=== block 1 ===
$ cat src/rtl/mux_n_1_arb_if.sv
// Bundle of the N-channel producer side and single consumer side of mux_n_1_arb.
// Latency: none (wires only).
// Backpressure: carries in_ready/out_ready; the mux drives in_ready, the consumer drives out_ready.
interface mux_n_1_arb_if #(
  parameter int WIDTH = 8,
  parameter int N     = 4,
  parameter int SELW  = $clog2(N)
);
  logic              mode;
  logic [SELW-1:0]   sel;
  logic [N*WIDTH-1:0] in_data;
  logic [N-1:0]      in_valid;
  logic [N-1:0]      in_ready;
  logic [WIDTH-1:0]  out_data;
  logic [SELW-1:0]   out_chan;
  logic              out_valid;
  logic              out_ready;

  // Environment side: producers, consumer and mode/select control.
  modport master (
    output mode, sel, in_data, in_valid, out_ready,
    input  in_ready, out_data, out_chan, out_valid
  );

  // Mux side.
  modport slave (
    input  mode, sel, in_data, in_valid, out_ready,
    output in_ready, out_data, out_chan, out_valid
  );
endinterface

$ cat src/rtl/mux_n_1_arb.sv
// N:1 mux with fixed-select or round-robin grant into a single registered output beat tagged with its source.
// Latency: 1 cycle from input transfer to out_valid; 1 beat/cycle sustained with out_ready=1.
// Backpressure: a held beat (out_valid && !out_ready) drops every in_ready and freezes output and rr pointer.
module mux_n_1_arb #(
  parameter int WIDTH = 8,
  parameter int N     = 4,
  parameter int SELW  = $clog2(N)
) (
  input logic          clk,
  input logic          rst_n,
  mux_n_1_arb_if.slave bus
);

  // Valid vector padded up to the full select range so that sel >= N reads a 0 and never grants.
  localparam int NPAD = 1 << SELW;

  localparam logic [SELW:0]   N_EXT = (SELW + 1)'(N);
  localparam logic [SELW-1:0] LAST  = SELW'(N - 1);

  logic [WIDTH-1:0] ch_data [N];
  logic [NPAD-1:0]  valid_pad;
  logic [SELW-1:0]  rr_ptr;
  logic [SELW-1:0]  grant;
  logic             grant_vld;
  logic [SELW:0]    rr_idx;
  logic             load;
  logic [N-1:0]     in_ready_w;

  logic [WIDTH-1:0] out_data_q;
  logic [SELW-1:0]  out_chan_q;
  logic             out_valid_q;

  for (genvar k = 0; k < N; k++) begin : g_unpack
    assign ch_data[k] = bus.in_data[k*WIDTH +: WIDTH];
  end

  assign valid_pad = NPAD'(bus.in_valid);

  // The output register can take a new beat when it is empty or being drained this cycle.
  assign load = !out_valid_q || bus.out_ready;

  // Grant selection: direct select in fixed mode, first valid channel from rr_ptr upward (wrapping) otherwise.
  always_comb begin
    grant     = '0;
    grant_vld = 1'b0;
    rr_idx    = '0;
    if (!bus.mode) begin
      if (valid_pad[bus.sel]) begin
        grant     = bus.sel;
        grant_vld = 1'b1;
      end
    end else begin
      for (int i = 0; i < N; i++) begin
        rr_idx = {1'b0, rr_ptr} + (SELW + 1)'(i);
        if (rr_idx >= N_EXT) begin
          rr_idx = rr_idx - N_EXT;
        end
        if (!grant_vld && valid_pad[rr_idx[SELW-1:0]]) begin
          grant     = rr_idx[SELW-1:0];
          grant_vld = 1'b1;
        end
      end
    end
  end

  // One-hot ready to the granted channel only; held low throughout reset.
  always_comb begin
    in_ready_w = '0;
    if (rst_n && load && grant_vld) begin
      in_ready_w[grant] = 1'b1;
    end
  end

  // Output beat register and round-robin pointer; a load with no grant empties the register but keeps data/chan.
  always_ff @(posedge clk or negedge rst_n) begin
    if (!rst_n) begin
      out_data_q  <= '0;
      out_chan_q  <= '0;
      out_valid_q <= 1'b0;
      rr_ptr      <= '0;
    end else if (load) begin
      if (grant_vld) begin
        out_data_q  <= ch_data[grant];
        out_chan_q  <= grant;
        out_valid_q <= 1'b1;
        rr_ptr      <= (grant == LAST) ? '0 : grant + 1'b1;
      end else begin
        out_valid_q <= 1'b0;
      end
    end
  end

  assign bus.in_ready  = in_ready_w;
  assign bus.out_data  = out_data_q;
  assign bus.out_chan  = out_chan_q;
  assign bus.out_valid = out_valid_q;

endmodule
$ cat src/flat_wrapper.sv
// flat-port wrapper written by rule: the top's interface ports become plain ports
module mux_n_1_arb_flat 
#(
  parameter int WIDTH = 8,
  parameter int N     = 4,
  parameter int SELW  = $clog2(N)
)
  (clk, rst_n, bus_mode, bus_sel, bus_in_data, bus_in_valid, bus_out_ready, bus_in_ready, bus_out_data, bus_out_chan, bus_out_valid);
  mux_n_1_arb_if #(.WIDTH(WIDTH), .N(N), .SELW(SELW)) bus_i ();
  input logic clk;
  input logic rst_n;
  input wire logic [$bits(bus_i.mode)-1:0] bus_mode;
  input wire logic [$bits(bus_i.sel)-1:0] bus_sel;
  input wire logic [$bits(bus_i.in_data)-1:0] bus_in_data;
  input wire logic [$bits(bus_i.in_valid)-1:0] bus_in_valid;
  input wire logic [$bits(bus_i.out_ready)-1:0] bus_out_ready;
  output wire logic [$bits(bus_i.in_ready)-1:0] bus_in_ready;
  output wire logic [$bits(bus_i.out_data)-1:0] bus_out_data;
  output wire logic [$bits(bus_i.out_chan)-1:0] bus_out_chan;
  output wire logic [$bits(bus_i.out_valid)-1:0] bus_out_valid;
  assign bus_i.mode = bus_mode;
  assign bus_i.sel = bus_sel;
  assign bus_i.in_data = bus_in_data;
  assign bus_i.in_valid = bus_in_valid;
  assign bus_i.out_ready = bus_out_ready;
  assign bus_in_ready = bus_i.in_ready;
  assign bus_out_data = bus_i.out_data;
  assign bus_out_chan = bus_i.out_chan;
  assign bus_out_valid = bus_i.out_valid;
  mux_n_1_arb #(.WIDTH(WIDTH), .N(N), .SELW(SELW)) u_core (.clk(clk), .rst_n(rst_n), .bus(bus_i));
endmodule
$ cat config.mk
export PLATFORM = sky130hd
export DESIGN_NAME = mux_n_1_arb_flat
export DESIGN_NICKNAME = d
export VERILOG_FILES = /design/src/rtl/mux_n_1_arb_if.sv /design/src/rtl/mux_n_1_arb.sv /design/src/flat_wrapper.sv
export SDC_FILE = /design/constraint.sdc
export NUM_CORES = 1
export LEC_CHECK = 0
export CORE_ASPECT_RATIO = 0.75
export CORE_MARGIN = 2
export CORE_UTILIZATION = 48
export DETAILED_ROUTE_END_ITERATION = 10
export PLACE_DENSITY = 0.84
export SKIP_CTS_REPAIR_TIMING = 1
export SYNTH_ARGS = -nofsm -noshare
export SYNTH_HDL_FRONTEND = slang
export SYNTH_SLANG_ARGS = --single-unit
$ cat constraint.sdc
create_clock -name clk -period 5.8 [get_ports clk]
set_clock_uncertainty 0.1 [all_clocks]
set_input_delay 0.87 -clock clk [delete_from_list [all_inputs] [get_ports clk]]
set_output_delay 0.87 -clock clk [all_outputs]
set_load 0.02 [all_outputs]
**Block 1: floorplan with the power grid**

Scale bar: 20 µm. Pins as bars on the die edge. Tap cells in grey.
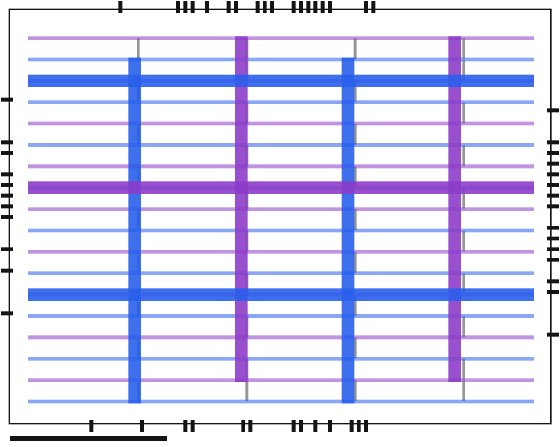
- VSS: blue
- VDD: purple
- met5 straps: 3
- met4 straps: 4
- signal pins: 57

-- stage by stage --
step / utilization / power [mW] / instances / hold slack, ns / worst slack [ns]
2_1_floorplan: - / 0.320 / 195 / 0.400 / 2.52
4_1_cts: 0.705 / 0.523 / 278 / 0.400 / 1.23
6_report: 0.705 / 0.525 / 278 / 0.390 / 1.23
3_5_place_dp: 0.689 / 0.438 / 274 / 0.378 / 1.28
3_3_place_gp: 0.689 / 0.436 / 274 / 0.382 / 1.33
5_1_grt: 0.705 / 0.562 / 278 / 0.414 / 1.05
-- state kept, by name, summed over array words and instances, names as in the netlist --
name                  flops
u_core.bus.out_chan       2
u_core.bus.out_data       8
u_core.bus.out_valid      1
u_core.rr_ptr             2
-- worst register-to-register path, delay by kind of cell, from the launching register on --
family          cells  cell delay (ns)
simple gates        4             0.53
buf+inv             1             0.24
flops               1             0.47
compound gates      2             0.41
fa+ha+maj           1             0.34
-- power by group --
part	switching, mW	internal [mW]
sequential	0.0234	0.120
combinational	0.158	0.141
clock	0.0336	0.0486
total	0.215	0.309
-- per-layer routing --
layer | global-route usage | share of wire
met5 | 0 | 0
met4 | 0.0588 | 0.0064
met3 | 0.0387 | 0.087
met2 | 0.362 | 0.42
met1 | 0.401 | 0.48
==> flow_summary_export.csv <==
group,metric,value,unit
min_path,hold_end,"u_core.bus.out_chan[1]",
placed_design,place.port_buffers,56,
detailed_routing,wl_per_cell,15.7,µm
min_path,hold_path_class,"reg -> reg",
worst_setup_path,cp_num_cells,8,
synth,yosysUniqueCellTypes,32,
synth,synthMuxAreaShare,0.0224,
floorplanning,core_area,2980,µm²
worst_setup_path,start_kind,"primary input",
global_route,grt_overflow,0,
detailed_routing,drtIter0Drc,215,
finish,lay_top_cells,"clkdlybuf4s50_1, inv_1, a21oi_1, o21ai_0, o32ai_1",
synth,syn-cell-area,1510,µm²
final_timing,fin_crit,4.57,ns
worst_setup_path,crit_path_start,"bus_mode",
run_status,status,"completed",
synth,ys_warn_count,0,
floorplanning,fp_util,0.506,
worst_setup_path,worstPathMaxFanout,35,
run,drv_cap,0,
floorplanning,die_h,52.5,µm
floorplanning,fp-row-count,17,
final_timing,relSlewSlack,0.544,
pwr,vdd_drop_max,0.257,mV

=== block 2 ===
**Block 2: floorplan with the power grid**

Scale bar: 50 µm. Pins as bars on the die edge. Tap cells in grey.
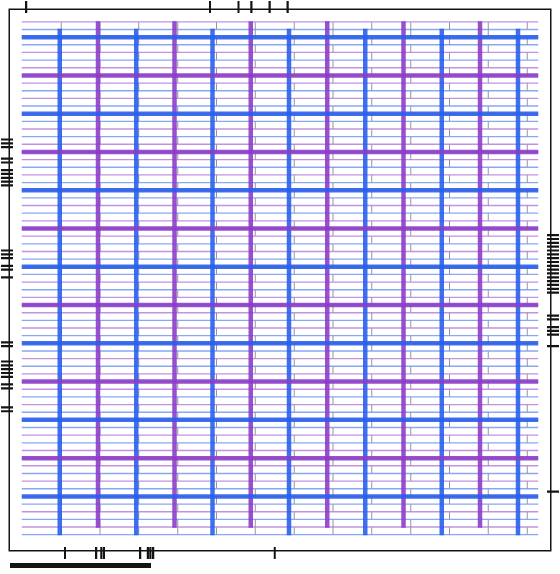
**Block 2: cells coloured by class**

Scale bar: 50 µm.
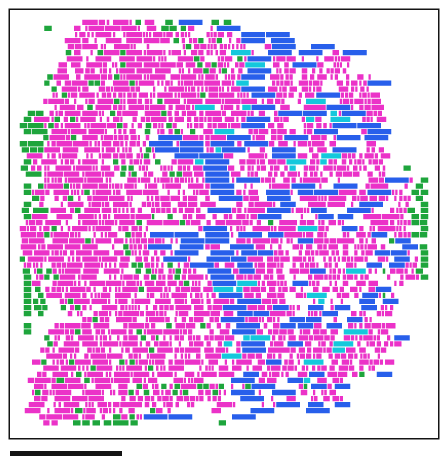
## config.mk

```make
export PLATFORM = sky130hd
export DESIGN_NAME = cnn_mac_stream_flat
export DESIGN_NICKNAME = d
export VERILOG_FILES = /design/src/rtl/cnn_mac_stream_if.sv /design/src/rtl/cnn_mac_stream.sv /design/src/flat_wrapper.sv
export SDC_FILE = /design/constraint.sdc
export NUM_CORES = 1
export LEC_CHECK = 0
export CORE_MARGIN = 4
export CORE_UTILIZATION = 58
export DETAILED_ROUTE_END_ITERATION = 12
export PLACE_DENSITY = 0.79
export RECOVER_POWER = 50
export SLEW_MARGIN = 20
export SYNTH_ARGS = -nofsm -noshare
export SYNTH_HDL_FRONTEND = slang
export SYNTH_SLANG_ARGS = --single-unit
```

## constraint.sdc

```tcl
create_clock -name clk -period 5.1 [get_ports clk]
set_input_delay 0.51 -clock clk [delete_from_list [all_inputs] [get_ports clk]]
set_output_delay 0.51 -clock clk [all_outputs]
set_load 0.01 [all_outputs]
```

## src/rtl/cnn_mac_stream_if.sv

```systemverilog
// Stream interface for cnn_mac_stream: activation/weight beats in, per-channel results out.
// master drives beats and out_ready; slave is the MAC block.
interface cnn_mac_stream_if #(
    parameter int DATA_W = 8,
    parameter int N_OUT  = 4,
    parameter int OUT_W  = 16
);
    localparam int CH_W = (N_OUT > 1) ? $clog2(N_OUT) : 1;

    logic                      in_valid;
    logic                      in_ready;
    logic [DATA_W-1:0]         in_x;
    logic [N_OUT*DATA_W-1:0]   in_w;
    logic                      out_valid;
    logic                      out_ready;
    logic [OUT_W-1:0]          out_data;
    logic [CH_W-1:0]           out_ch;
    logic                      out_last;

    modport master (
        output in_valid, in_x, in_w, out_ready,
        input  in_ready, out_valid, out_data, out_ch, out_last
    );

    modport slave (
        input  in_valid, in_x, in_w, out_ready,
        output in_ready, out_valid, out_data, out_ch, out_last
    );
endinterface

```

## src/rtl/cnn_mac_stream.sv

```systemverilog
// Time-multiplexed MAC: accumulates N_IN beats into N_OUT channels, then drains saturated results serially.
// Optional macro CNN_MAC_STREAM_RELU_EN clamps negative results to zero after saturation.
module cnn_mac_stream #(
    parameter int DATA_W = 8,
    parameter int N_IN   = 16,
    parameter int N_OUT  = 4,
    parameter int ACC_W  = 20,
    parameter int OUT_W  = 16
) (
    input  logic             clk,
    input  logic             rst,
    cnn_mac_stream_if.slave  bus
);
    localparam int CH_W  = (N_OUT > 1) ? $clog2(N_OUT) : 1;
    localparam int CNT_W = $clog2(N_IN);
    localparam int P_W   = 2 * DATA_W;

    localparam logic signed [ACC_W-1:0] SAT_MAX = {{(ACC_W-OUT_W+1){1'b0}}, {(OUT_W-1){1'b1}}};
    localparam logic signed [ACC_W-1:0] SAT_MIN = {{(ACC_W-OUT_W+1){1'b1}}, {(OUT_W-1){1'b0}}};
    localparam logic [OUT_W-1:0] OUT_MAX = {1'b0, {(OUT_W-1){1'b1}}};
    localparam logic [OUT_W-1:0] OUT_MIN = {1'b1, {(OUT_W-1){1'b0}}};

    typedef enum logic [1:0] {ACCUM, FLUSH, DRAIN} state_t;

    state_t                 state, next_state;
    logic [CNT_W-1:0]       tap_cnt;
    logic [CH_W-1:0]        out_ch;
    logic                   prod_valid;
    logic signed [P_W-1:0]  prod  [N_OUT];
    logic signed [P_W-1:0]  w_ext [N_OUT];
    logic signed [P_W-1:0]  x_ext;
    logic signed [ACC_W-1:0] acc  [N_OUT];
    logic signed [ACC_W-1:0] sel_acc;
    logic [OUT_W-1:0]       sat_val;
    logic [OUT_W-1:0]       res_val;
    logic                   in_ready_c, out_valid_c;
    logic                   accept, out_fire, last_tap, last_ch;

    always_ff @(posedge clk) begin
        if (rst) state <= ACCUM;
        else     state <= next_state;
    end

    always_comb begin
        next_state = state;
        case (state)
            ACCUM:   if (accept && last_tap) next_state = FLUSH;
            FLUSH:   next_state = DRAIN;
            DRAIN:   if (out_fire && last_ch) next_state = ACCUM;
            default: next_state = ACCUM;
        endcase
    end

    // in_ready is forced low while reset is asserted, even though the state is already ACCUM
    always_comb begin
        in_ready_c  = (state == ACCUM) && !rst;
        out_valid_c = (state == DRAIN);
    end

    assign accept   = bus.in_valid && in_ready_c;
    assign out_fire = out_valid_c && bus.out_ready;
    assign last_tap = (tap_cnt == CNT_W'(N_IN - 1));
    assign last_ch  = (out_ch == CH_W'(N_OUT - 1));

    // Operands are widened to the product width so the truncated product is exact
    assign x_ext = {{DATA_W{bus.in_x[DATA_W-1]}}, bus.in_x};
    always_comb begin
        for (int c = 0; c < N_OUT; c++) begin
            w_ext[c] = {{DATA_W{bus.in_w[c*DATA_W+DATA_W-1]}}, bus.in_w[c*DATA_W +: DATA_W]};
        end
    end

    always_ff @(posedge clk) begin
        if (rst) begin
            tap_cnt    <= '0;
            out_ch     <= '0;
            prod_valid <= 1'b0;
            for (int c = 0; c < N_OUT; c++) begin
                prod[c] <= '0;
                acc[c]  <= '0;
            end
        end else begin
            prod_valid <= accept;
            if (accept) begin
                tap_cnt <= last_tap ? '0 : tap_cnt + CNT_W'(1);
                for (int c = 0; c < N_OUT; c++) begin
                    prod[c] <= x_ext * w_ext[c];
                end
            end
            if (prod_valid) begin
                for (int c = 0; c < N_OUT; c++) begin
                    acc[c] <= acc[c] + {{(ACC_W-P_W){prod[c][P_W-1]}}, prod[c]};
                end
            end
            if (out_fire) begin
                if (last_ch) begin
                    out_ch <= '0;
                    for (int c = 0; c < N_OUT; c++) begin
                        acc[c] <= '0;
                    end
                end else begin
                    out_ch <= out_ch + CH_W'(1);
                end
            end
        end
    end

    always_comb begin
        sel_acc = acc[out_ch];
        if (sel_acc > SAT_MAX)      sat_val = OUT_MAX;
        else if (sel_acc < SAT_MIN) sat_val = OUT_MIN;
        else                        sat_val = sel_acc[OUT_W-1:0];
`ifdef CNN_MAC_STREAM_RELU_EN
        res_val = sat_val[OUT_W-1] ? '0 : sat_val;
`else
        res_val = sat_val;
`endif
    end

    assign bus.in_ready  = in_ready_c;
    assign bus.out_valid = out_valid_c;
    assign bus.out_data  = out_valid_c ? res_val : '0;
    assign bus.out_ch    = out_ch;
    assign bus.out_last  = out_valid_c && last_ch;
endmodule

```

## src/flat_wrapper.sv

```systemverilog
// flat-port wrapper written by rule: the top's interface ports become plain ports
module cnn_mac_stream_flat 
#(
    parameter int DATA_W = 8,
    parameter int N_IN   = 16,
    parameter int N_OUT  = 4,
    parameter int ACC_W  = 20,
    parameter int OUT_W  = 16
)
  (clk, rst, bus_in_valid, bus_in_x, bus_in_w, bus_out_ready, bus_in_ready, bus_out_valid, bus_out_data, bus_out_ch, bus_out_last);
  cnn_mac_stream_if #(.DATA_W(DATA_W), .N_OUT(N_OUT), .OUT_W(OUT_W)) bus_i ();
  input  logic clk;
  input  logic rst;
  input wire logic [$bits(bus_i.in_valid)-1:0] bus_in_valid;
  input wire logic [$bits(bus_i.in_x)-1:0] bus_in_x;
  input wire logic [$bits(bus_i.in_w)-1:0] bus_in_w;
  input wire logic [$bits(bus_i.out_ready)-1:0] bus_out_ready;
  output wire logic [$bits(bus_i.in_ready)-1:0] bus_in_ready;
  output wire logic [$bits(bus_i.out_valid)-1:0] bus_out_valid;
  output wire logic [$bits(bus_i.out_data)-1:0] bus_out_data;
  output wire logic [$bits(bus_i.out_ch)-1:0] bus_out_ch;
  output wire logic [$bits(bus_i.out_last)-1:0] bus_out_last;
  assign bus_i.in_valid = bus_in_valid;
  assign bus_i.in_x = bus_in_x;
  assign bus_i.in_w = bus_in_w;
  assign bus_i.out_ready = bus_out_ready;
  assign bus_in_ready = bus_i.in_ready;
  assign bus_out_valid = bus_i.out_valid;
  assign bus_out_data = bus_i.out_data;
  assign bus_out_ch = bus_i.out_ch;
  assign bus_out_last = bus_i.out_last;
  cnn_mac_stream #(.DATA_W(DATA_W), .N_IN(N_IN), .N_OUT(N_OUT), .ACC_W(ACC_W), .OUT_W(OUT_W)) u_core (.clk(clk), .rst(rst), .bus(bus_i));
endmodule
```

==> flow_summary_export.csv <==
group,metric,value,unit
run_status,status,"finished, violations left",
run_status,violations,"max-capacitance violations, max-slew violations",
synth,ys_top_cells_by_area,"fa_1, edfxtp_1, ha_1",
final_timing,finalMaxSlewViolations,145,
worst_setup_path,crit_path_start,"bus_in_x[7]",
finish,fin_area,22300,µm²
synth,ys_warn_count,0,
clock_network,insertion_delay,0.43,ns
final_timing,fin_hold_ws,0.491,ns
pwr,p_seq,1.96,mW
synth,yosysUniqueCellTypes,75,
run,drv_cap,3,
floorplanning,die_x,192,µm
detailed_routing,routed_wl,45.7,mm
detailed_routing,dr_wl_met2,21.9,mm
pwr,design_power_total,9.66,mW
Notes on 'floorplan with the power grid' of block 2 above:
- VSS: blue
- VDD: purple
- rows: 67
- met4 straps: 13
- met1 rails: 68
- signal pins: 65

Notes on 'cells coloured by class' of block 2 above:
- remaining buffers and delay cells: green (cells 200; share of their area 7.9%)
- clock drivers and dummy loads: cyan (cells 32; share of their area 2.8%)
- remaining logic cells: magenta (cells 1,879; share of their area 70%)
- registers: blue (cells 155; share of their area 19%)

-- area by class of cell --
class	instances	area, µm²	share of cell area
tap	448	561	0.0252
inverter	366	1370	0.0617
multi-input combinational	1513	13900	0.623
clock inverter	15	176	0.00792
timing repair buffer	200	1720	0.0772
sequential	155	4140	0.186
clock buffer	17	425	0.0191
-- placed cells by master (no fill, tap or decap), types with 8 or more instances in the layout --
master,netlist,routed
nand4_1,10,10
nor3_1,36,36
or3_1,8,8
a211oi_1,20,20
and3_1,29,29
mux2i_1,26,26
fa_1,224,224
ha_1,194,194
a21oi_1,91,92
o21a_1,32,32
nand3_1,19,19
nand2_1,126,127
nor2b_1,42,42
buf_4,1,125
edfxtp_1,104,104
dfxtp_1,51,51
xnor2_1,62,62
inv_1,365,365
and2_1,165,164
o21ai_0,75,76
xor2_1,41,41
nor2_1,141,141
clkdlybuf4s50_1,0,58
mux4_2,20,20
o22ai_1,9,9
nand2b_1,21,20
clkbuf_16,0,17
a21o_1,23,23
o211ai_1,9,9
-- sequential cells by signal, summed over array words and instances, names as in the netlist, named ones only --
signal and count:
u_core.tap_cnt 4, u_core.bus.out_ch 2, u_core.state 2, u_core.prod_valid 1, u_core.prod 64, u_core.acc 80

=== block 3 ===
**Block 3: clock wires, drivers and flops**

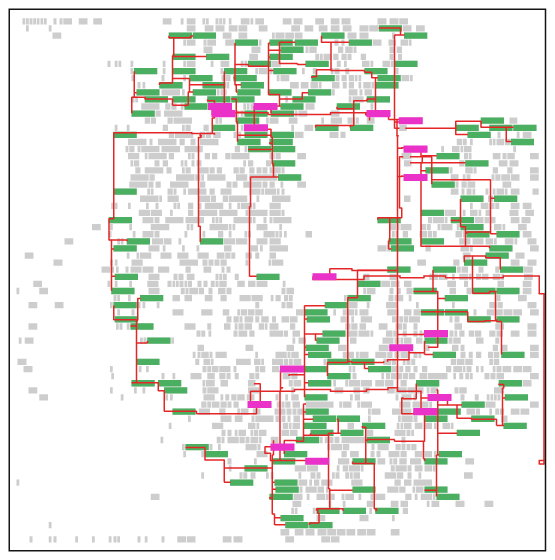
**Block 3: congestion heat map**

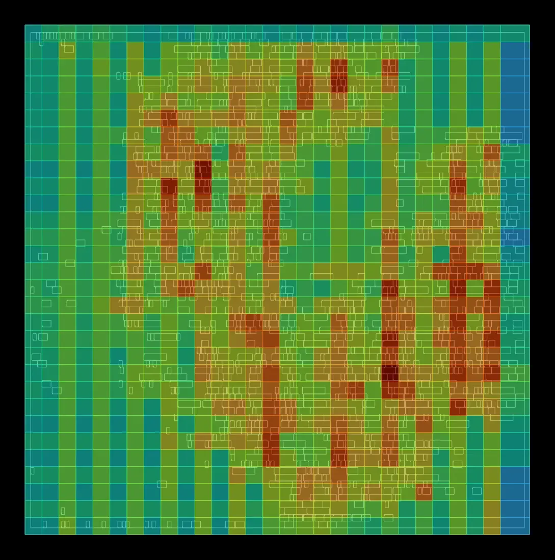
`config.mk`:
```
export PLATFORM = sky130hd
export DESIGN_NAME = approx_mult_err_monitor
export DESIGN_NICKNAME = d
export VERILOG_FILES = /design/src/rtl/approx_mult_err_monitor.sv
export SDC_FILE = /design/constraint.sdc
export NUM_CORES = 1
export LEC_CHECK = 0
export CORE_AREA = 2 2 203 205
export DETAILED_ROUTE_END_ITERATION = 16
export DIE_AREA = 0 0 205 207
export MAX_ROUTING_LAYER = met4
export SYNTH_ARGS = -nofsm -noshare
export SYNTH_HDL_FRONTEND = slang
export SYNTH_SLANG_ARGS = --single-unit
```
`constraint.sdc`:
```
create_clock -name clk -period 7.86 [get_ports clk]
set_clock_uncertainty 0.15 [all_clocks]
set_input_delay 0.786 -clock clk [delete_from_list [all_inputs] [get_ports clk]]
set_output_delay 0.786 -clock clk [all_outputs]
set_load 0.01 [all_outputs]
```
`src/rtl/approx_mult_err_monitor.sv`:
```
// rtl/approx_mult_err_monitor.sv - approximate multiplier accuracy monitor; optional signed bias accumulator under ERR_BIAS_EN
module approx_mult_err_monitor #(
  parameter int W     = 8,
  parameter int CNT_W = 17,
  parameter int ACC_W = 33
) (
  input  logic             clk,
  input  logic             rst,
  input  logic             start,
  input  logic             s_valid,
  output logic             s_ready,
  input  logic [W-1:0]     s_a,
  input  logic [W-1:0]     s_x,
  input  logic [2*W-1:0]   s_p,
  input  logic             s_last,
  output logic             busy,
  output logic             done,
  output logic [CNT_W-1:0] sample_cnt,
  output logic [CNT_W-1:0] match_cnt,
  output logic [ACC_W-1:0] err_sum,
  output logic [2*W-1:0]   err_max,
  output logic [W-1:0]     err_max_a,
  output logic [W-1:0]     err_max_x,
  output logic [ACC_W:0]   err_bias
);

  typedef enum logic [1:0] {IDLE, RUN, DRAIN, DONE} state_t;

  state_t     state, state_nxt;
  logic [1:0] drain_cnt;
  logic       accept;

  // start wins over a beat offered in the same cycle
  assign accept = s_valid & s_ready & ~start;

  // state register; drain_cnt counts cycles spent in DRAIN so DONE lands 3 edges after the last beat
  always_ff @(posedge clk or posedge rst) begin
    if (rst) begin
      state     <= IDLE;
      drain_cnt <= 2'd0;
    end else begin
      state     <= state_nxt;
      drain_cnt <= (state == DRAIN && !start) ? drain_cnt + 2'd1 : 2'd0;
    end
  end

  // next state and state-decoded handshake/status outputs
  always_comb begin
    state_nxt = state;
    s_ready   = 1'b0;
    busy      = 1'b0;
    done      = 1'b0;
    case (state)
      IDLE:  ;
      RUN: begin
        s_ready = 1'b1;
        busy    = 1'b1;
        if (accept && s_last) state_nxt = DRAIN;
      end
      DRAIN: begin
        busy = 1'b1;
        if (drain_cnt == 2'd2) state_nxt = DONE;
      end
      DONE:  done = 1'b1;
      default: state_nxt = IDLE;
    endcase
    if (start) state_nxt = RUN;
  end

  logic           s1_v;
  logic [W-1:0]   s1_a, s1_x;
  logic [2*W-1:0] s1_p;

  // stage 1: capture accepted beat
  always_ff @(posedge clk or posedge rst) begin
    if (rst) begin
      s1_v <= 1'b0;
      s1_a <= '0;
      s1_x <= '0;
      s1_p <= '0;
    end else begin
      s1_v <= accept;
      if (accept) begin
        s1_a <= s_a;
        s1_x <= s_x;
        s1_p <= s_p;
      end
    end
  end

  logic [2*W-1:0] exact;
  logic [2*W:0]   diff;
  logic [2*W-1:0] abs_diff;

  assign exact    = {{W{1'b0}}, s1_a} * {{W{1'b0}}, s1_x};
  assign diff     = {1'b0, s1_p} - {1'b0, exact};
  assign abs_diff = diff[2*W] ? (~diff[2*W-1:0] + 1'b1) : diff[2*W-1:0];

  logic           s2_v;
  logic           s2_match;
  logic [W-1:0]   s2_a, s2_x;
  logic [2*W-1:0] s2_abs;
`ifdef ERR_BIAS_EN
  logic [2*W:0]   s2_diff;
`endif

  // stage 2: register exact-product comparison results
  always_ff @(posedge clk or posedge rst) begin
    if (rst) begin
      s2_v     <= 1'b0;
      s2_match <= 1'b0;
      s2_a     <= '0;
      s2_x     <= '0;
      s2_abs   <= '0;
`ifdef ERR_BIAS_EN
      s2_diff  <= '0;
`endif
    end else begin
      s2_v     <= s1_v & ~start;
      s2_match <= (s1_p == exact);
      s2_a     <= s1_a;
      s2_x     <= s1_x;
      s2_abs   <= abs_diff;
`ifdef ERR_BIAS_EN
      s2_diff  <= diff;
`endif
    end
  end

  logic [ACC_W:0] sum_ext;
  assign sum_ext = {1'b0, err_sum} + {{(ACC_W+1-2*W){1'b0}}, s2_abs};

  // stage 3: saturating statistics; err_max keeps the first beat on ties
  always_ff @(posedge clk or posedge rst) begin
    if (rst) begin
      sample_cnt <= '0;
      match_cnt  <= '0;
      err_sum    <= '0;
      err_max    <= '0;
      err_max_a  <= '0;
      err_max_x  <= '0;
    end else if (start) begin
      sample_cnt <= '0;
      match_cnt  <= '0;
      err_sum    <= '0;
      err_max    <= '0;
      err_max_a  <= '0;
      err_max_x  <= '0;
    end else if (s2_v) begin
      if (sample_cnt != '1) sample_cnt <= sample_cnt + 1'b1;
      if (s2_match && match_cnt != '1) match_cnt <= match_cnt + 1'b1;
      err_sum <= sum_ext[ACC_W] ? '1 : sum_ext[ACC_W-1:0];
      if (s2_abs > err_max) begin
        err_max   <= s2_abs;
        err_max_a <= s2_a;
        err_max_x <= s2_x;
      end
    end
  end

`ifdef ERR_BIAS_EN
  logic [ACC_W:0]   bias_r;
  logic [ACC_W+1:0] bias_sum;

  assign bias_sum = {bias_r[ACC_W], bias_r} + {{(ACC_W+1-2*W){s2_diff[2*W]}}, s2_diff};

  // signed bias accumulator clamped to the signed range of err_bias
  always_ff @(posedge clk or posedge rst) begin
    if (rst) begin
      bias_r <= '0;
    end else if (start) begin
      bias_r <= '0;
    end else if (s2_v) begin
      if (bias_sum[ACC_W+1] != bias_sum[ACC_W])
        bias_r <= bias_sum[ACC_W+1] ? {1'b1, {ACC_W{1'b0}}} : {1'b0, {ACC_W{1'b1}}};
      else
        bias_r <= bias_sum[ACC_W:0];
    end
  end

  assign err_bias = bias_r;
`else
  assign err_bias = '0;
`endif

endmodule

```
==> flow_summary_export.csv <==
group,metric,value,unit
worst_setup_path,crit_path_end,"s2_abs[15]",
min_path,min_path_cells,1,
placed_design,placed_cell_area,13300,µm²
clock_network,cts_setup_buffers,0,
worst_setup_path,crit_family,"adder cells",
run_status,status,"completed",
synth,yosys_area,11500,µm²
synth,compound_area_frac,0.115,
global_route,grt_overflow,0,
final_timing,setup_ws,1.67,ns
placed_design,gp_congestion,0.883,
worst_setup_path,worst-path-buf-inv,2,
placed_design,pre_cts_slack,1.71,ns
detailed_routing,vias,8942,
Notes on 'clock wires, drivers and flops' of block 3 above:
- flip-flops: green (count 170)
- clock-net drivers: magenta (count 17)
- clock wires: red (length 2,480 µm)
- routed clock nets: 18

Notes on 'congestion heat map' of block 3 above:
Final Util: 0.345
GR met2 Demand/Resource: 0.229

## placed cells by master (no fill, tap or decap), types with 5 or more instances in the layout
master / count
a21oi_1: 45
o21ai_0: 24
dfrtp_1: 170
nand4_1: 17
and2_1: 61
nand3_1: 24
nor4_1: 6
nand2_1: 137
xnor2_1: 32
nand2b_1: 8
or3_1: 7
nor2b_1: 11
inv_1: 89
a31oi_1: 10
and3_1: 17
clkdlybuf4s50_1: 137
o21ai_1: 8
xor2_1: 43
conb_1: 34
mux2i_1: 37
clkbuf_16: 17
a311oi_1: 13
fa_1: 38
nor3_1: 17
ha_1: 93
buf_4: 7
o21a_1: 6
nor2_1: 125
a21o_1: 17
a211oi_1: 14
clkinv_4: 6
or2_2: 5
o31ai_1: 6
## cell type report
class                   count  area share
inverters                  92      0.0252
well taps                 532      0.0478
flip-flops and latches    170       0.306
clock buffers              17      0.0306
multi-input cells         921       0.477
clock inverters            14      0.0120
repair buffers            144       0.102
## cells by family after synthesis
logic type | count (synthesis)
AOI/OAI and AO/OA | 185
xor gates and xnor gates | 75
adders and majority gates | 131
buffers and inverters | 158
DFF | 170
muxes | 37
other | 1
and+or+nand+nor | 459

=== block 4 ===
===== src/rtl/clk_div_pkg.sv =====
// Shared defaults and helpers for the clock-divider bank.
// Referenced by clk_div_bank and clk_div_chan.
package clk_div_pkg;

    localparam int NCH_DEF     = 4;
    localparam int DW_DEF      = 8;
    localparam int DIV_RST_DEF = 21;

    // Width of a channel index. It is never narrower than one bit, so a
    // single-channel bank still has a real WR_CH port.
    function automatic int ch_idx_w(input int n);
        return (n > 1) ? $clog2(n) : 1;
    endfunction

endpackage


===== src/rtl/clk_div_chan.sv =====
// One divider channel: free-running counter, active/staged divide value,
// and a registered square-wave output with a toggle pulse.
module clk_div_chan #(
    parameter int DW      = 8,
    parameter int DIV_RST = 21
) (
    input  logic          clk,
    input  logic          rst_n,
    input  logic          en,
    input  logic          sync,
    input  logic          wr,
    input  logic [DW-1:0] wr_div,
    output logic          clk_out,
    output logic          tick,
    output logic          pend
);

    localparam logic [DW-1:0] RST_VAL = DW'(DIV_RST);

    logic [DW-1:0] cnt;
    logic [DW-1:0] act;
    logic [DW-1:0] stg;
    logic          term;
    logic          apply;

    // The counter never passes act, because act only changes when cnt is 0.
    // An equality test therefore cannot miss the terminal count.
    assign term  = (cnt == act);
    assign apply = sync || !en || term;

    always_ff @(posedge clk or negedge rst_n) begin
        if (!rst_n) begin
            cnt     <= '0;
            act     <= RST_VAL;
            stg     <= RST_VAL;
            pend    <= 1'b0;
            clk_out <= 1'b0;
            tick    <= 1'b0;
        end else begin
            if (sync || !en) begin
                cnt     <= '0;
                clk_out <= 1'b0;
                tick    <= 1'b0;
            end else if (term) begin
                cnt     <= '0;
                clk_out <= ~clk_out;
                tick    <= 1'b1;
            end else begin
                cnt  <= cnt + DW'(1);
                tick <= 1'b0;
            end

            if (apply && pend) begin
                act <= stg;
            end

            // A same-cycle write restages after the older staged value is applied.
            if (wr) begin
                stg  <= wr_div;
                pend <= 1'b1;
            end else if (apply) begin
                pend <= 1'b0;
            end
        end
    end

endmodule


===== src/rtl/clk_div_bank.sv =====
// Bank of NCH programmable clock dividers sharing one clock.
// When the macro CLK_DIV_SYNC_EN is defined, SYNC phase-aligns all channels.
// Without that macro, the SYNC port is present but has no effect.
module clk_div_bank
    import clk_div_pkg::*;
#(
    parameter int NCH     = NCH_DEF,
    parameter int DW      = DW_DEF,
    parameter int DIV_RST = DIV_RST_DEF
) (
    input  logic                     CLK,
    input  logic                     RST_N,
    input  logic                     WR_EN,
    input  logic [ch_idx_w(NCH)-1:0] WR_CH,
    input  logic [DW-1:0]            WR_DIV,
    input  logic [NCH-1:0]           CH_EN,
    input  logic                     SYNC,
    output logic [NCH-1:0]           CLK_OUT,
    output logic [NCH-1:0]           TICK,
    output logic [NCH-1:0]           PEND
);

    localparam int CW = ch_idx_w(NCH);

    logic sync_int;

`ifdef CLK_DIV_SYNC_EN
    assign sync_int = SYNC;
`else
    logic unused_sync;
    assign unused_sync = SYNC;
    assign sync_int    = 1'b0;
`endif

    // A WR_CH value at or above NCH matches no channel, so that write is dropped.
    for (genvar i = 0; i < NCH; i++) begin : g_ch
        clk_div_chan #(
            .DW      (DW),
            .DIV_RST (DIV_RST)
        ) u_chan (
            .clk     (CLK),
            .rst_n   (RST_N),
            .en      (CH_EN[i]),
            .sync    (sync_int),
            .wr      (WR_EN && (WR_CH == CW'(i))),
            .wr_div  (WR_DIV),
            .clk_out (CLK_OUT[i]),
            .tick    (TICK[i]),
            .pend    (PEND[i])
        );
    end

endmodule


===== config.mk =====
export PLATFORM = sky130hd
export DESIGN_NAME = clk_div_bank
export DESIGN_NICKNAME = d
export VERILOG_FILES = /design/src/rtl/clk_div_pkg.sv /design/src/rtl/clk_div_chan.sv /design/src/rtl/clk_div_bank.sv
export SDC_FILE = /design/constraint.sdc
export NUM_CORES = 1
export LEC_CHECK = 0
export CAP_MARGIN = 20
export CORE_MARGIN = 10
export CORE_UTILIZATION = 50
export DETAILED_ROUTE_END_ITERATION = 10
export GPL_TIMING_DRIVEN = 0
export PLACE_DENSITY_LB_ADDON = 0.1
export REMOVE_ABC_BUFFERS = 1
export SLEW_MARGIN = 20
export SYNTH_ARGS = -nofsm -noshare
export SYNTH_HDL_FRONTEND = slang
export SYNTH_SLANG_ARGS = --single-unit

===== constraint.sdc =====
create_clock -name CLK -period 4.4 [get_ports CLK]
set_input_delay 0.88 -clock CLK [delete_from_list [all_inputs] [get_ports CLK]]
set_output_delay 0.88 -clock CLK [all_outputs]
set_load 0.1 [all_outputs]

**Block 4: floorplan with the power grid**

Scale bar: 20 µm. Pins as bars on the die edge. Tap cells in grey.
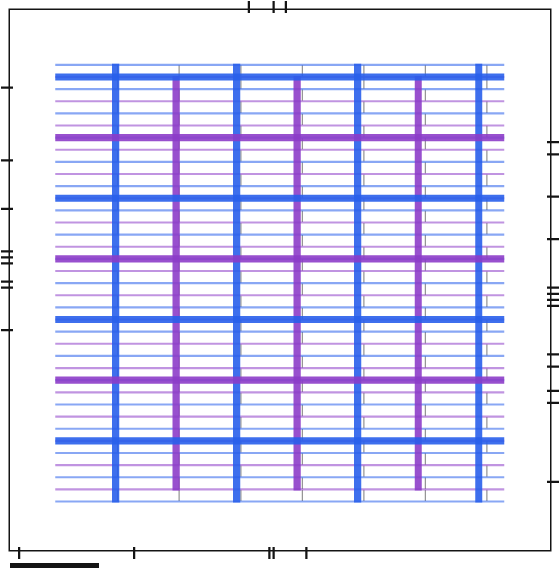
- VSS: blue
- VDD: purple
- met4 straps: 7
- met5 straps: 7
- met1 rails: 37
- rows: 36

**Block 4: cells coloured by class**

Scale bar: 20 µm.
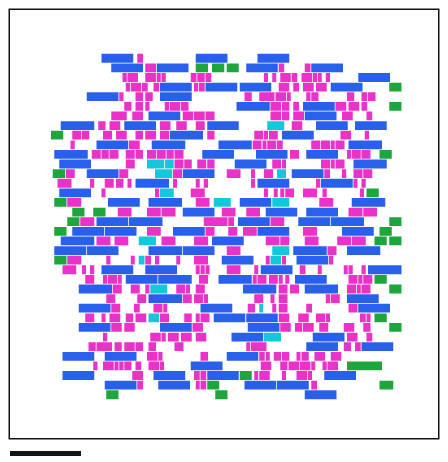
- remaining buffers and delay cells: green (cells 29; share of their area 5.7%)
- registers: blue (cells 108; share of their area 51%)
- clock drivers and dummy loads: cyan (cells 16; share of their area 3.3%)
- remaining logic cells: magenta (cells 325; share of their area 41%)

**Block 4: clock wires, drivers and flops**

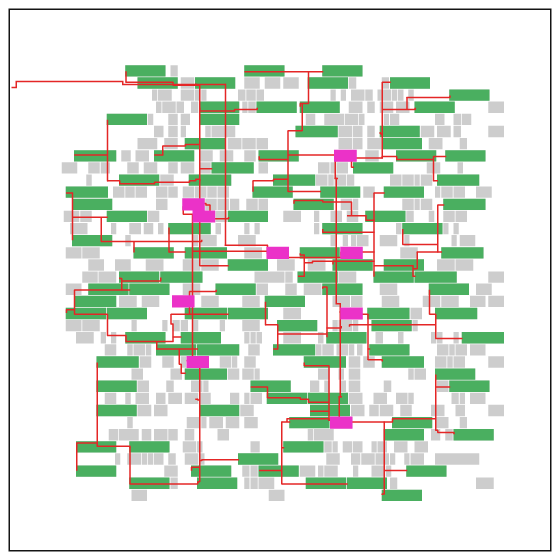
- flip-flops: green (count 108)
- clock-net drivers: magenta (count 9)
- clock wires: red (length 1,210 µm)
- routed clock nets: 10

==> flow_summary_export.csv <==
group,metric,value,unit
worst_setup_path,max_stage_delay,1.23,ns
synth,synth_top_area_share,0.411,
finish,flops,108,
worst_setup_path,r2r_start,"g_ch[3].u_chan.act[0]",
worst_setup_path,reg2regPathDepth,4,
detailed_routing,dr.pass1.iters,4,
finish,regArea,2730,µm²
clock_network,cts_setup_buffers,0,
floorplanning,core_area,9860,µm²
worst_setup_path,cp_cell_sequence,"clkdlybuf4s50_1",
run_status,status,"completed",
detailed_routing,remaining_drc_errors,0,
finish,num-nonclk-inverters,7,
floorplanning,fp-row-count,36,
synth,avgSynthCellArea,11.0,µm²
final_timing,hold_violations,0,
detailed_routing,routed_wl,9.47,mm
finish,logic_gates,318,
global_route,grt_max_degree,58,
clock_network,cts_resized,0,
-- cells by family after synthesis --
family / share of synthesized area
AND-OR/OR-AND: 0.116
adder cells (fa/ha/maj): 0.00979
flip-flops: 0.535
multiplexers: 0.0705
XOR/XNOR: 0.0960
buffers and inverters: 0.0416
AND/OR/NAND/NOR: 0.131
-- power breakdown --
part,switching [mW],internal [mW]
registers,0.0978,1.14
clock network,0.341,0.213
logic,0.158,0.164
-- routing by layer --
metal | wire length, µm | vias to the layer above | global-route usage
met1 | 4660 | 1677 | 0.188
met2 | 4350 | 41 | 0.210
li1 | - | 1635 | -
met5 | 0 | - | 0
met3 | 343 | 10 | 0.0261
met4 | 118 | 0 | 0.0437
-- registers in the layout, indices dropped and copies added (netlist names) --
register             cells
g_ch.u_chan.pend         4
g_ch.u_chan.stg         32
g_ch.u_chan.clk_out      4
g_ch.u_chan.cnt         32
g_ch.u_chan.tick         4
g_ch.u_chan.act         32

=== block 5 ===
### src/rtl/fifo_wr_arbiter_pkg.sv
// Shared definitions for the terminal FIFO write-side arbiter.
// FSM state encoding and the default data width tied to the FIFO width.
package fifo_wr_arbiter_pkg;

  localparam int FIFO_WIDTH = 8;
  localparam int DEF_WIDTH  = FIFO_WIDTH;

  typedef enum logic {
    ST_IDLE  = 1'b0,
    ST_GRANT = 1'b1
  } arb_state_t;

endpackage

### src/rtl/fifo_wr_arbiter_rr_pick.sv
// Combinational round-robin priority selector: first set request at or after rr_ptr, with wrap.
// Kept standalone so a read-side scheduler can reuse it.
module rr_pick #(
  parameter int NREQ  = 4,
  parameter int IDX_W = 2
) (
  input  logic [NREQ-1:0]  req,
  input  logic [IDX_W-1:0] rr_ptr,
  output logic             any_req,
  output logic [IDX_W-1:0] sel_idx
);

  int idx;

  // Walk offsets from farthest to nearest so the nearest set request wins.
  always_comb begin
    any_req = |req;
    sel_idx = '0;
    idx     = 0;
    for (int k = NREQ - 1; k >= 0; k--) begin
      idx = int'(rr_ptr) + k;
      if (idx >= NREQ) idx = idx - NREQ;
      if (req[idx]) sel_idx = IDX_W'(idx);
    end
  end

endmodule

### src/rtl/fifo_wr_arbiter.sv
// Round-robin arbiter sharing the terminal FIFO write port among NREQ valid/ready producers.
// Grants are held for at most MAX_BURST accepted beats or until the producer withdraws.
//
// state    | meaning
// ST_IDLE  | no grant; pick next requester from rr_ptr
// ST_GRANT | gnt_idx owns the FIFO write port
module fifo_wr_arbiter
  import fifo_wr_arbiter_pkg::*;
#(
  parameter int NREQ      = 4,
  parameter int WIDTH     = DEF_WIDTH,
  parameter int IDX_W     = 2,
  parameter int MAX_BURST = 4
) (
  input  logic                    clk,
  input  logic                    rst,
  input  logic [NREQ-1:0]         req_valid,
  input  logic [NREQ*WIDTH-1:0]   req_data,
  output logic [NREQ-1:0]         req_ready,
  output logic                    wr_en,
  output logic                    terminal_valid,
  output logic [WIDTH-1:0]        wr_data,
  input  logic                    terminal_ready,
  input  logic                    fifo_full,
  output logic [NREQ-1:0]         gnt,
  output logic                    busy
);

  localparam logic [NREQ-1:0] ONE = {{(NREQ-1){1'b0}}, 1'b1};

  arb_state_t       state;
  logic [IDX_W-1:0] rr_ptr;
  logic [IDX_W-1:0] gnt_idx;
  logic [3:0]       beat_cnt;

  logic             any_req;
  logic [IDX_W-1:0] sel_idx;
  logic             cur_valid;
  logic             accept;
  logic             last_beat;
  logic [IDX_W-1:0] next_ptr;

  rr_pick #(
    .NREQ  (NREQ),
    .IDX_W (IDX_W)
  ) u_rr_pick (
    .req     (req_valid),
    .rr_ptr  (rr_ptr),
    .any_req (any_req),
    .sel_idx (sel_idx)
  );

  assign cur_valid = req_valid[gnt_idx];
  assign accept    = (state == ST_GRANT) && cur_valid && terminal_ready && !fifo_full;
  assign last_beat = (beat_cnt == 4'(MAX_BURST - 1));
  // Pointer wraps at NREQ, which need not be a power of two.
  assign next_ptr  = (gnt_idx == IDX_W'(NREQ - 1)) ? '0 : gnt_idx + 1'b1;

  always_ff @(posedge clk) begin
    if (rst) begin
      state    <= ST_IDLE;
      rr_ptr   <= '0;
      gnt_idx  <= '0;
      beat_cnt <= '0;
      gnt      <= '0;
      busy     <= 1'b0;
    end else begin
      case (state)
        ST_IDLE: begin
          if (any_req) begin
            state    <= ST_GRANT;
            gnt_idx  <= sel_idx;
            beat_cnt <= '0;
            gnt      <= ONE << sel_idx;
            busy     <= 1'b1;
          end
        end
        ST_GRANT: begin
          if (!cur_valid || (accept && last_beat)) begin
            state  <= ST_IDLE;
            rr_ptr <= next_ptr;
            gnt    <= '0;
            busy   <= 1'b0;
          end else if (accept) begin
            beat_cnt <= beat_cnt + 4'd1;
          end
        end
        default: begin
          state <= ST_IDLE;
          gnt   <= '0;
          busy  <= 1'b0;
        end
      endcase
    end
  end

  assign wr_en          = (state == ST_GRANT) && cur_valid;
  assign terminal_valid = wr_en;
  assign req_ready      = ((state == ST_GRANT) && terminal_ready && !fifo_full) ?
                          (ONE << gnt_idx) : '0;

  always_comb begin
    wr_data = '0;
    if (state == ST_GRANT) begin
      for (int i = 0; i < NREQ; i++) begin
        if (int'(gnt_idx) == i) wr_data = req_data[i*WIDTH +: WIDTH];
      end
    end
  end

endmodule

### config.mk
export PLATFORM = sky130hd
export DESIGN_NAME = fifo_wr_arbiter
export DESIGN_NICKNAME = d
export VERILOG_FILES = /design/src/rtl/fifo_wr_arbiter_pkg.sv /design/src/rtl/fifo_wr_arbiter_rr_pick.sv /design/src/rtl/fifo_wr_arbiter.sv
export SDC_FILE = /design/constraint.sdc
export NUM_CORES = 1
export LEC_CHECK = 0
export CORE_MARGIN = 3
export CORE_UTILIZATION = 40
export CTS_CLUSTER_DIAMETER = 120
export DETAILED_ROUTE_END_ITERATION = 6
export PLACE_DENSITY = 0.81
export SYNTH_ARGS = -nofsm -noshare
export SYNTH_HDL_FRONTEND = slang
export SYNTH_SLANG_ARGS = --single-unit
### constraint.sdc
create_clock -name clk -period 2.31 [get_ports clk]
set_input_delay 0.693 -clock clk [delete_from_list [all_inputs] [get_ports clk]]
set_output_delay 0.693 -clock clk [all_outputs]
set_load 0.005 [all_outputs]
==> flow_summary_export.csv <==
group,metric,value,unit
run_status,status,"finished, violations left",
run_status,violations,"negative setup slack",
pwr,p_seq,0.274,mW
finish,buffers,82,
final_timing,fin_hold_ws,0.498,ns
final_timing,setup_viol,8,
placed_design,place_hpwl,2.98,mm
min_path,min-delay-start,"beat_cnt[1]",
final_timing,finalCritPeriodShare,1.03,
final_timing,tns,-0.503,ns
floorplanning,die_x,59.6,µm
finish,lay_top_cells,"dlygate4sd2_1, buf_4, buf_2",
run,drv_cap,0,
synth,yosys_area,1150,µm²
floorplanning,fp_util,0.443,
global_route,grt.total_usage,0.225,
pwr,pwr-share-seq,0.322,
finish,final_util,0.754,
placed_design,gp_congestion,0.832,
synth,yosys-dominant-comb-family,"AND-OR/OR-AND gates",
final_timing,fin_crit,2.39,ns
synth,top_cell,"dfxtp_1",
final_timing,setup_ws,-0.0773,ns
pwr,p_per_area,436,nW/µm²
detailed_routing,routed_wl,3.88,mm
synth,avgSynthCellArea,8.02,µm²
finish,fin_area,1950,µm²
min_path,min_path_cells,2,
finish,fill_cells,192,
[critical path, stage by stage (launching register included)]
cell and delay [ns]:
dfxtp_4 0.38, inv_4 0.08, ha_4 0.12, nor2b_4 0.13
buf_6 0.15, a221oi_2 0.07, a211o_1 0.23, a21boi_1 0.14
buf_2 0.13
[how the worst max path moves through the flow]
stage                endpoint         start
2_1_floorplan      wr_data[0]    gnt_idx[1]
3_3_place_gp   terminal_valid  req_valid[3]
3_5_place_dp       wr_data[0]   req_data[8]
4_1_cts            wr_data[5]    gnt_idx[0]
5_1_grt            wr_data[2]    gnt_idx[0]
6_report           wr_data[2]    gnt_idx[0]
[per-layer routing]
metal / vias up / GRT usage / wire length (µm)
li1: 669 / - / -
met1: 639 / 0.260 / 1530
met2: 45 / 0.423 / 2040
met3: 2 / 0.0501 / 298
met4: 0 / 0.0380 / 8
met5: - / 0 / 0
[flip-flops by register name, summed over array words and instances, names as in the netlist]
register,flops
gnt,4
gnt_idx,2
beat_cnt,4
busy,1
state,1
rr_ptr,2
[what timing repair did]
item | CTS | global route
cloned | 0 | 0
setup buffers | 3 | 1
gates resized | 118 | 16
setup endpoints to repair | 14 | 9
pin swaps | 25 | 2
**Block 5: floorplan with the power grid**

Scale bar: 20 µm. Pins as bars on the die edge. Tap cells in grey.
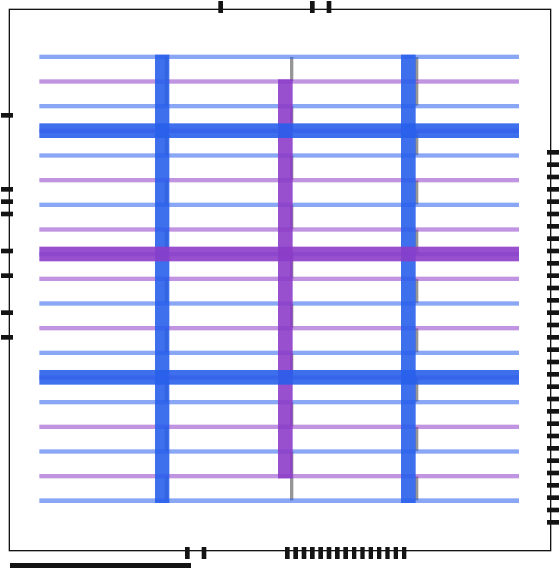
- VDD: purple
- VSS: blue
- met1 rails: 19
- met4 straps: 3
- signal pins: 59
- rows: 18
- met5 straps: 3

**Block 5: cells coloured by class**

Scale bar: 20 µm.
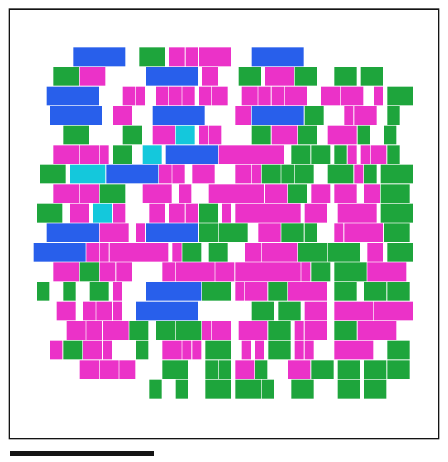
- remaining logic cells: magenta (cells 117; share of their area 48%)
- remaining buffers and delay cells: green (cells 82; share of their area 35%)
- clock drivers and dummy loads: cyan (cells 4; share of their area 1.9%)
- registers: blue (cells 14; share of their area 15%)

**Block 5: clock wires, drivers and flops**

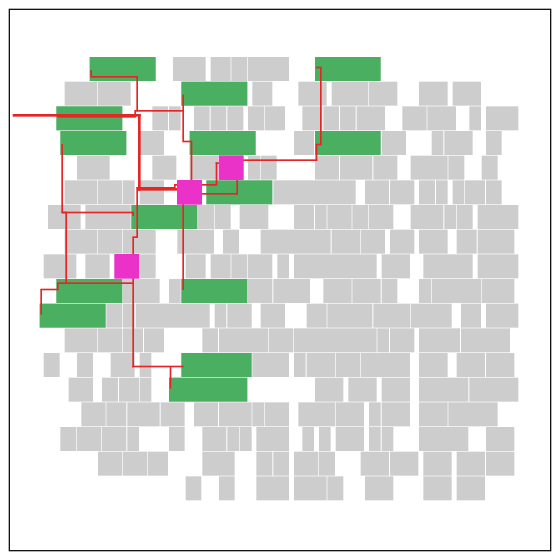
- flip-flops: green (count 14)
- clock wires: red (length 180 µm)
- clock-net drivers: magenta (count 3)
- routed clock nets: 4


=== block 6 ===
**Block 6: floorplan with the power grid**

Scale bar: 20 µm. Pins as bars on the die edge. Tap cells in grey.
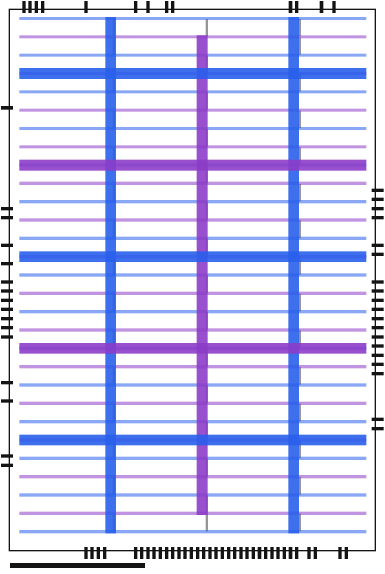
**Block 6: cells coloured by class**

Scale bar: 20 µm.
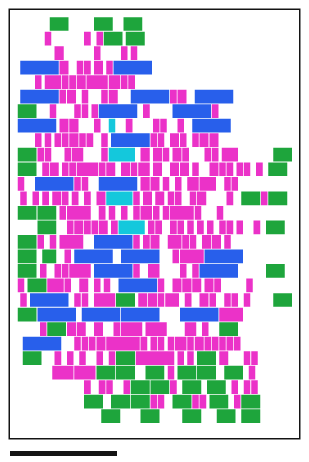
==> src/rtl/weight_mem_ctrl.sv <==
// -----------------------------------------------------------------------------
// weight_mem_ctrl
//
// Sequencer and access controller for one neuron's weight memory.
//
// Write side: weight words arrive on the shared configuration bus. Words whose
// (cfg_layer, cfg_neuron) match this instance's (layerNo, neuronNo) are written
// to consecutive memory addresses 0..numWeight-1. Once the last address has
// been written, `loaded` rises. A later matching word written at address 0
// starts a reload, and `loaded` drops until the set is complete again.
//
// Read side: a `start` request with `loaded` set runs one read pass over every
// address. Each issued read is tagged one cycle later with w_valid, which lines
// up with the memory's registered read data. The final read is also tagged
// with w_last.
//
// Handshake (cfg bus): a word transfers on any rising edge where
// cfg_valid && cfg_ready. cfg_ready depends only on the FSM state and never on
// cfg_valid. Non-matching words are still accepted and then dropped, so this
// block never stalls the shared bus except while a read pass is in flight.
//
// Ports
//   clk, rst_n       clock; synchronous active-low reset
//   cfg_valid/ready  config bus handshake
//   cfg_layer/neuron target of the config word
//   cfg_data         weight value
//   start            request one read pass (needs loaded)
//   stall            downstream backpressure, suspends read issue in RUN
//   busy             pass in progress (state != IDLE)
//   loaded           full weight set present
//   done             one-cycle pulse in the final cycle of a pass
//   mem_wen/wadd/win memory write port
//   mem_ren/radd     memory read port
//   w_valid, w_last  read data qualifiers, one cycle after mem_ren
//   fsm_state        current FSM state (0 IDLE, 1 RUN, 2 DRAIN) for observation
// -----------------------------------------------------------------------------
module weight_mem_ctrl #(
  parameter int numWeight    = 3,
  parameter int neuronNo     = 5,
  parameter int layerNo      = 1,
  parameter int addressWidth = 10,
  parameter int dataWidth    = 16
) (
  input  logic                    clk,
  input  logic                    rst_n,
  input  logic                    cfg_valid,
  output logic                    cfg_ready,
  input  logic [7:0]              cfg_layer,
  input  logic [7:0]              cfg_neuron,
  input  logic [dataWidth-1:0]    cfg_data,
  input  logic                    start,
  input  logic                    stall,
  output logic                    busy,
  output logic                    loaded,
  output logic                    done,
  output logic                    mem_wen,
  output logic [addressWidth-1:0] mem_wadd,
  output logic [dataWidth-1:0]    mem_win,
  output logic                    mem_ren,
  output logic [addressWidth-1:0] mem_radd,
  output logic                    w_valid,
  output logic                    w_last,
  output logic [1:0]              fsm_state
);

  typedef enum logic [1:0] {
    IDLE  = 2'd0,
    RUN   = 2'd1,
    DRAIN = 2'd2
  } state_t;

  localparam logic [addressWidth-1:0] LAST_ADDR = addressWidth'(numWeight - 1);
  localparam logic [addressWidth-1:0] ADDR_ONE  = addressWidth'(1);
  localparam logic [7:0]              MY_LAYER  = 8'(layerNo);
  localparam logic [7:0]              MY_NEURON = 8'(neuronNo);

  state_t                  state;
  state_t                  state_next;
  logic [addressWidth-1:0] wcnt;
  logic [addressWidth-1:0] wcnt_next;
  logic [addressWidth-1:0] rcnt;
  logic [addressWidth-1:0] rcnt_next;
  logic                    loaded_next;
  logic                    cfg_match;
  logic                    cfg_write;
  logic                    ren_core;

  // ---------------------------------------------------------------------------
  // Config side
  // ---------------------------------------------------------------------------
  assign cfg_ready = (state == IDLE);
  assign cfg_match = (cfg_layer == MY_LAYER) && (cfg_neuron == MY_NEURON);

  // Gated by rst_n so no write can reach memory while reset is asserted.
  assign cfg_write = rst_n && cfg_valid && cfg_ready && cfg_match;

  assign mem_wen  = cfg_write;
  assign mem_wadd = rst_n ? wcnt : '0;
  assign mem_win  = cfg_data;

  always_comb begin
    wcnt_next   = wcnt;
    loaded_next = loaded;
    if (cfg_write) begin
      if (wcnt == LAST_ADDR) begin
        // Last slot written: set is complete. The wrap check comes first so
        // a one-weight neuron still ends up loaded.
        wcnt_next   = '0;
        loaded_next = 1'b1;
      end else begin
        wcnt_next = wcnt + ADDR_ONE;
        // A write to address 0 begins a new set. Compute must not see a
        // half-replaced set, so loaded stays low until the wrap.
        if (wcnt == '0) begin
          loaded_next = 1'b0;
        end
      end
    end
  end

  // ---------------------------------------------------------------------------
  // Read-pass FSM: next state and read issue
  // ---------------------------------------------------------------------------
  always_comb begin
    state_next = state;
    rcnt_next  = rcnt;
    ren_core   = 1'b0;
    unique case (state)
      IDLE: begin
        // Uses the registered loaded: a reload that starts in this same cycle
        // does not cancel the pass being launched.
        if (start && loaded) begin
          state_next = RUN;
          rcnt_next  = '0;
        end
      end
      RUN: begin
        if (!stall) begin
          ren_core  = 1'b1;
          rcnt_next = rcnt + ADDR_ONE;
          if (rcnt == LAST_ADDR) begin
            state_next = DRAIN;
          end
        end
      end
      DRAIN: begin
        // Single cycle to line the done pulse up with the last w_valid.
        state_next = IDLE;
      end
      default: begin
        state_next = IDLE;
      end
    endcase
  end

  assign mem_ren   = rst_n && ren_core;
  assign mem_radd  = rst_n ? rcnt : '0;
  assign busy      = (state != IDLE);
  assign done      = (state == DRAIN);
  assign fsm_state = state;

  // ---------------------------------------------------------------------------
  // State registers
  // ---------------------------------------------------------------------------
  always_ff @(posedge clk) begin
    if (!rst_n) begin
      state   <= IDLE;
      wcnt    <= '0;
      rcnt    <= '0;
      loaded  <= 1'b0;
      w_valid <= 1'b0;
      w_last  <= 1'b0;
    end else begin
      state   <= state_next;
      wcnt    <= wcnt_next;
      rcnt    <= rcnt_next;
      loaded  <= loaded_next;
      // Memory data is registered, so the valid/last tags trail the read
      // issue by exactly one cycle.
      w_valid <= ren_core;
      w_last  <= ren_core && (rcnt == LAST_ADDR);
    end
  end

endmodule
==> config.mk <==
export PLATFORM = sky130hd
export DESIGN_NAME = weight_mem_ctrl
export DESIGN_NICKNAME = d
export VERILOG_FILES = /design/src/rtl/weight_mem_ctrl.sv
export SDC_FILE = /design/constraint.sdc
export NUM_CORES = 1
export LEC_CHECK = 0
export ABC_AREA = 1
export CORE_ASPECT_RATIO = 1.5
export CORE_MARGIN = 1
export CORE_UTILIZATION = 45
export CTS_CLUSTER_SIZE = 30
export DETAILED_ROUTE_END_ITERATION = 7
export HOLD_SLACK_MARGIN = 0.15
export PLACE_DENSITY = 0.86
export SYNTH_ARGS = -nofsm -noshare
export SYNTH_HDL_FRONTEND = slang
export SYNTH_SLANG_ARGS = --single-unit
==> constraint.sdc <==
create_clock -name clk -period 3.33 [get_ports clk]
set_input_delay 0.333 -clock clk [delete_from_list [all_inputs] [get_ports clk]]
set_output_delay 0.333 -clock clk [all_outputs]
set_load 0.005 [all_outputs]
==> flow_summary_export.csv <==
group,metric,value,unit
finish,area_growth,25.3,%
finish,num-nonclk-inverters,55,
global_route,grt_pass1_wl,6.89,mm
finish,comb_area,978,µm²
worst_setup_path,worstSetupPathType,"in -> out",
synth,ys_seq_frac,0.273,
worst_setup_path,worst-path-buf-inv,4,
floorplanning,fp-row-count,28,
finish,n_clock_buffer,4,
detailed_routing,remaining_drc_errors,0,
synth,synthesis.nets,340,
detailed_routing,vias,1813,
finish,finalNetCount,374,
placed_design,gp_congestion,0.877,
floorplanning,die_area,4340,µm²
clock_network,cts.sinks,25,
worst_setup_path,max_stage_delay,0.51,ns
finish,top_area_cell_class,"multi-input combinational cells",
placed_design,place.port_buffers,50,
synth,compound_area_frac,0.0710,
detailed_routing,dr_wl_met2,2.23,mm
synth,fa_ha_area_frac,0.0342,
clock_network,insertion_delay,0.26,ns
detailed_routing,routed_wl,4.01,mm
final_timing,relSlewSlack,0.693,
floorplanning,die_x,54.1,µm
synth,netlist_instances,298,
synth,synthMuxAreaShare,0,
finish,lay_top_cells,"nand2_1, inv_1, clkdlybuf4s50_1",
run_status,status,"completed",
Notes on 'floorplan with the power grid' of block 6 above:
- VDD: purple
- VSS: blue
- signal pins: 83
- met1 rails: 29

Notes on 'cells coloured by class' of block 6 above:
- remaining logic cells: magenta (cells 251; share of their area 53%)
- registers: blue (cells 25; share of their area 22%)
- clock drivers and dummy loads: cyan (cells 4; share of their area 2.0%)
- remaining buffers and delay cells: green (cells 51; share of their area 23%)

flip-flops by register name (all words and copies together) (netlist names):
name       count
w_valid        1
wcnt          10
w_last         1
rcnt          10
fsm_state      2
loaded         1
stage by stage:
step	cells	worst slack (ns)	hold WS [ns]	cell area, µm²	power [mW]
after floorplan	298	2.05	0.452	1830	0.339
after global placement	372	0.985	0.470	2250	0.351
after detailed placement	372	0.929	0.483	2250	0.352
after CTS	376	0.930	0.494	2290	0.520
after global routing	376	0.796	0.536	2290	0.543
final	376	0.936	0.490	2290	0.517
worst paths after layout:
path,from,end,slack [ns],depth (start not counted)
max,rst_n,mem_ren,0.94,5
min,rcnt[9],rcnt[9],0.49,2
max reg2reg,fsm_state[0],rcnt[7],1.91,9
min reg2reg,rcnt[9],rcnt[9],0.49,2
worst min-delay path: stages (launching register included):
cell and delay, ns:
dfxtp_1 0.31, inv_1 0.07, a21oi_1 0.06
routing by layer:
metal / vias up / track usage
li1: 955 / -
met1: 821 / 0.232
met2: 35 / 0.391
met3: 2 / 0.0246
met4: 0 / 0.0487
met5: - / 0

=== block 7 ===
<file path="src/rtl/serdes_pkg.sv">
// Shared definitions for the D x S serializer/deserializer pair.
package serdes_pkg;

  localparam int   UNDERRUN_CNT_W   = 16;
  localparam logic DEFAULT_IDLE_BIT = 1'b0;

  typedef enum logic {
    ST_IDLE,
    ST_SEND
  } tx_state_e;

  // Slot counter width; a single-slot word still needs a 1-bit counter.
  function automatic int cnt_width(input int s);
    return (s > 1) ? $clog2(s) : 1;
  endfunction

endpackage

</file>
<file path="src/rtl/serializer_hold_buffer.sv">
// Single-entry holding register between the parallel handshake and the slot shifter.
module serializer_hold_buffer #(
  parameter int W = 32
) (
  input  logic         high_speed_clock,
  input  logic         reset,
  input  logic [W-1:0] data_in,
  input  logic         push,
  input  logic         pop,
  output logic [W-1:0] hold_data,
  output logic         hold_valid
);

  // NOTE: sequential state uses non-blocking assignments so every register samples pre-edge values.
  always_ff @(posedge high_speed_clock) begin
    if (reset) begin
      hold_valid <= 1'b0;
    end else if (push) begin
      hold_valid <= 1'b1;
    end else if (pop) begin
      hold_valid <= 1'b0;
    end
  end

  // NOTE: the payload register is not reset; hold_valid alone qualifies it.
  always_ff @(posedge high_speed_clock) begin
    if (push) begin
      hold_data <= data_in;
    end
  end

endmodule

</file>
<file path="src/rtl/parallel_serializer.sv">
// Streams a D*S-bit word as S D-bit slots, LSB slot first, with a one-word hold buffer.
// Optional: define PARALLEL_SERIALIZER_UNDERRUN_COUNT_EN to add a saturating underrun_count output.
module parallel_serializer
  import serdes_pkg::*;
#(
  parameter int             D            = 8,
  parameter int             S            = 4,
  parameter logic [D-1:0]   IDLE_PATTERN = {D{DEFAULT_IDLE_BIT}}
) (
  input  logic             high_speed_clock,
  input  logic             reset,
  input  logic [D*S-1:0]   data_in,
  input  logic             data_in_valid,
  output logic             data_in_ready,
  output logic [D-1:0]     data_out,
  output logic             data_out_valid,
  output logic             frame_start,
  output logic             underrun
`ifdef PARALLEL_SERIALIZER_UNDERRUN_COUNT_EN
  ,
  output logic [UNDERRUN_CNT_W-1:0] underrun_count
`endif
);

  localparam int             W    = D * S;
  localparam int             CW   = cnt_width(S);
  localparam logic [CW-1:0]  LAST = CW'(S - 1);

  tx_state_e     state, state_next;
  logic [W-1:0]  shreg, shreg_next;
  logic [CW-1:0] cnt, cnt_next;
  logic [D-1:0]  data_out_next;
  logic          data_out_valid_next;
  logic          frame_start_next;
  logic          underrun_next;

  logic          boundary;
  logic          accept;
  logic          pop;
  logic [W-1:0]  hold_data;
  logic          hold_valid;

  // Ready depends only on registers, never on data_in_valid.
  assign boundary      = (state == ST_IDLE) || (cnt == LAST);
  assign data_in_ready = !hold_valid || boundary;
  assign accept        = data_in_valid && data_in_ready;
  assign pop           = boundary && hold_valid;

  serializer_hold_buffer #(
    .W (W)
  ) u_hold (
    .high_speed_clock (high_speed_clock),
    .reset            (reset),
    .data_in          (data_in),
    .push             (accept),
    .pop              (pop),
    .hold_data        (hold_data),
    .hold_valid       (hold_valid)
  );

  always_comb begin
    // NOTE: every output of this block gets a default first, so no path can infer a latch.
    state_next          = state;
    shreg_next          = shreg;
    cnt_next            = cnt;
    data_out_next       = data_out;
    data_out_valid_next = data_out_valid;
    frame_start_next    = 1'b0;
    underrun_next       = 1'b0;

    if (boundary) begin
      if (hold_valid) begin
        data_out_next       = hold_data[D-1:0];
        shreg_next          = hold_data >> D;
        cnt_next            = '0;
        state_next          = ST_SEND;
        data_out_valid_next = 1'b1;
        frame_start_next    = 1'b1;
      end else begin
        data_out_next       = IDLE_PATTERN;
        data_out_valid_next = 1'b0;
        state_next          = ST_IDLE;
        underrun_next       = (state == ST_SEND);
      end
    end else begin
      data_out_next = shreg[D-1:0];
      shreg_next    = shreg >> D;
      cnt_next      = cnt + 1'b1;
    end
  end

  always_ff @(posedge high_speed_clock) begin
    if (reset) begin
      state          <= ST_IDLE;
      cnt            <= '0;
      data_out       <= IDLE_PATTERN;
      data_out_valid <= 1'b0;
      frame_start    <= 1'b0;
      underrun       <= 1'b0;
    end else begin
      state          <= state_next;
      cnt            <= cnt_next;
      data_out       <= data_out_next;
      data_out_valid <= data_out_valid_next;
      frame_start    <= frame_start_next;
      underrun       <= underrun_next;
    end
  end

  // Shifter contents are meaningless while idle, so they carry no reset.
  always_ff @(posedge high_speed_clock) begin
    shreg <= shreg_next;
  end

`ifdef PARALLEL_SERIALIZER_UNDERRUN_COUNT_EN
  always_ff @(posedge high_speed_clock) begin
    if (reset) begin
      underrun_count <= '0;
    end else if (underrun_next && (underrun_count != '1)) begin
      underrun_count <= underrun_count + 1'b1;
    end
  end
`endif

endmodule
</file>
<file path="config.mk">
export PLATFORM = sky130hd
export DESIGN_NAME = parallel_serializer
export DESIGN_NICKNAME = d
export VERILOG_FILES = /design/src/rtl/serdes_pkg.sv /design/src/rtl/serializer_hold_buffer.sv /design/src/rtl/parallel_serializer.sv
export SDC_FILE = /design/constraint.sdc
export NUM_CORES = 1
export LEC_CHECK = 0
export CAP_MARGIN = 0
export CORE_ASPECT_RATIO = 1.1
export CORE_MARGIN = 3
export CORE_UTILIZATION = 46
export DETAILED_ROUTE_END_ITERATION = 10
export PLACE_DENSITY = 0.82
export SLEW_MARGIN = 20
export SYNTH_ARGS = -nofsm -noshare
export SYNTH_HDL_FRONTEND = slang
export SYNTH_SLANG_ARGS = --single-unit
</file>
<file path="constraint.sdc">
create_clock -name high_speed_clock -period 2.1 [get_ports high_speed_clock]
set_input_delay 0.42 -clock high_speed_clock [delete_from_list [all_inputs] [get_ports high_speed_clock]]
set_output_delay 0.42 -clock high_speed_clock [all_outputs]
set_load 0.03 [all_outputs]
</file>
**Block 7: floorplan with the power grid**

Scale bar: 20 µm. Pins as bars on the die edge. Tap cells in grey.
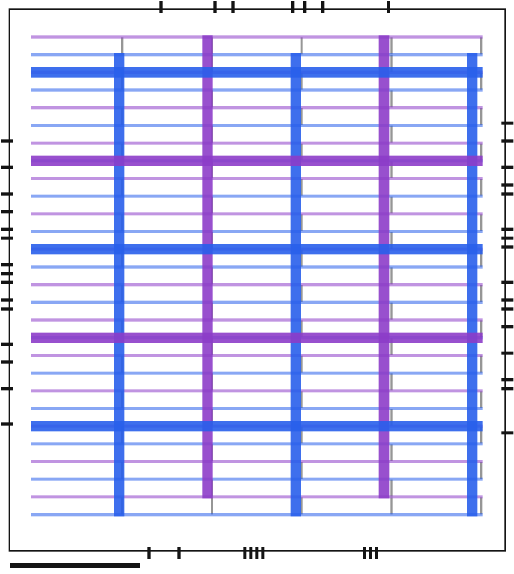
- VDD: purple
- VSS: blue
- rows: 27
- met1 rails: 28

**Block 7: cells coloured by class**

Scale bar: 20 µm.
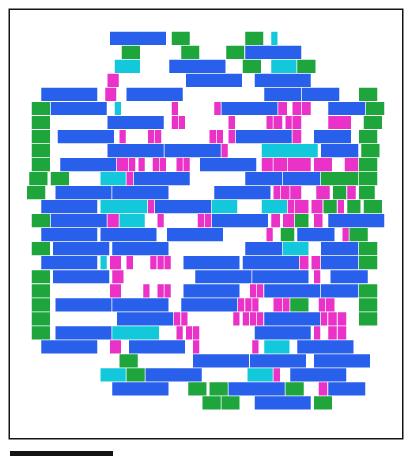
- clock drivers and dummy loads: cyan (cells 16; share of their area 7.2%)
- registers: blue (cells 70; share of their area 62%)
- remaining buffers and delay cells: green (cells 52; share of their area 16%)
- remaining logic cells: magenta (cells 97; share of their area 14%)

==> flow_summary_export.csv <==
group,metric,value,unit
run_status,status,"completed",
worst_setup_path,worstPathMaxFanout,3,
final_timing,setup_viol,0,
floorplanning,die_h,83.0,µm
floorplanning,core_area,5100,µm²
finish,lay_top_count,"nand2_1",
synth,ys_top_cells_by_area,"edfxtp_1, dfxtp_1, nand2_1",
global_route,grt_antenna_before_repair,0,
finish,comb_area,457,µm²
synth,synth-seq-cells,70,
finish,top_regs,"u_hold.hold_data: 32 flops, shreg: 24 flops, data_out: 8 flops",
final_timing,fin_crit,1.97,ns
detailed_routing,routed_wl,3.78,mm
synth,ys_warn_count,0,
detailed_routing,wl_per_cell,12.3,µm
worst_setup_path,r2r_slack,0.59,ns
final_timing,finClkSkew,0.00660,ns
synth,compound_area_frac,0.0222,
synth,yosys_area,2480,µm²
finish,area_growth,31.2,%
synth,synthesis.nets,212,
global_route,grt_pass1_vias,1363,
synth,avgSynthCellArea,14.1,µm²
synth,ys_async_sr_fraction,0,
**Block 7: clock wires, drivers and flops**

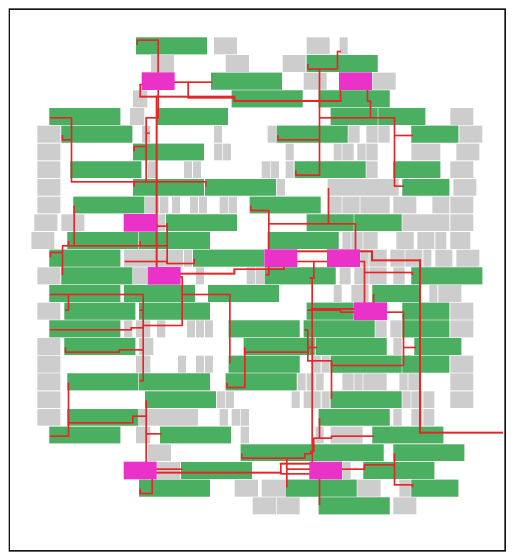
- clock wires: red (length 772 µm)
- clock-net drivers: magenta (count 9)
- flip-flops: green (count 70)
- routed clock nets: 10
- flops lie: spread over the die

==> where the power goes <==
part / total [mW] / internal [mW] / switching (mW)
clock: 1.19 / 0.723 / 0.468
combinational: 0.250 / 0.120 / 0.129
sequential: 1.64 / 1.61 / 0.0249
==> area by class of cell <==
cell class                 count  area share
clock inverter                 2      0.0104
multi-input combinational     97       0.140
tap                           72      0.0277
timing repair buffer          52       0.159
sequential                    70       0.603
clock buffer                  14      0.0600
==> repair_timing <==
item,4_1_cts,5_1_grt
hold buffers,0,0
endpoints found under the setup margin,1,0
gates resized,1,0
==> routing by layer <==
| layer | track usage | wire length (µm) | up-vias |
|---|---|---|---|
| met2 | 0.216 | 1860 | 41 |
| met5 | 0 | 0 | - |
| met4 | 0.0643 | 82 | 0 |
| li1 | - | - | 714 |
| met1 | 0.147 | 1610 | 645 |
| met3 | 0.0683 | 233 | 8 |
==> per-stage QoR <==
stage,total power [mW],setup slack (ns)
4_1_cts,3.10,0.107
6_report,3.08,0.131
2_1_floorplan,1.80,0.131
5_1_grt,3.20,0.0614
3_3_place_gp,1.91,0.280
3_5_place_dp,1.92,0.228

=== block 8 ===
**src/rtl/pipe_buffer_ctrl_if.sv**
```systemverilog
// ---------------------------------------------------------------------------
// pipe_buffer_ctrl_if
// Handshake bundle between the pipeline start FSM and the delay-buffer
// controller.
//   pip_rst, we, re : strobes from the start FSM
//   pdepth          : programmed pipeline depth
//   wen/waddr       : buffer write port controls
//   ren/raddr       : buffer read port controls
//   occ             : current occupancy (write pointer minus read pointer)
//   pipe_valid      : pipeline running in steady state
//   underrun/overflow/depth_err : sticky fault status
// The master modport is the start-FSM / slow-control side; the slave
// modport is the controller.
// ---------------------------------------------------------------------------
interface pipe_buffer_ctrl_if #(
   parameter int AW = 9
);
   logic          pip_rst;
   logic          we;
   logic          re;
   logic [AW-1:0] pdepth;
   logic          wen;
   logic [AW-1:0] waddr;
   logic          ren;
   logic [AW-1:0] raddr;
   logic [AW-1:0] occ;
   logic          pipe_valid;
   logic          underrun;
   logic          overflow;
   logic          depth_err;

   modport master (
      output pip_rst, we, re, pdepth,
      input  wen, waddr, ren, raddr, occ, pipe_valid, underrun, overflow, depth_err
   );

   modport slave (
      input  pip_rst, we, re, pdepth,
      output wen, waddr, ren, raddr, occ, pipe_valid, underrun, overflow, depth_err
   );
endinterface

```
**src/rtl/pipe_buffer_ctrl.sv**
```systemverilog
// ---------------------------------------------------------------------------
// pipe_buffer_ctrl
// Responder side of the pipeline-start handshake. Turns the PIP_RST/WE/RE
// strobes into write/read enables and addresses for a 2^AW-entry circular
// delay buffer, checks that reads trail writes by exactly PDEPTH entries once
// reading starts, and reports pipeline-valid plus sticky fault flags.
// Ports:
//   clk_i   : pipeline clock, rising edge
//   rst_b_i : asynchronous active-low reset
//   bus     : pipe_buffer_ctrl_if slave (strobes in, buffer controls/status out)
// ---------------------------------------------------------------------------
module pipe_buffer_ctrl #(
   parameter int AW = 9
) (
   input  logic                  clk_i,
   input  logic                  rst_b_i,
   pipe_buffer_ctrl_if.slave     bus
);

   typedef enum logic [1:0] {
      S_EMPTY  = 2'd0,
      S_FILL   = 2'd1,
      S_STEADY = 2'd2,
      S_FAULT  = 2'd3
   } state_t;

   state_t        state_q, state_d;
   logic [AW-1:0] wptr_q, rptr_q;
   logic [AW-1:0] waddr_q, raddr_q;
   logic          wen_q, ren_q;
   logic          pipe_valid_q;
   logic          underrun_q, overflow_q, depth_err_q;

   logic [AW-1:0] occ;
   logic          underrun_ev, overflow_ev, depth_err_ev, fault_ev;
   logic          do_wr, do_rd, depth_ok;

   assign occ      = wptr_q - rptr_q;
   assign depth_ok = (occ == bus.pdepth);

   // A read with nothing stored is suppressed even if a write arrives in the
   // same cycle: the written entry is not readable until the next cycle.
   assign underrun_ev = bus.re && (occ == '0);
   assign overflow_ev = bus.we && !bus.re && (occ == {AW{1'b1}});
   assign do_wr       = bus.we && !overflow_ev;
   assign do_rd       = bus.re && !underrun_ev;

   always_comb begin
      depth_err_ev = 1'b0;
      state_d      = state_q;
      case (state_q)
         S_EMPTY: begin
            // With a zero depth any write-only cycle already overshoots.
            if (bus.we && !bus.re) begin
               if (bus.pdepth == '0) depth_err_ev = 1'b1;
               else                  state_d      = S_FILL;
            end
         end
         S_FILL: begin
            if (bus.re) begin
               if (bus.we && depth_ok) state_d      = S_STEADY;
               else                    depth_err_ev = 1'b1;
            end
         end
         S_STEADY: begin
            // Checked every cycle so a PDEPTH change mid-run is caught too.
            if ((bus.re != bus.we) || !depth_ok) depth_err_ev = 1'b1;
         end
         default: state_d = S_FAULT;
      endcase
      fault_ev = underrun_ev || overflow_ev || depth_err_ev;
      if (fault_ev) state_d = S_FAULT;
   end

   always_ff @(posedge clk_i or negedge rst_b_i) begin
      if (!rst_b_i) begin
         state_q      <= S_EMPTY;
         wptr_q       <= '0;
         rptr_q       <= '0;
         waddr_q      <= '0;
         raddr_q      <= '0;
         wen_q        <= 1'b0;
         ren_q        <= 1'b0;
         pipe_valid_q <= 1'b0;
         underrun_q   <= 1'b0;
         overflow_q   <= 1'b0;
         depth_err_q  <= 1'b0;
      end else if (bus.pip_rst) begin
         state_q      <= S_EMPTY;
         wptr_q       <= '0;
         rptr_q       <= '0;
         waddr_q      <= '0;
         raddr_q      <= '0;
         wen_q        <= 1'b0;
         ren_q        <= 1'b0;
         pipe_valid_q <= 1'b0;
         underrun_q   <= 1'b0;
         overflow_q   <= 1'b0;
         depth_err_q  <= 1'b0;
      end else begin
         state_q      <= state_d;
         pipe_valid_q <= (state_d == S_STEADY);
         wen_q        <= do_wr;
         ren_q        <= do_rd;
         if (do_wr) begin
            waddr_q <= wptr_q;
            wptr_q  <= wptr_q + AW'(1);
         end
         if (do_rd) begin
            raddr_q <= rptr_q;
            rptr_q  <= rptr_q + AW'(1);
         end
         underrun_q  <= underrun_q  || underrun_ev;
         overflow_q  <= overflow_q  || overflow_ev;
         depth_err_q <= depth_err_q || depth_err_ev;
      end
   end

   assign bus.wen        = wen_q;
   assign bus.waddr      = waddr_q;
   assign bus.ren        = ren_q;
   assign bus.raddr      = raddr_q;
   assign bus.occ        = occ;
   assign bus.pipe_valid = pipe_valid_q;
   assign bus.underrun   = underrun_q;
   assign bus.overflow   = overflow_q;
   assign bus.depth_err  = depth_err_q;

endmodule

```
**src/flat_wrapper.sv**
```systemverilog
// flat-port wrapper written by rule: the top's interface ports become plain ports
module pipe_buffer_ctrl_flat 
#(
   parameter int AW = 9
)
  (clk_i, rst_b_i, bus_pip_rst, bus_we, bus_re, bus_pdepth, bus_wen, bus_waddr, bus_ren, bus_raddr, bus_occ, bus_pipe_valid, bus_underrun, bus_overflow, bus_depth_err);
  pipe_buffer_ctrl_if #(.AW(AW)) bus_i ();
  input  logic clk_i;
  input  logic rst_b_i;
  input wire logic [$bits(bus_i.pip_rst)-1:0] bus_pip_rst;
  input wire logic [$bits(bus_i.we)-1:0] bus_we;
  input wire logic [$bits(bus_i.re)-1:0] bus_re;
  input wire logic [$bits(bus_i.pdepth)-1:0] bus_pdepth;
  output wire logic [$bits(bus_i.wen)-1:0] bus_wen;
  output wire logic [$bits(bus_i.waddr)-1:0] bus_waddr;
  output wire logic [$bits(bus_i.ren)-1:0] bus_ren;
  output wire logic [$bits(bus_i.raddr)-1:0] bus_raddr;
  output wire logic [$bits(bus_i.occ)-1:0] bus_occ;
  output wire logic [$bits(bus_i.pipe_valid)-1:0] bus_pipe_valid;
  output wire logic [$bits(bus_i.underrun)-1:0] bus_underrun;
  output wire logic [$bits(bus_i.overflow)-1:0] bus_overflow;
  output wire logic [$bits(bus_i.depth_err)-1:0] bus_depth_err;
  assign bus_i.pip_rst = bus_pip_rst;
  assign bus_i.we = bus_we;
  assign bus_i.re = bus_re;
  assign bus_i.pdepth = bus_pdepth;
  assign bus_wen = bus_i.wen;
  assign bus_waddr = bus_i.waddr;
  assign bus_ren = bus_i.ren;
  assign bus_raddr = bus_i.raddr;
  assign bus_occ = bus_i.occ;
  assign bus_pipe_valid = bus_i.pipe_valid;
  assign bus_underrun = bus_i.underrun;
  assign bus_overflow = bus_i.overflow;
  assign bus_depth_err = bus_i.depth_err;
  pipe_buffer_ctrl #(.AW(AW)) u_core (.clk_i(clk_i), .rst_b_i(rst_b_i), .bus(bus_i));
endmodule
```
**config.mk**
```make
export PLATFORM = sky130hd
export DESIGN_NAME = pipe_buffer_ctrl_flat
export DESIGN_NICKNAME = d
export VERILOG_FILES = /design/src/rtl/pipe_buffer_ctrl_if.sv /design/src/rtl/pipe_buffer_ctrl.sv /design/src/flat_wrapper.sv
export SDC_FILE = /design/constraint.sdc
export NUM_CORES = 1
export LEC_CHECK = 0
export ABC_AREA = 1
export CORE_ASPECT_RATIO = 0.75
export CORE_MARGIN = 2
export CORE_UTILIZATION = 49
export DETAILED_ROUTE_END_ITERATION = 12
export GPL_ROUTABILITY_DRIVEN = 0
export PLACE_DENSITY = 0.79
export SLEW_MARGIN = 40
export SYNTH_ARGS = -nofsm -noshare
export SYNTH_HDL_FRONTEND = slang
export SYNTH_SLANG_ARGS = --single-unit
export TNS_END_PERCENT = 20
```
**constraint.sdc**
```tcl
create_clock -name clk_i -period 2.15 [get_ports clk_i]
set_input_delay 0.5375 -clock clk_i [delete_from_list [all_inputs] [get_ports clk_i]]
set_output_delay 0.5375 -clock clk_i [all_outputs]
set_load 0.01 [all_outputs]
```
**Block 8: floorplan with the power grid**

Scale bar: 20 µm. Pins as bars on the die edge. Tap cells in grey.
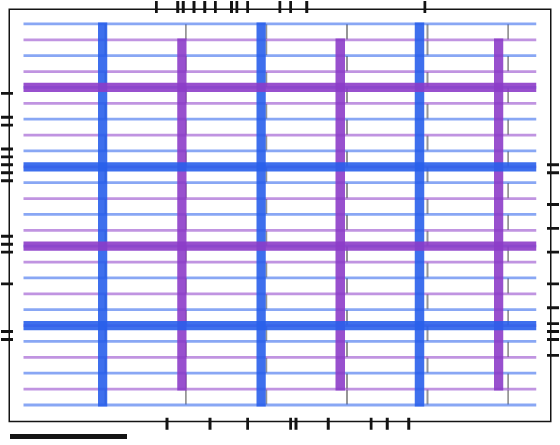
- VDD: purple
- VSS: blue
- tap cells: 78
- met1 rails: 25
- signal pins: 47

==> flow_summary_export.csv <==
group,metric,value,unit
worst_setup_path,critical_path_arrival,2.97,ns
final_timing,setup_ws,-0.592,ns
pwr,top_power_group,"combinational logic",
clock_network,holdBufCountCts,0,
finish,drive_gt1_frac,0.400,
final_timing,fin_crit,2.74,ns
finish,area_growth,58.5,%
run_status,status,"finished, violations left",
pwr,p_leak,2.23,nW
clock_network,cts.reportedPaths.clkPinSlew,0.09,ns
min_path,hold_path_class,"in -> async",
synth,compound_area_frac,0.0765,
pwr,p_clk_frac,0.205,
synth,synthMuxAreaShare,0,
finish,final_cells,586,
final_timing,setup_viol,52,
final_timing,fin_hold_ws,0.302,ns
synth,ys_top_cells_by_area,"dfrtp_1, nand2_1, nand3_1",
final_timing,finalMaxSlewViolations,0,
detailed_routing,drtIter0Drc,250,
worst_setup_path,crit_path_start,"u_core.wptr_q[0]",
worst_setup_path,r2r_start,"u_core.wptr_q[0]",
worst_setup_path,worstSetupPathType,"reg -> reg",
run_status,violations,"negative setup slack",
worst_setup_path,worstPathMaxFanout,3,
## layout make-up
class	instances	area (µm²)	share of cell area
well taps	78	97.6	0.0214
repair buffers	125	1100	0.242
clock buffers	6	82.6	0.0181
inverters	64	248	0.0543
flip-flops and latches	44	1100	0.241
multi-input cells	267	1920	0.420
clock inverters	2	15.0	0.00329
## cell families after synthesis
group / Yosys count
buf+inv: 71
xor+xnor: 7
compound gates: 37
fa+ha+maj: 13
flops: 44
simple gates: 210
## flip-flops by register name, indices dropped and copies added (netlist names)
register               cells
u_core.bus.raddr           9
u_core.bus.waddr           9
u_core.rptr_q              9
u_core.wptr_q              9
u_core.state_q             2
u_core.bus.depth_err       1
u_core.bus.overflow        1
u_core.bus.pipe_valid      1
u_core.bus.ren             1
u_core.bus.underrun        1
u_core.bus.wen             1
## routing by layer
layer  track usage  routed length, µm
met1         0.356               4060
met2         0.448               4930
met3        0.0539                712
met4        0.0547                422
met5             0                  0
## metrics by stage
step	instance area (µm²)	setup WS [ns]	total power, mW
final	4560	-0.592	2.76
after detailed placement	3890	-0.415	1.87
after global routing	4560	-0.701	2.89
after floorplan	2950	-0.141	1.45
after CTS	4250	-0.371	2.52
after global placement	3890	-0.359	1.84

=== block 9 ===
**Block 9: floorplan with the power grid**

Scale bar: 50 µm. Pins as bars on the die edge. Tap cells in grey.
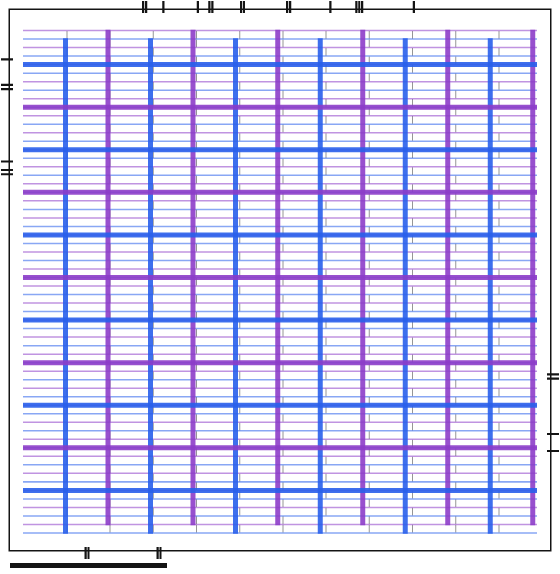
**Block 9: cells coloured by class**

Scale bar: 50 µm.
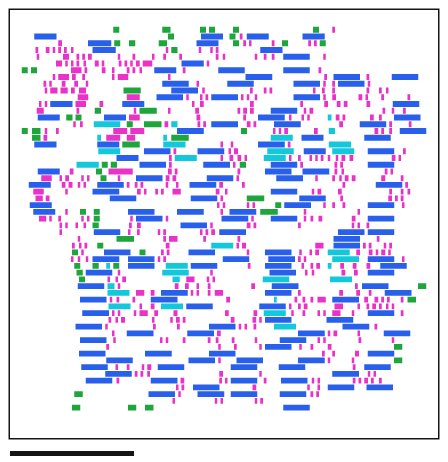
**Block 9: clock wires, drivers and flops**

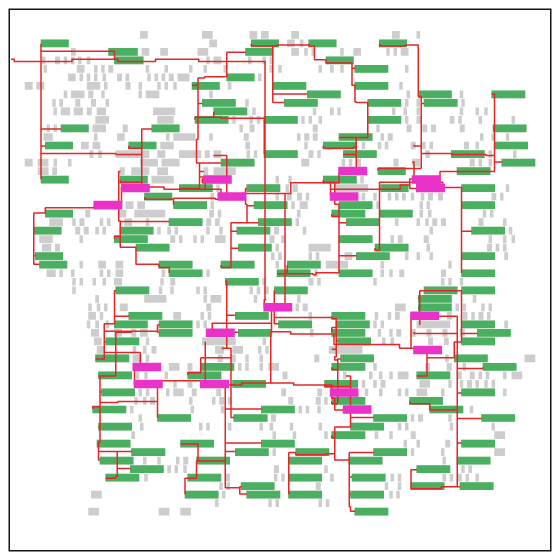
$ cat src/rtl/rs232_rx_fifo.sv
// First-word-fall-through byte FIFO behind the RS-232 receiver, with a sticky overflow flag.
// Define RS232_RX_FIFO_CTS_EN to drive rs232_ctsn_o from level hysteresis; otherwise it is tied to 0.
module rs232_rx_fifo #(
    parameter int ADDR_BITS     = 4,
    parameter int CTS_HIGH_MARK = 12,
    parameter int CTS_LOW_MARK  = 8
) (
    input  logic                 clock_i,
    input  logic                 reset_i,
    input  logic [7:0]           in_data_i,
    input  logic                 in_valid_i,
    output logic [7:0]           out_data_o,
    output logic                 out_valid_o,
    input  logic                 out_ready_i,
    output logic [ADDR_BITS:0]   level_o,
    output logic                 overflow_o,
    input  logic                 overflow_clear_i,
    output logic                 rs232_ctsn_o
);

    localparam int DEPTH = 2 ** ADDR_BITS;
    localparam logic [ADDR_BITS:0] FULL_LEVEL = (ADDR_BITS + 1)'(DEPTH);

    logic [7:0]           mem_q [DEPTH];
    logic [ADDR_BITS-1:0] wr_ptr_q, wr_ptr_d;
    logic [ADDR_BITS-1:0] rd_ptr_q, rd_ptr_d;
    logic [ADDR_BITS:0]   level_q, level_d;
    logic [7:0]           out_data_q;
    logic                 out_valid_q, out_valid_d;
    logic                 overflow_q, overflow_d;
    logic                 push, pop, full, drop;

    always_comb begin
        pop  = out_valid_q & out_ready_i;
        full = (level_q == FULL_LEVEL);
        // When full, a pop in the same cycle frees the slot the new byte lands in.
        push = in_valid_i & (~full | pop);
        drop = in_valid_i & full & ~pop;

        wr_ptr_d = wr_ptr_q + ADDR_BITS'(push);
        rd_ptr_d = rd_ptr_q + ADDR_BITS'(pop);

        level_d = level_q;
        case ({push, pop})
            2'b10:   level_d = level_q + 1'b1;
            2'b01:   level_d = level_q - 1'b1;
            default: level_d = level_q;
        endcase

        // Only bytes written at an earlier edge are visible to the read port, so a byte
        // pushed into an empty FIFO becomes valid one edge after it was stored.
        out_valid_d = ((level_q - (ADDR_BITS + 1)'(pop)) != '0);

        overflow_d = overflow_q;
        if (drop) begin
            overflow_d = 1'b1;
        end else if (overflow_clear_i) begin
            overflow_d = 1'b0;
        end
    end

    always_ff @(posedge clock_i) begin
        if (push) begin
            mem_q[wr_ptr_q] <= in_data_i;
        end
    end

    always_ff @(posedge clock_i or posedge reset_i) begin
        if (reset_i) begin
            wr_ptr_q    <= '0;
            rd_ptr_q    <= '0;
            level_q     <= '0;
            out_valid_q <= 1'b0;
            out_data_q  <= 8'h00;
            overflow_q  <= 1'b0;
        end else begin
            wr_ptr_q    <= wr_ptr_d;
            rd_ptr_q    <= rd_ptr_d;
            level_q     <= level_d;
            out_valid_q <= out_valid_d;
            overflow_q  <= overflow_d;
            if (out_valid_d) begin
                out_data_q <= mem_q[rd_ptr_d];
            end
        end
    end

`ifdef RS232_RX_FIFO_CTS_EN
    localparam logic [ADDR_BITS:0] HIGH_LEVEL = (ADDR_BITS + 1)'(CTS_HIGH_MARK);
    localparam logic [ADDR_BITS:0] LOW_LEVEL  = (ADDR_BITS + 1)'(CTS_LOW_MARK);

    logic ctsn_q;

    always_ff @(posedge clock_i or posedge reset_i) begin
        if (reset_i) begin
            ctsn_q <= 1'b0;
        end else if (level_q >= HIGH_LEVEL) begin
            ctsn_q <= 1'b1;
        end else if (level_q <= LOW_LEVEL) begin
            ctsn_q <= 1'b0;
        end
    end

    assign rs232_ctsn_o = ctsn_q;
`else
    assign rs232_ctsn_o = 1'b0;
`endif

    assign out_data_o  = out_data_q;
    assign out_valid_o = out_valid_q;
    assign level_o     = level_q;
    assign overflow_o  = overflow_q;

endmodule

$ cat config.mk
export PLATFORM = sky130hd
export DESIGN_NAME = rs232_rx_fifo
export DESIGN_NICKNAME = d
export VERILOG_FILES = /design/src/rtl/rs232_rx_fifo.sv
export SDC_FILE = /design/constraint.sdc
export NUM_CORES = 1
export LEC_CHECK = 0
export ABC_AREA = 1
export CELL_PAD_IN_SITES_DETAIL_PLACEMENT = 1
export CELL_PAD_IN_SITES_GLOBAL_PLACEMENT = 2
export CORE_MARGIN = 4
export CORE_UTILIZATION = 25
export CTS_CLUSTER_DIAMETER = 60
export DETAILED_ROUTE_END_ITERATION = 8
export PLACE_DENSITY_LB_ADDON = 0.1
export SYNTH_ARGS = -nofsm -noshare
export SYNTH_HDL_FRONTEND = slang
export SYNTH_SLANG_ARGS = --single-unit
$ cat constraint.sdc
create_clock -name clock_i -period 2.8 [get_ports clock_i]
set_input_delay 0.56 -clock clock_i [delete_from_list [all_inputs] [get_ports clock_i]]
set_output_delay 0.56 -clock clock_i [all_outputs]
set_load 0.1 [all_outputs]
==> flow_summary_export.csv <==
group,metric,value,unit
final_timing,setup_ws,0.439,ns
synth,edf_count,128,
min_path,hold_end,"out_data_o[2]",
pwr,p_sw,4.62,mW
placed_design,place.port_buffers,27,
synth,ys_warn_count,0,
clock_network,cts.sinks,151,
detailed_routing,vias,4477,
pwr,p_sw_frac,0.436,
placed_design,placed_cell_area,7650,µm²
global_route,grt_pass1_vias,4951,
synth,syn-cell-area,6760,µm²
floorplanning,die_area,29800,µm²
pwr,pwr-share-seq,0.288,
worst_setup_path,endpoint_kind,"flip-flop",
clock_network,cts_tree,"yes",
run_status,status,"completed",
finish,diodes,0,
final_timing,hold_violations,0,
detailed_routing,antenna_left,0,
clock_network,cts_setup_buffers,0,
synth,synthesis.nets,688,
synth,yosysUniqueCellTypes,25,
clock_network,insertion_delay,0.42,ns
clock_network,cts_resized,0,
pwr,p_per_area,1280,nW/µm²
clock_network,holdBufCountCts,0,
detailed_routing,remaining_drc_errors,0,
worst_setup_path,r2r_end,"level_o[4]",
## Picture notes: 'floorplan with the power grid' of block 9
- VDD: purple
- VSS: blue
- met4 straps: 12
- rows: 59
- signal pins: 29
- tap cells: 335
- met1 rails: 60

## Picture notes: 'cells coloured by class' of block 9
- remaining buffers and delay cells: green (cells 59; share of their area 7.3%)
- clock drivers and dummy loads: cyan (cells 32; share of their area 8.1%)
- registers: blue (cells 151; share of their area 56%)
- remaining logic cells: magenta (cells 492; share of their area 28%)

## Picture notes: 'clock wires, drivers and flops' of block 9
- flip-flops: green (count 151)
- clock wires: red (length 2,250 µm)
- clock-net drivers: magenta (count 17)
- flops lie: spread over the die

[layout make-up]
class	instances	area [µm²]
inverter	118	443
fill	2954	18100
clock inverter	14	208
tap	335	419
clock buffer	18	429
multi-input combinational	374	1790
sequential	151	4420
timing repair buffer	59	573
[routing by layer]
layer | routed length [µm] | track usage | part of all wire | vias up
met5 | 0 | 0 | 0 | -
met4 | 177 | 0.0325 | 0.0096 | 0
met3 | 426 | 0.0295 | 0.023 | 10
met2 | 9240 | 0.229 | 0.50 | 37
met1 | 8630 | 0.169 | 0.47 | 2195
li1 | - | - | - | 2235
[cells by family after synthesis]
family | after synthesis | share of synthesized area
and+or+nand+nor | 347 | 0.222
DFF | 151 | 0.653
buffers and inverters | 141 | 0.0825
xor gates and xnor gates | 10 | 0.0191
adders and majority gates | 9 | 0.0166
AOI/OAI and AO/OA | 7 | 0.00592
other | 1 | 0.000554
[state kept, by name, indices dropped and copies added (netlist names)]
register and flops:
wr_ptr_q 4, rd_ptr_q 4, level_o 5, overflow_o 1, out_valid_o 1, out_data_o 8
mem_q 128

=== block 10 ===
**Block 10: cells coloured by class**

Scale bar: 20 µm.
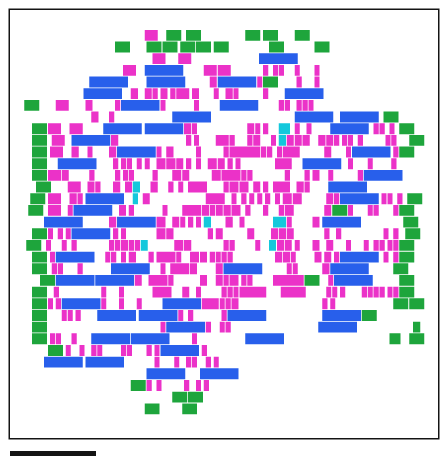
## src/rtl/nibble_serial_add_ctrl.sv

```systemverilog
// nibble_serial_add_ctrl
// WIDTH-bit adder/subtractor that walks the operands one nibble per cycle
// through a single 4-bit carry-lookahead slice. It has a ready/valid request
// port and a ready/valid result port. A three-state controller sequences the
// nibble steps. Subtraction is done as A + ~B + 1: B is inverted when the
// request is accepted, and the carry chain is seeded with 1.

// ---------------------------------------------------------------------------
// cla_4bit: one 4-bit carry-lookahead slice with flat (non-rippled) carries.
// ---------------------------------------------------------------------------
module cla_4bit (
    input  logic [3:0] a,
    input  logic [3:0] b,
    input  logic       cin,
    output logic [3:0] sum,
    output logic       cout
);

    logic [3:0] g;
    logic [3:0] p;
    logic [4:0] c;

    // Generate/propagate terms, two-level lookahead carries, sum bits
    always_comb begin
        g    = a & b;
        p    = a ^ b;
        c[0] = cin;
        c[1] = g[0] | (p[0] & cin);
        c[2] = g[1] | (p[1] & g[0]) | (p[1] & p[0] & cin);
        c[3] = g[2] | (p[2] & g[1]) | (p[2] & p[1] & g[0])
             | (p[2] & p[1] & p[0] & cin);
        c[4] = g[3] | (p[3] & g[2]) | (p[3] & p[2] & g[1])
             | (p[3] & p[2] & p[1] & g[0]) | (p[3] & p[2] & p[1] & p[0] & cin);
        sum  = p ^ c[3:0];
        cout = c[4];
    end

endmodule

// ---------------------------------------------------------------------------
// nibble_serial_add_ctrl: controller plus the serial datapath around one slice.
// ---------------------------------------------------------------------------
module nibble_serial_add_ctrl #(
    parameter int WIDTH = 16
) (
    input  logic             clk,
    input  logic             rst_n,
    input  logic             flush,
    input  logic             in_valid,
    output logic             in_ready,
    input  logic [WIDTH-1:0] a,
    input  logic [WIDTH-1:0] b,
    input  logic             sub,
    output logic             out_valid,
    input  logic             out_ready,
    output logic [WIDTH-1:0] sum,
    output logic             cout,
    output logic             ovf,
    output logic             busy
);

    localparam int NIB   = WIDTH / 4;
    localparam int MSB   = WIDTH - 1;
    // Keep the index at least one bit wide so that WIDTH=4 still elaborates.
    localparam int IDX_W = (NIB > 1) ? $clog2(NIB) : 1;
    localparam logic [IDX_W-1:0] IDX_LAST = IDX_W'(NIB - 1);

    typedef enum logic [1:0] {
        IDLE = 2'd0,
        RUN  = 2'd1,
        DONE = 2'd2
    } state_t;

    state_t           state_q, state_d;
    logic [IDX_W-1:0] idx_q,   idx_d;
    logic             carry_q, carry_d;
    logic             sub_q,   sub_d;
    logic [WIDTH-1:0] a_q,     a_d;
    logic [WIDTH-1:0] b_q,     b_d;
    logic [WIDTH-1:0] sum_q,   sum_d;

    logic [3:0] slice_a;
    logic [3:0] slice_b;
    logic [3:0] slice_sum;
    logic       slice_cout;
    logic       accept;
    logic       result_valid;

    // sub_q records the operation type for debug visibility only. The
    // datapath already carries that information in b_q and in the carry seed.
    logic unused_sub;
    assign unused_sub = sub_q;

    // The one and only adder: the current nibble of A and B plus the running carry
    cla_4bit u_slice (
        .a    (slice_a),
        .b    (slice_b),
        .cin  (carry_q),
        .sum  (slice_sum),
        .cout (slice_cout)
    );

    // Nibble select mux: pick operand nibbles idx_q out of the held words
    always_comb begin
        slice_a = 4'd0;
        slice_b = 4'd0;
        for (int i = 0; i < NIB; i++) begin
            if (idx_q == IDX_W'(i)) begin
                slice_a = a_q[4*i +: 4];
                slice_b = b_q[4*i +: 4];
            end
        end
    end

    // Next-state and datapath update; flush overrides every other action
    always_comb begin
        state_d = state_q;
        idx_d   = idx_q;
        carry_d = carry_q;
        sub_d   = sub_q;
        a_d     = a_q;
        b_d     = b_q;
        sum_d   = sum_q;
        accept  = 1'b0;

        if (flush) begin
            state_d = IDLE;
            idx_d   = '0;
            carry_d = 1'b0;
        end else begin
            unique case (state_q)
                IDLE: begin
                    if (in_valid) begin
                        accept  = 1'b1;
                        a_d     = a;
                        b_d     = sub ? ~b : b;
                        sub_d   = sub;
                        carry_d = sub;
                        idx_d   = '0;
                        sum_d   = '0;
                        state_d = RUN;
                    end
                end
                RUN: begin
                    for (int i = 0; i < NIB; i++) begin
                        if (idx_q == IDX_W'(i)) begin
                            sum_d[4*i +: 4] = slice_sum;
                        end
                    end
                    carry_d = slice_cout;
                    // The last nibble returns the index to zero rather than
                    // letting it step past NIB-1.
                    if (idx_q == IDX_LAST) begin
                        idx_d   = '0;
                        state_d = DONE;
                    end else begin
                        idx_d = idx_q + IDX_W'(1);
                    end
                end
                DONE: begin
                    if (out_ready) begin
                        state_d = IDLE;
                    end
                end
                default: begin
                    state_d = IDLE;
                    idx_d   = '0;
                    carry_d = 1'b0;
                end
            endcase
        end
    end

    // State and datapath registers with immediate (asynchronous) reset
    always_ff @(posedge clk or negedge rst_n) begin
        if (!rst_n) begin
            state_q <= IDLE;
            idx_q   <= '0;
            carry_q <= 1'b0;
            sub_q   <= 1'b0;
            a_q     <= '0;
            b_q     <= '0;
            sum_q   <= '0;
        end else begin
            state_q <= state_d;
            idx_q   <= idx_d;
            carry_q <= carry_d;
            sub_q   <= sub_d;
            a_q     <= a_d;
            b_q     <= b_d;
            sum_q   <= sum_d;
        end
    end

    // Output decode: result fields are forced to zero outside DONE
    always_comb begin
        result_valid = (state_q == DONE);
        in_ready     = (state_q == IDLE);
        busy         = (state_q != IDLE);
        out_valid    = result_valid;
        sum          = '0;
        cout         = 1'b0;
        ovf          = 1'b0;
        if (result_valid) begin
            sum  = sum_q;
            cout = carry_q;
            // Signed overflow: both addends (B after inversion) have the same
            // sign, and the result sign differs from it.
            ovf  = (a_q[MSB] == b_q[MSB]) && (sum_q[MSB] != a_q[MSB]);
        end
    end

endmodule

```

## config.mk

```make
export PLATFORM = sky130hd
export DESIGN_NAME = nibble_serial_add_ctrl
export DESIGN_NICKNAME = d
export VERILOG_FILES = /design/src/rtl/nibble_serial_add_ctrl.sv
export SDC_FILE = /design/constraint.sdc
export NUM_CORES = 1
export LEC_CHECK = 0
export ABC_AREA = 1
export CAP_MARGIN = 15
export CORE_MARGIN = 3
export CORE_UTILIZATION = 35
export CTS_BUF_LIST = sky130_fd_sc_hd__clkbuf_2
export DETAILED_ROUTE_END_ITERATION = 8
export GPL_ROUTABILITY_DRIVEN = 0
export GPL_TIMING_DRIVEN = 1
export HOLD_SLACK_MARGIN = 0.15
export PLACE_DENSITY = 0.65
export SLEW_MARGIN = 20
export SYNTH_ARGS = -nofsm -noshare
export SYNTH_HDL_FRONTEND = slang
export SYNTH_HIERARCHICAL = 1
export SYNTH_SLANG_ARGS = --single-unit
```

## constraint.sdc

```tcl
create_clock -name clk -period 4.9 [get_ports clk]
set_clock_uncertainty 0.1 [all_clocks]
set_input_delay 0.49 -clock clk [delete_from_list [all_inputs] [get_ports clk]]
set_output_delay 0.49 -clock clk [all_outputs]
set_load 0.1 [all_outputs]
```

==> flow_summary_export.csv <==
group,metric,value,unit
detailed_routing,wl_met1,3.15,mm
detailed_routing,dr.pass1.iters,5,
pwr,pwr-share-comb,0.426,
worst_setup_path,r2r_end,"sum_q[3]",
finish,final_util,0.445,
final_timing,setup_ws,1.42,ns
pwr,p_sw,0.637,mW
clock_network,holdBufCountCts,1,
finish,num-nonclk-inverters,42,
clock_network,numCtsBuffers,5,
pwr,intPower,0.835,mW
finish,seq_area_frac,0.356,
placed_design,placed_cell_area,3670,µm²
clock_network,h-tree-depth,2,
finish,finalNetCount,503,
synth,top_cells_by_count,"nand2_1, dfrtp_1, inv_1",
run_status,status,"completed",
placed_design,pre_cts_slack,1.89,ns
synth,synth-seq-cells,53,
worst_setup_path,r2r_slack,1.94,ns
global_route,grt.total_usage,0.141,
synth,compound_area_frac,0.0606,
worst_setup_path,worstSetupPathType,"reg -> out",
About 'cells coloured by class' of block 10:
- remaining logic cells: magenta (cells 336; share of their area 45%)
- clock drivers and dummy loads: cyan (cells 8; share of their area 1.3%)
- remaining buffers and delay cells: green (cells 60; share of their area 16%)
- registers: blue (cells 53; share of their area 37%)

[worst max path at each step]
| stage | startpoint | end | slack, ns | depth (start not counted) |
|---|---|---|---|---|
| 4_1_cts | state_q[1] | ovf | 1.36 | 5 |
| 5_1_grt | state_q[1] | sum[10] | 1.21 | 5 |
| 2_1_floorplan | state_q[1] | ovf | 1.19 | 5 |
| 6_report | state_q[1] | sum[3] | 1.42 | 5 |
| 3_5_place_dp | state_q[1] | ovf | 1.89 | 5 |
| 3_3_place_gp | state_q[1] | ovf | 1.93 | 5 |
[power groups by stage]
stage / clock [mW] / sequential [mW] / combinational, mW
after CTS: 0.187 / 0.669 / 0.633
after floorplan: 0 / 0.639 / 0.509
after global routing: 0.200 / 0.687 / 0.722
after detailed placement: 0 / 0.678 / 0.631
after global placement: 0 / 0.677 / 0.618
final: 0.178 / 0.667 / 0.627
[worst max-delay path, cell delays in order, from the launching register on]
cell,delay (ns)
dfrtp_1,0.69
inv_1,0.17
nor2_2,0.19
inv_2,0.16
nor2_1,0.12
clkdlybuf4s50_1,1.14
[registers in the layout, summed over array words and instances (netlist names)]
signal,count
state_q,2
b_q,16
idx_q,2
a_q,16
carry_q,1
sum_q,16

=== block 11 ===
**Block 11: floorplan with the power grid**

Scale bar: 20 µm. Pins as bars on the die edge. Tap cells in grey.
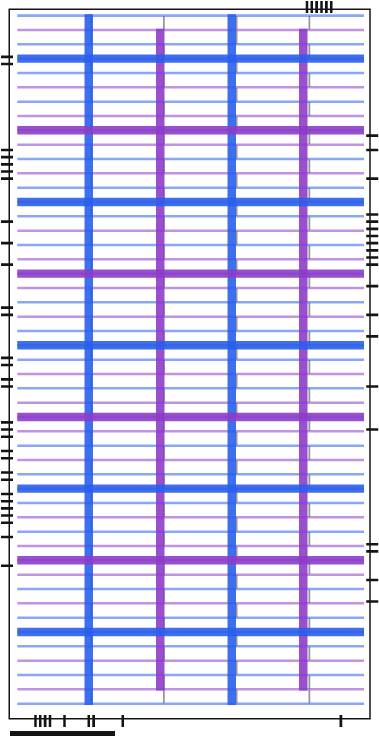
**Block 11: cells coloured by class**

Scale bar: 20 µm.
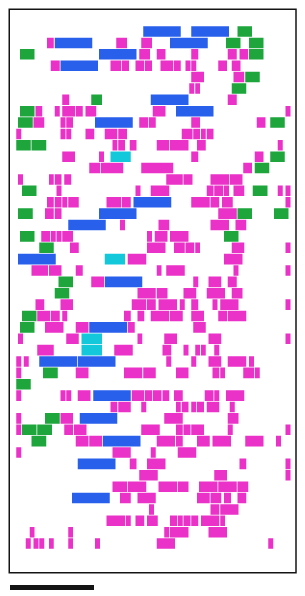
**Block 11: clock wires, drivers and flops**

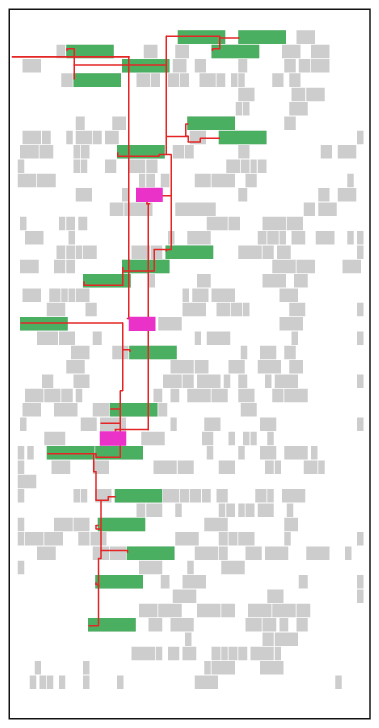
--- src/rtl/sa_tile_sequencer_if.sv ---
// Job-request and result-drain handshakes of the systolic tile sequencer.
// The sequencer takes the slave side; the job source/result sink the master.
interface sa_tile_sequencer_if #(
  parameter int ARRAY_SIZE = 4,
  parameter int K_WIDTH    = 8
);
  localparam int ROW_W = $clog2(ARRAY_SIZE);

  logic               start_v_i;
  logic [K_WIDTH-1:0] k_len_i;
  logic               start_ready_o;
  logic               drain_v_o;
  logic               drain_ready_i;
  logic [ROW_W-1:0]   drain_row_o;

  modport master (
    output start_v_i, k_len_i, drain_ready_i,
    input  start_ready_o, drain_v_o, drain_row_o
  );

  modport slave (
    input  start_v_i, k_len_i, drain_ready_i,
    output start_ready_o, drain_v_o, drain_row_o
  );
endinterface

--- src/rtl/sa_tile_sequencer.sv ---
// Sequences one tile pass: clear, skewed feed, flush, row drain, done.
// Optional job cycle counter enabled by SA_TILE_SEQ_PERF_EN.
module sa_tile_sequencer #(
  parameter int ARRAY_SIZE = 4,
  parameter int K_WIDTH    = 8
) (
  input  logic                  clk_i,
  input  logic                  reset_n,
  sa_tile_sequencer_if.slave    job_if,
  input  logic                  abort_i,
  output logic                  pe_clear_o,
  output logic [ARRAY_SIZE-1:0] feed_en_o,
  output logic [K_WIDTH:0]      rd_addr_o,
  output logic                  busy_o,
  output logic                  done_o,
  output logic [31:0]           perf_cycles_o
);
  localparam int ROW_W = $clog2(ARRAY_SIZE);
  localparam int TW    = K_WIDTH + 1;
  localparam int EW    = K_WIDTH + 2;

  typedef enum logic [2:0] {
    S_IDLE, S_CLEAR, S_FEED, S_FLUSH, S_DRAIN, S_DONE
  } state_t;

  state_t             state, state_n;
  logic [TW-1:0]      t;
  logic [ROW_W-1:0]   row;
  logic [K_WIDTH-1:0] k;
  logic [TW-1:0]      t_last;
  logic               t_end, flush_end, row_last;
  logic               accept, kill;

  // t doubles as the flush-cycle counter; rd_addr_o is gated to FEED
  assign t_last    = {1'b0, k} + TW'(ARRAY_SIZE - 2);
  assign t_end     = t == t_last;
  assign flush_end = t == TW'(ARRAY_SIZE - 1);
  assign row_last  = row == ROW_W'(ARRAY_SIZE - 1);
  assign accept    = (state == S_IDLE) && job_if.start_v_i;
  assign kill      = abort_i && (state != S_IDLE);

  always_ff @(posedge clk_i or negedge reset_n) begin
    if (!reset_n) state <= S_IDLE;
    else          state <= state_n;
  end

  always_comb begin
    state_n = state;
    unique case (state)
      S_IDLE:
        if (job_if.start_v_i)
          state_n = (job_if.k_len_i == '0) ? S_DONE : S_CLEAR;
      S_CLEAR: state_n = S_FEED;
      S_FEED:  if (t_end) state_n = S_FLUSH;
      S_FLUSH: if (flush_end) state_n = S_DRAIN;
      S_DRAIN:
        if (job_if.drain_ready_i && row_last) state_n = S_DONE;
      S_DONE:  state_n = S_IDLE;
      default: state_n = S_IDLE;
    endcase
    if (kill) state_n = S_IDLE;
  end

  always_ff @(posedge clk_i or negedge reset_n) begin
    if (!reset_n) begin
      t   <= '0;
      row <= '0;
      k   <= '0;
    end else if (kill) begin
      t   <= '0;
      row <= '0;
      k   <= '0;
    end else begin
      unique case (state)
        S_IDLE:
          if (accept) begin
            k   <= job_if.k_len_i;
            t   <= '0;
            row <= '0;
          end
        S_CLEAR: t <= '0;
        S_FEED:  t <= t_end ? '0 : t + TW'(1);
        S_FLUSH: t <= flush_end ? '0 : t + TW'(1);
        S_DRAIN:
          if (job_if.drain_ready_i)
            row <= row_last ? '0 : row + ROW_W'(1);
        S_DONE:  ;
        default: ;
      endcase
    end
  end

  // row i sees operands for t in [i, i+K)
  always_comb begin
    feed_en_o = '0;
    for (int i = 0; i < ARRAY_SIZE; i++)
      feed_en_o[i] = (state == S_FEED)
                  && ({1'b0, t} >= EW'(i))
                  && ({1'b0, t} < EW'(i) + {2'b0, k});
  end

  assign rd_addr_o            = (state == S_FEED) ? t : '0;
  assign pe_clear_o           = state == S_CLEAR;
  assign busy_o               = state != S_IDLE;
  assign done_o               = state == S_DONE;
  assign job_if.start_ready_o = state == S_IDLE;
  assign job_if.drain_v_o     = state == S_DRAIN;
  assign job_if.drain_row_o   = (state == S_DRAIN) ? row : '0;

`ifdef SA_TILE_SEQ_PERF_EN
  logic [31:0] perf;

  always_ff @(posedge clk_i or negedge reset_n) begin
    if (!reset_n)
      perf <= '0;
    else if (kill || accept)
      perf <= '0;
    else if (state != S_IDLE && perf != '1)
      perf <= perf + 32'd1;
  end

  assign perf_cycles_o = perf;
`else
  assign perf_cycles_o = '0;
`endif
endmodule

--- src/flat_wrapper.sv ---
// flat-port wrapper written by rule: the top's interface ports become plain ports
module sa_tile_sequencer_flat 
#(
  parameter int ARRAY_SIZE = 4,
  parameter int K_WIDTH    = 8
)
  (clk_i, reset_n, abort_i, pe_clear_o, feed_en_o, rd_addr_o, busy_o, done_o, perf_cycles_o, job_if_start_v_i, job_if_k_len_i, job_if_drain_ready_i, job_if_start_ready_o, job_if_drain_v_o, job_if_drain_row_o);
  sa_tile_sequencer_if #(.ARRAY_SIZE(ARRAY_SIZE), .K_WIDTH(K_WIDTH)) job_if_i ();
  input  logic clk_i;
  input  logic reset_n;
  input  logic abort_i;
  output logic pe_clear_o;
  output logic [ARRAY_SIZE-1:0] feed_en_o;
  output logic [K_WIDTH:0] rd_addr_o;
  output logic busy_o;
  output logic done_o;
  output logic [31:0] perf_cycles_o;
  input wire logic [$bits(job_if_i.start_v_i)-1:0] job_if_start_v_i;
  input wire logic [$bits(job_if_i.k_len_i)-1:0] job_if_k_len_i;
  input wire logic [$bits(job_if_i.drain_ready_i)-1:0] job_if_drain_ready_i;
  output wire logic [$bits(job_if_i.start_ready_o)-1:0] job_if_start_ready_o;
  output wire logic [$bits(job_if_i.drain_v_o)-1:0] job_if_drain_v_o;
  output wire logic [$bits(job_if_i.drain_row_o)-1:0] job_if_drain_row_o;
  assign job_if_i.start_v_i = job_if_start_v_i;
  assign job_if_i.k_len_i = job_if_k_len_i;
  assign job_if_i.drain_ready_i = job_if_drain_ready_i;
  assign job_if_start_ready_o = job_if_i.start_ready_o;
  assign job_if_drain_v_o = job_if_i.drain_v_o;
  assign job_if_drain_row_o = job_if_i.drain_row_o;
  sa_tile_sequencer #(.ARRAY_SIZE(ARRAY_SIZE), .K_WIDTH(K_WIDTH)) u_core (.clk_i(clk_i), .reset_n(reset_n), .job_if(job_if_i), .abort_i(abort_i), .pe_clear_o(pe_clear_o), .feed_en_o(feed_en_o), .rd_addr_o(rd_addr_o), .busy_o(busy_o), .done_o(done_o), .perf_cycles_o(perf_cycles_o));
endmodule
--- config.mk ---
export PLATFORM = sky130hd
export DESIGN_NAME = sa_tile_sequencer_flat
export DESIGN_NICKNAME = d
export VERILOG_FILES = /design/src/rtl/sa_tile_sequencer_if.sv /design/src/rtl/sa_tile_sequencer.sv /design/src/flat_wrapper.sv
export SDC_FILE = /design/constraint.sdc
export NUM_CORES = 1
export LEC_CHECK = 0
export CELL_PAD_IN_SITES_DETAIL_PLACEMENT = 0
export CELL_PAD_IN_SITES_GLOBAL_PLACEMENT = 1
export CORE_ASPECT_RATIO = 2
export CORE_UTILIZATION = 30
export CTS_BUF_LIST = sky130_fd_sc_hd__clkbuf_2 sky130_fd_sc_hd__clkbuf_4 sky130_fd_sc_hd__clkbuf_8
export DETAILED_ROUTE_END_ITERATION = 7
export PLACE_DENSITY_LB_ADDON = 0.1
export SYNTH_ARGS = -nofsm -noshare
export SYNTH_HDL_FRONTEND = slang
export SYNTH_SLANG_ARGS = --single-unit
--- constraint.sdc ---
create_clock -name clk_i -period 4.9 [get_ports clk_i]
set_clock_uncertainty 0.1 [all_clocks]
set_input_delay 0.98 -clock clk_i [delete_from_list [all_inputs] [get_ports clk_i]]
set_output_delay 0.98 -clock clk_i [all_outputs]
set_load 0.02 [all_outputs]
==> flow_summary_export.csv <==
group,metric,value,unit
run_status,status,"completed",
floorplanning,core_area,8590,µm²
finish,finalNetCount,390,
detailed_routing,vias,2189,
pwr,p_per_area,414,nW/µm²
clock_network,h-tree-depth,1,
clock_network,ctsRootBufferMaster,"clkbuf_8",
detailed_routing,routed_wl,7.23,mm
synth,synth_top_area_share,0.210,
worst_setup_path,worstPathMaxFanout,10,
pwr,p_sw,0.606,mW
global_route,grt_pass1_wl,11.5,mm
finish,fin_area,2960,µm²
synth,yosysUniqueCellTypes,52,
floorplanning,die_x,68.2,µm
pwr,pwr-share-seq,0.281,
run,drv_cap,0,
synth,ys_top_cells_by_area,"dfrtp_1, ha_1, buf_4",
synth,syn-cell-area,2630,µm²
synth,synthMuxAreaShare,0.0124,
## Picture notes: 'floorplan with the power grid' of block 11
- VSS: blue
- VDD: purple
- met5 straps: 9
- signal pins: 65

## Picture notes: 'cells coloured by class' of block 11
- remaining buffers and delay cells: green (cells 33; share of their area 12%)
- registers: blue (cells 22; share of their area 19%)
- clock drivers and dummy loads: cyan (cells 4; share of their area 1.9%)
- remaining logic cells: magenta (cells 275; share of their area 67%)

## Picture notes: 'clock wires, drivers and flops' of block 11
- clock wires: red (length 384 µm)
- clock-net drivers: magenta (count 3)
- flip-flops: green (count 22)
- routed clock nets: 4

cell type report:
| type | count | area (µm²) |
|---|---|---|
| Clock buffer | 4 | 55.1 |
| Multi-Input combinational cell | 261 | 1850 |
| Inverter | 14 | 52.6 |
| Tap cell | 100 | 125 |
| Fill cell | 927 | 5630 |
| Sequential cell | 22 | 551 |
| Timing Repair Buffer | 33 | 328 |
final timing paths:
path                            depth (start not counted)     startpoint         endpoint
worst min register to register                          1  u_core.row[1]    u_core.row[1]
worst max register to register                         10    u_core.k[3]      u_core.t[3]
worst max-delay path                                   10    u_core.k[3]     feed_en_o[2]
min in group asynchronous                               1        reset_n  u_core.state[0]
max in group asynchronous                               1        reset_n      u_core.k[4]
worst min-delay path                                    1  u_core.row[1]    u_core.row[1]
metal layers:
metal | vias to the layer above | track usage | wire [µm]
li1 | 1092 | - | -
met1 | 1013 | 0.188 | 2720
met2 | 69 | 0.313 | 3960
met3 | 15 | 0.0128 | 215
met4 | 0 | 0.0949 | 330
met5 | - | 0 | 0
state kept, by name, summed over array words and instances (netlist names):
| register | cells |
|---|---|
| u_core.k | 8 |
| u_core.row | 2 |
| u_core.state | 3 |
| u_core.t | 9 |


## Gallery

Clock wires, drivers and flops.
Plate I
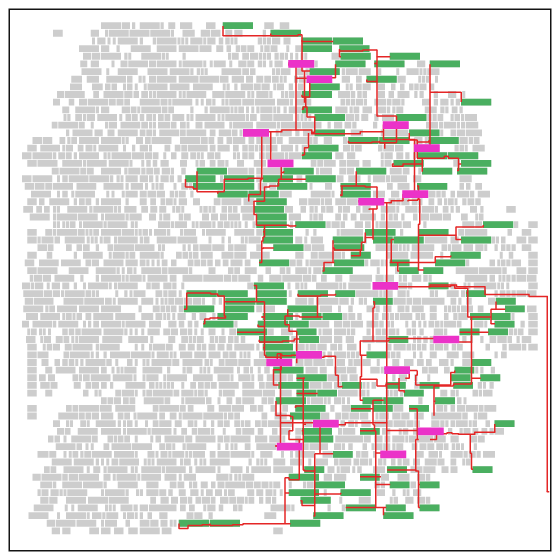
Plate II
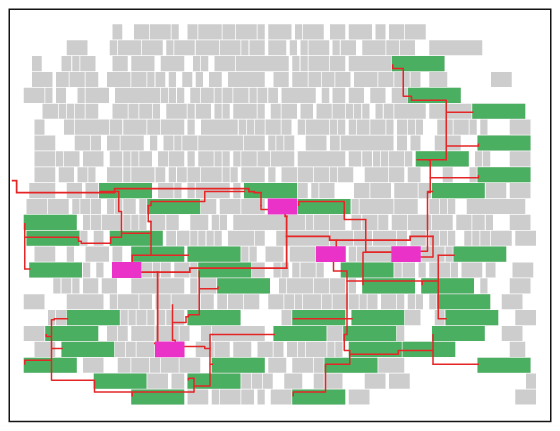
Plate III
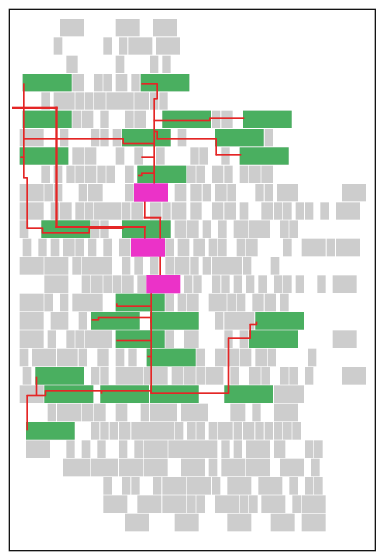
Plate IV
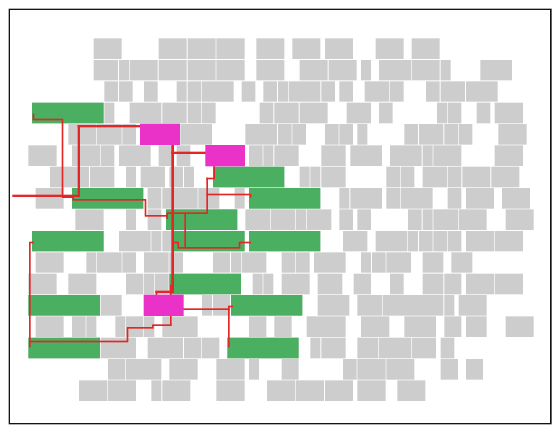
Plate V
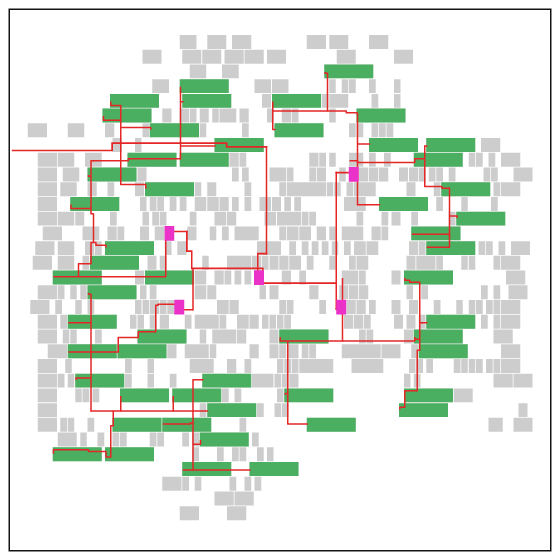
Plate V is block 10.
Plate II is block 8.
Plate III is block 6.
Plate I is block 2.
Plate IV is block 1.

Key to Plate V:
- clock-net drivers: magenta (count 5)
- flip-flops: green (count 53)
- clock wires: red (length 627 µm)
- routed clock nets: 6


==> layout pictures side by side <==
Metal layers overlaid.
image #1
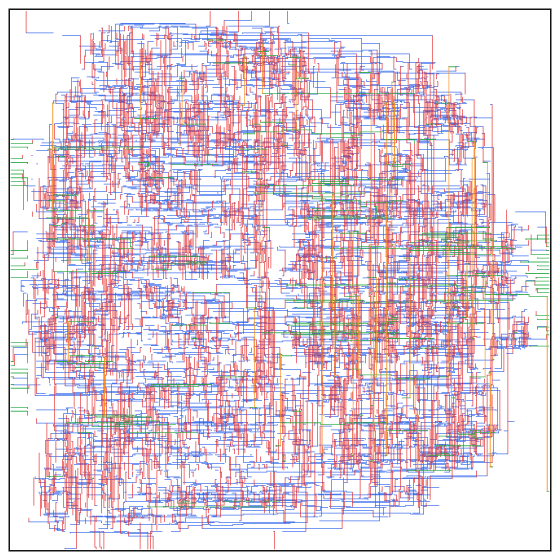
image #2
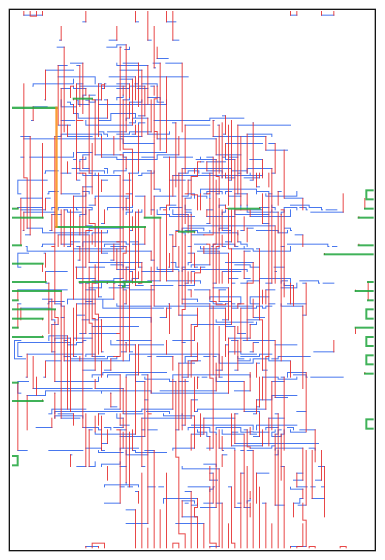
image #3
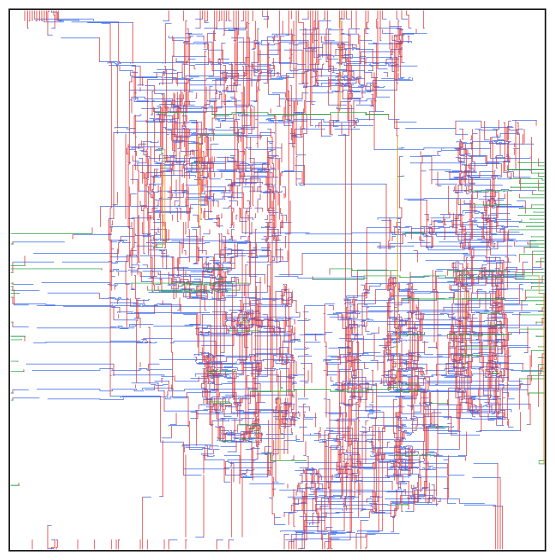
image #4
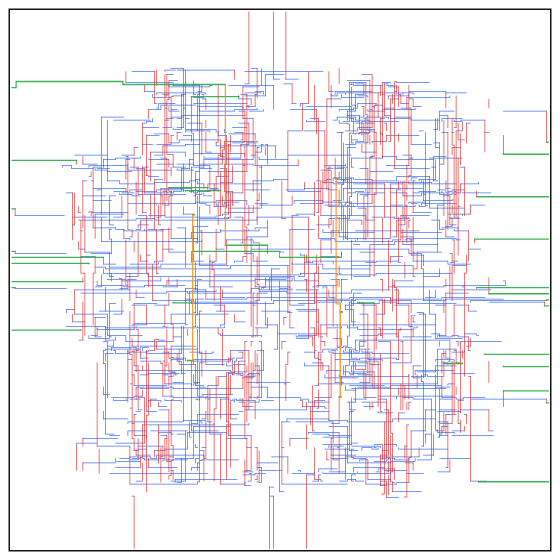
image #5
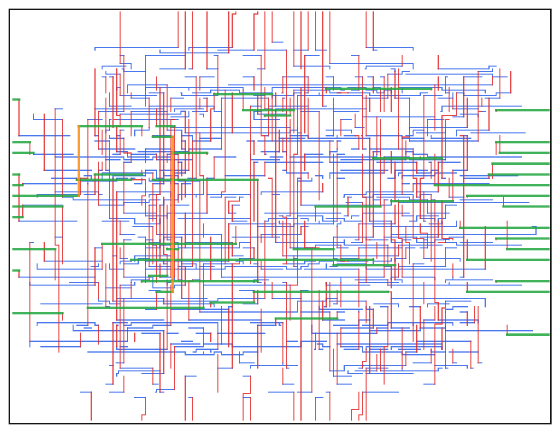
image #6
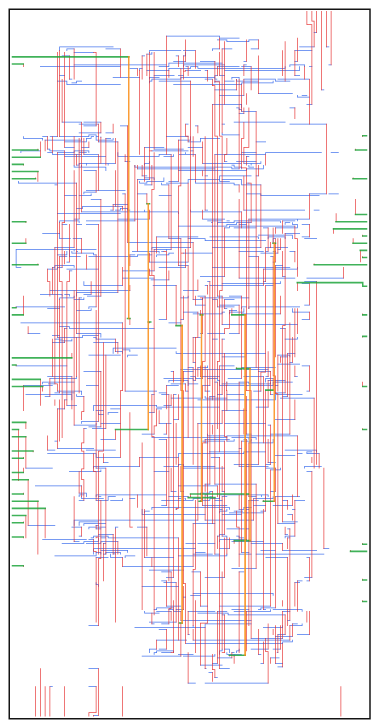
block 4 -> image #4
block 2 -> image #1
block 1 -> image #5
block 6 -> image #2
block 11 -> image #6
block 3 -> image #3
Of these, most wire: image #1

Key to image #6:
- M1: blue (wire length 2,720 µm)
- M4: orange (wire length 331 µm)
- M3: green (wire length 216 µm)
- M2: red (wire length 3,960 µm)

Power and IR drop assume default switching activity.
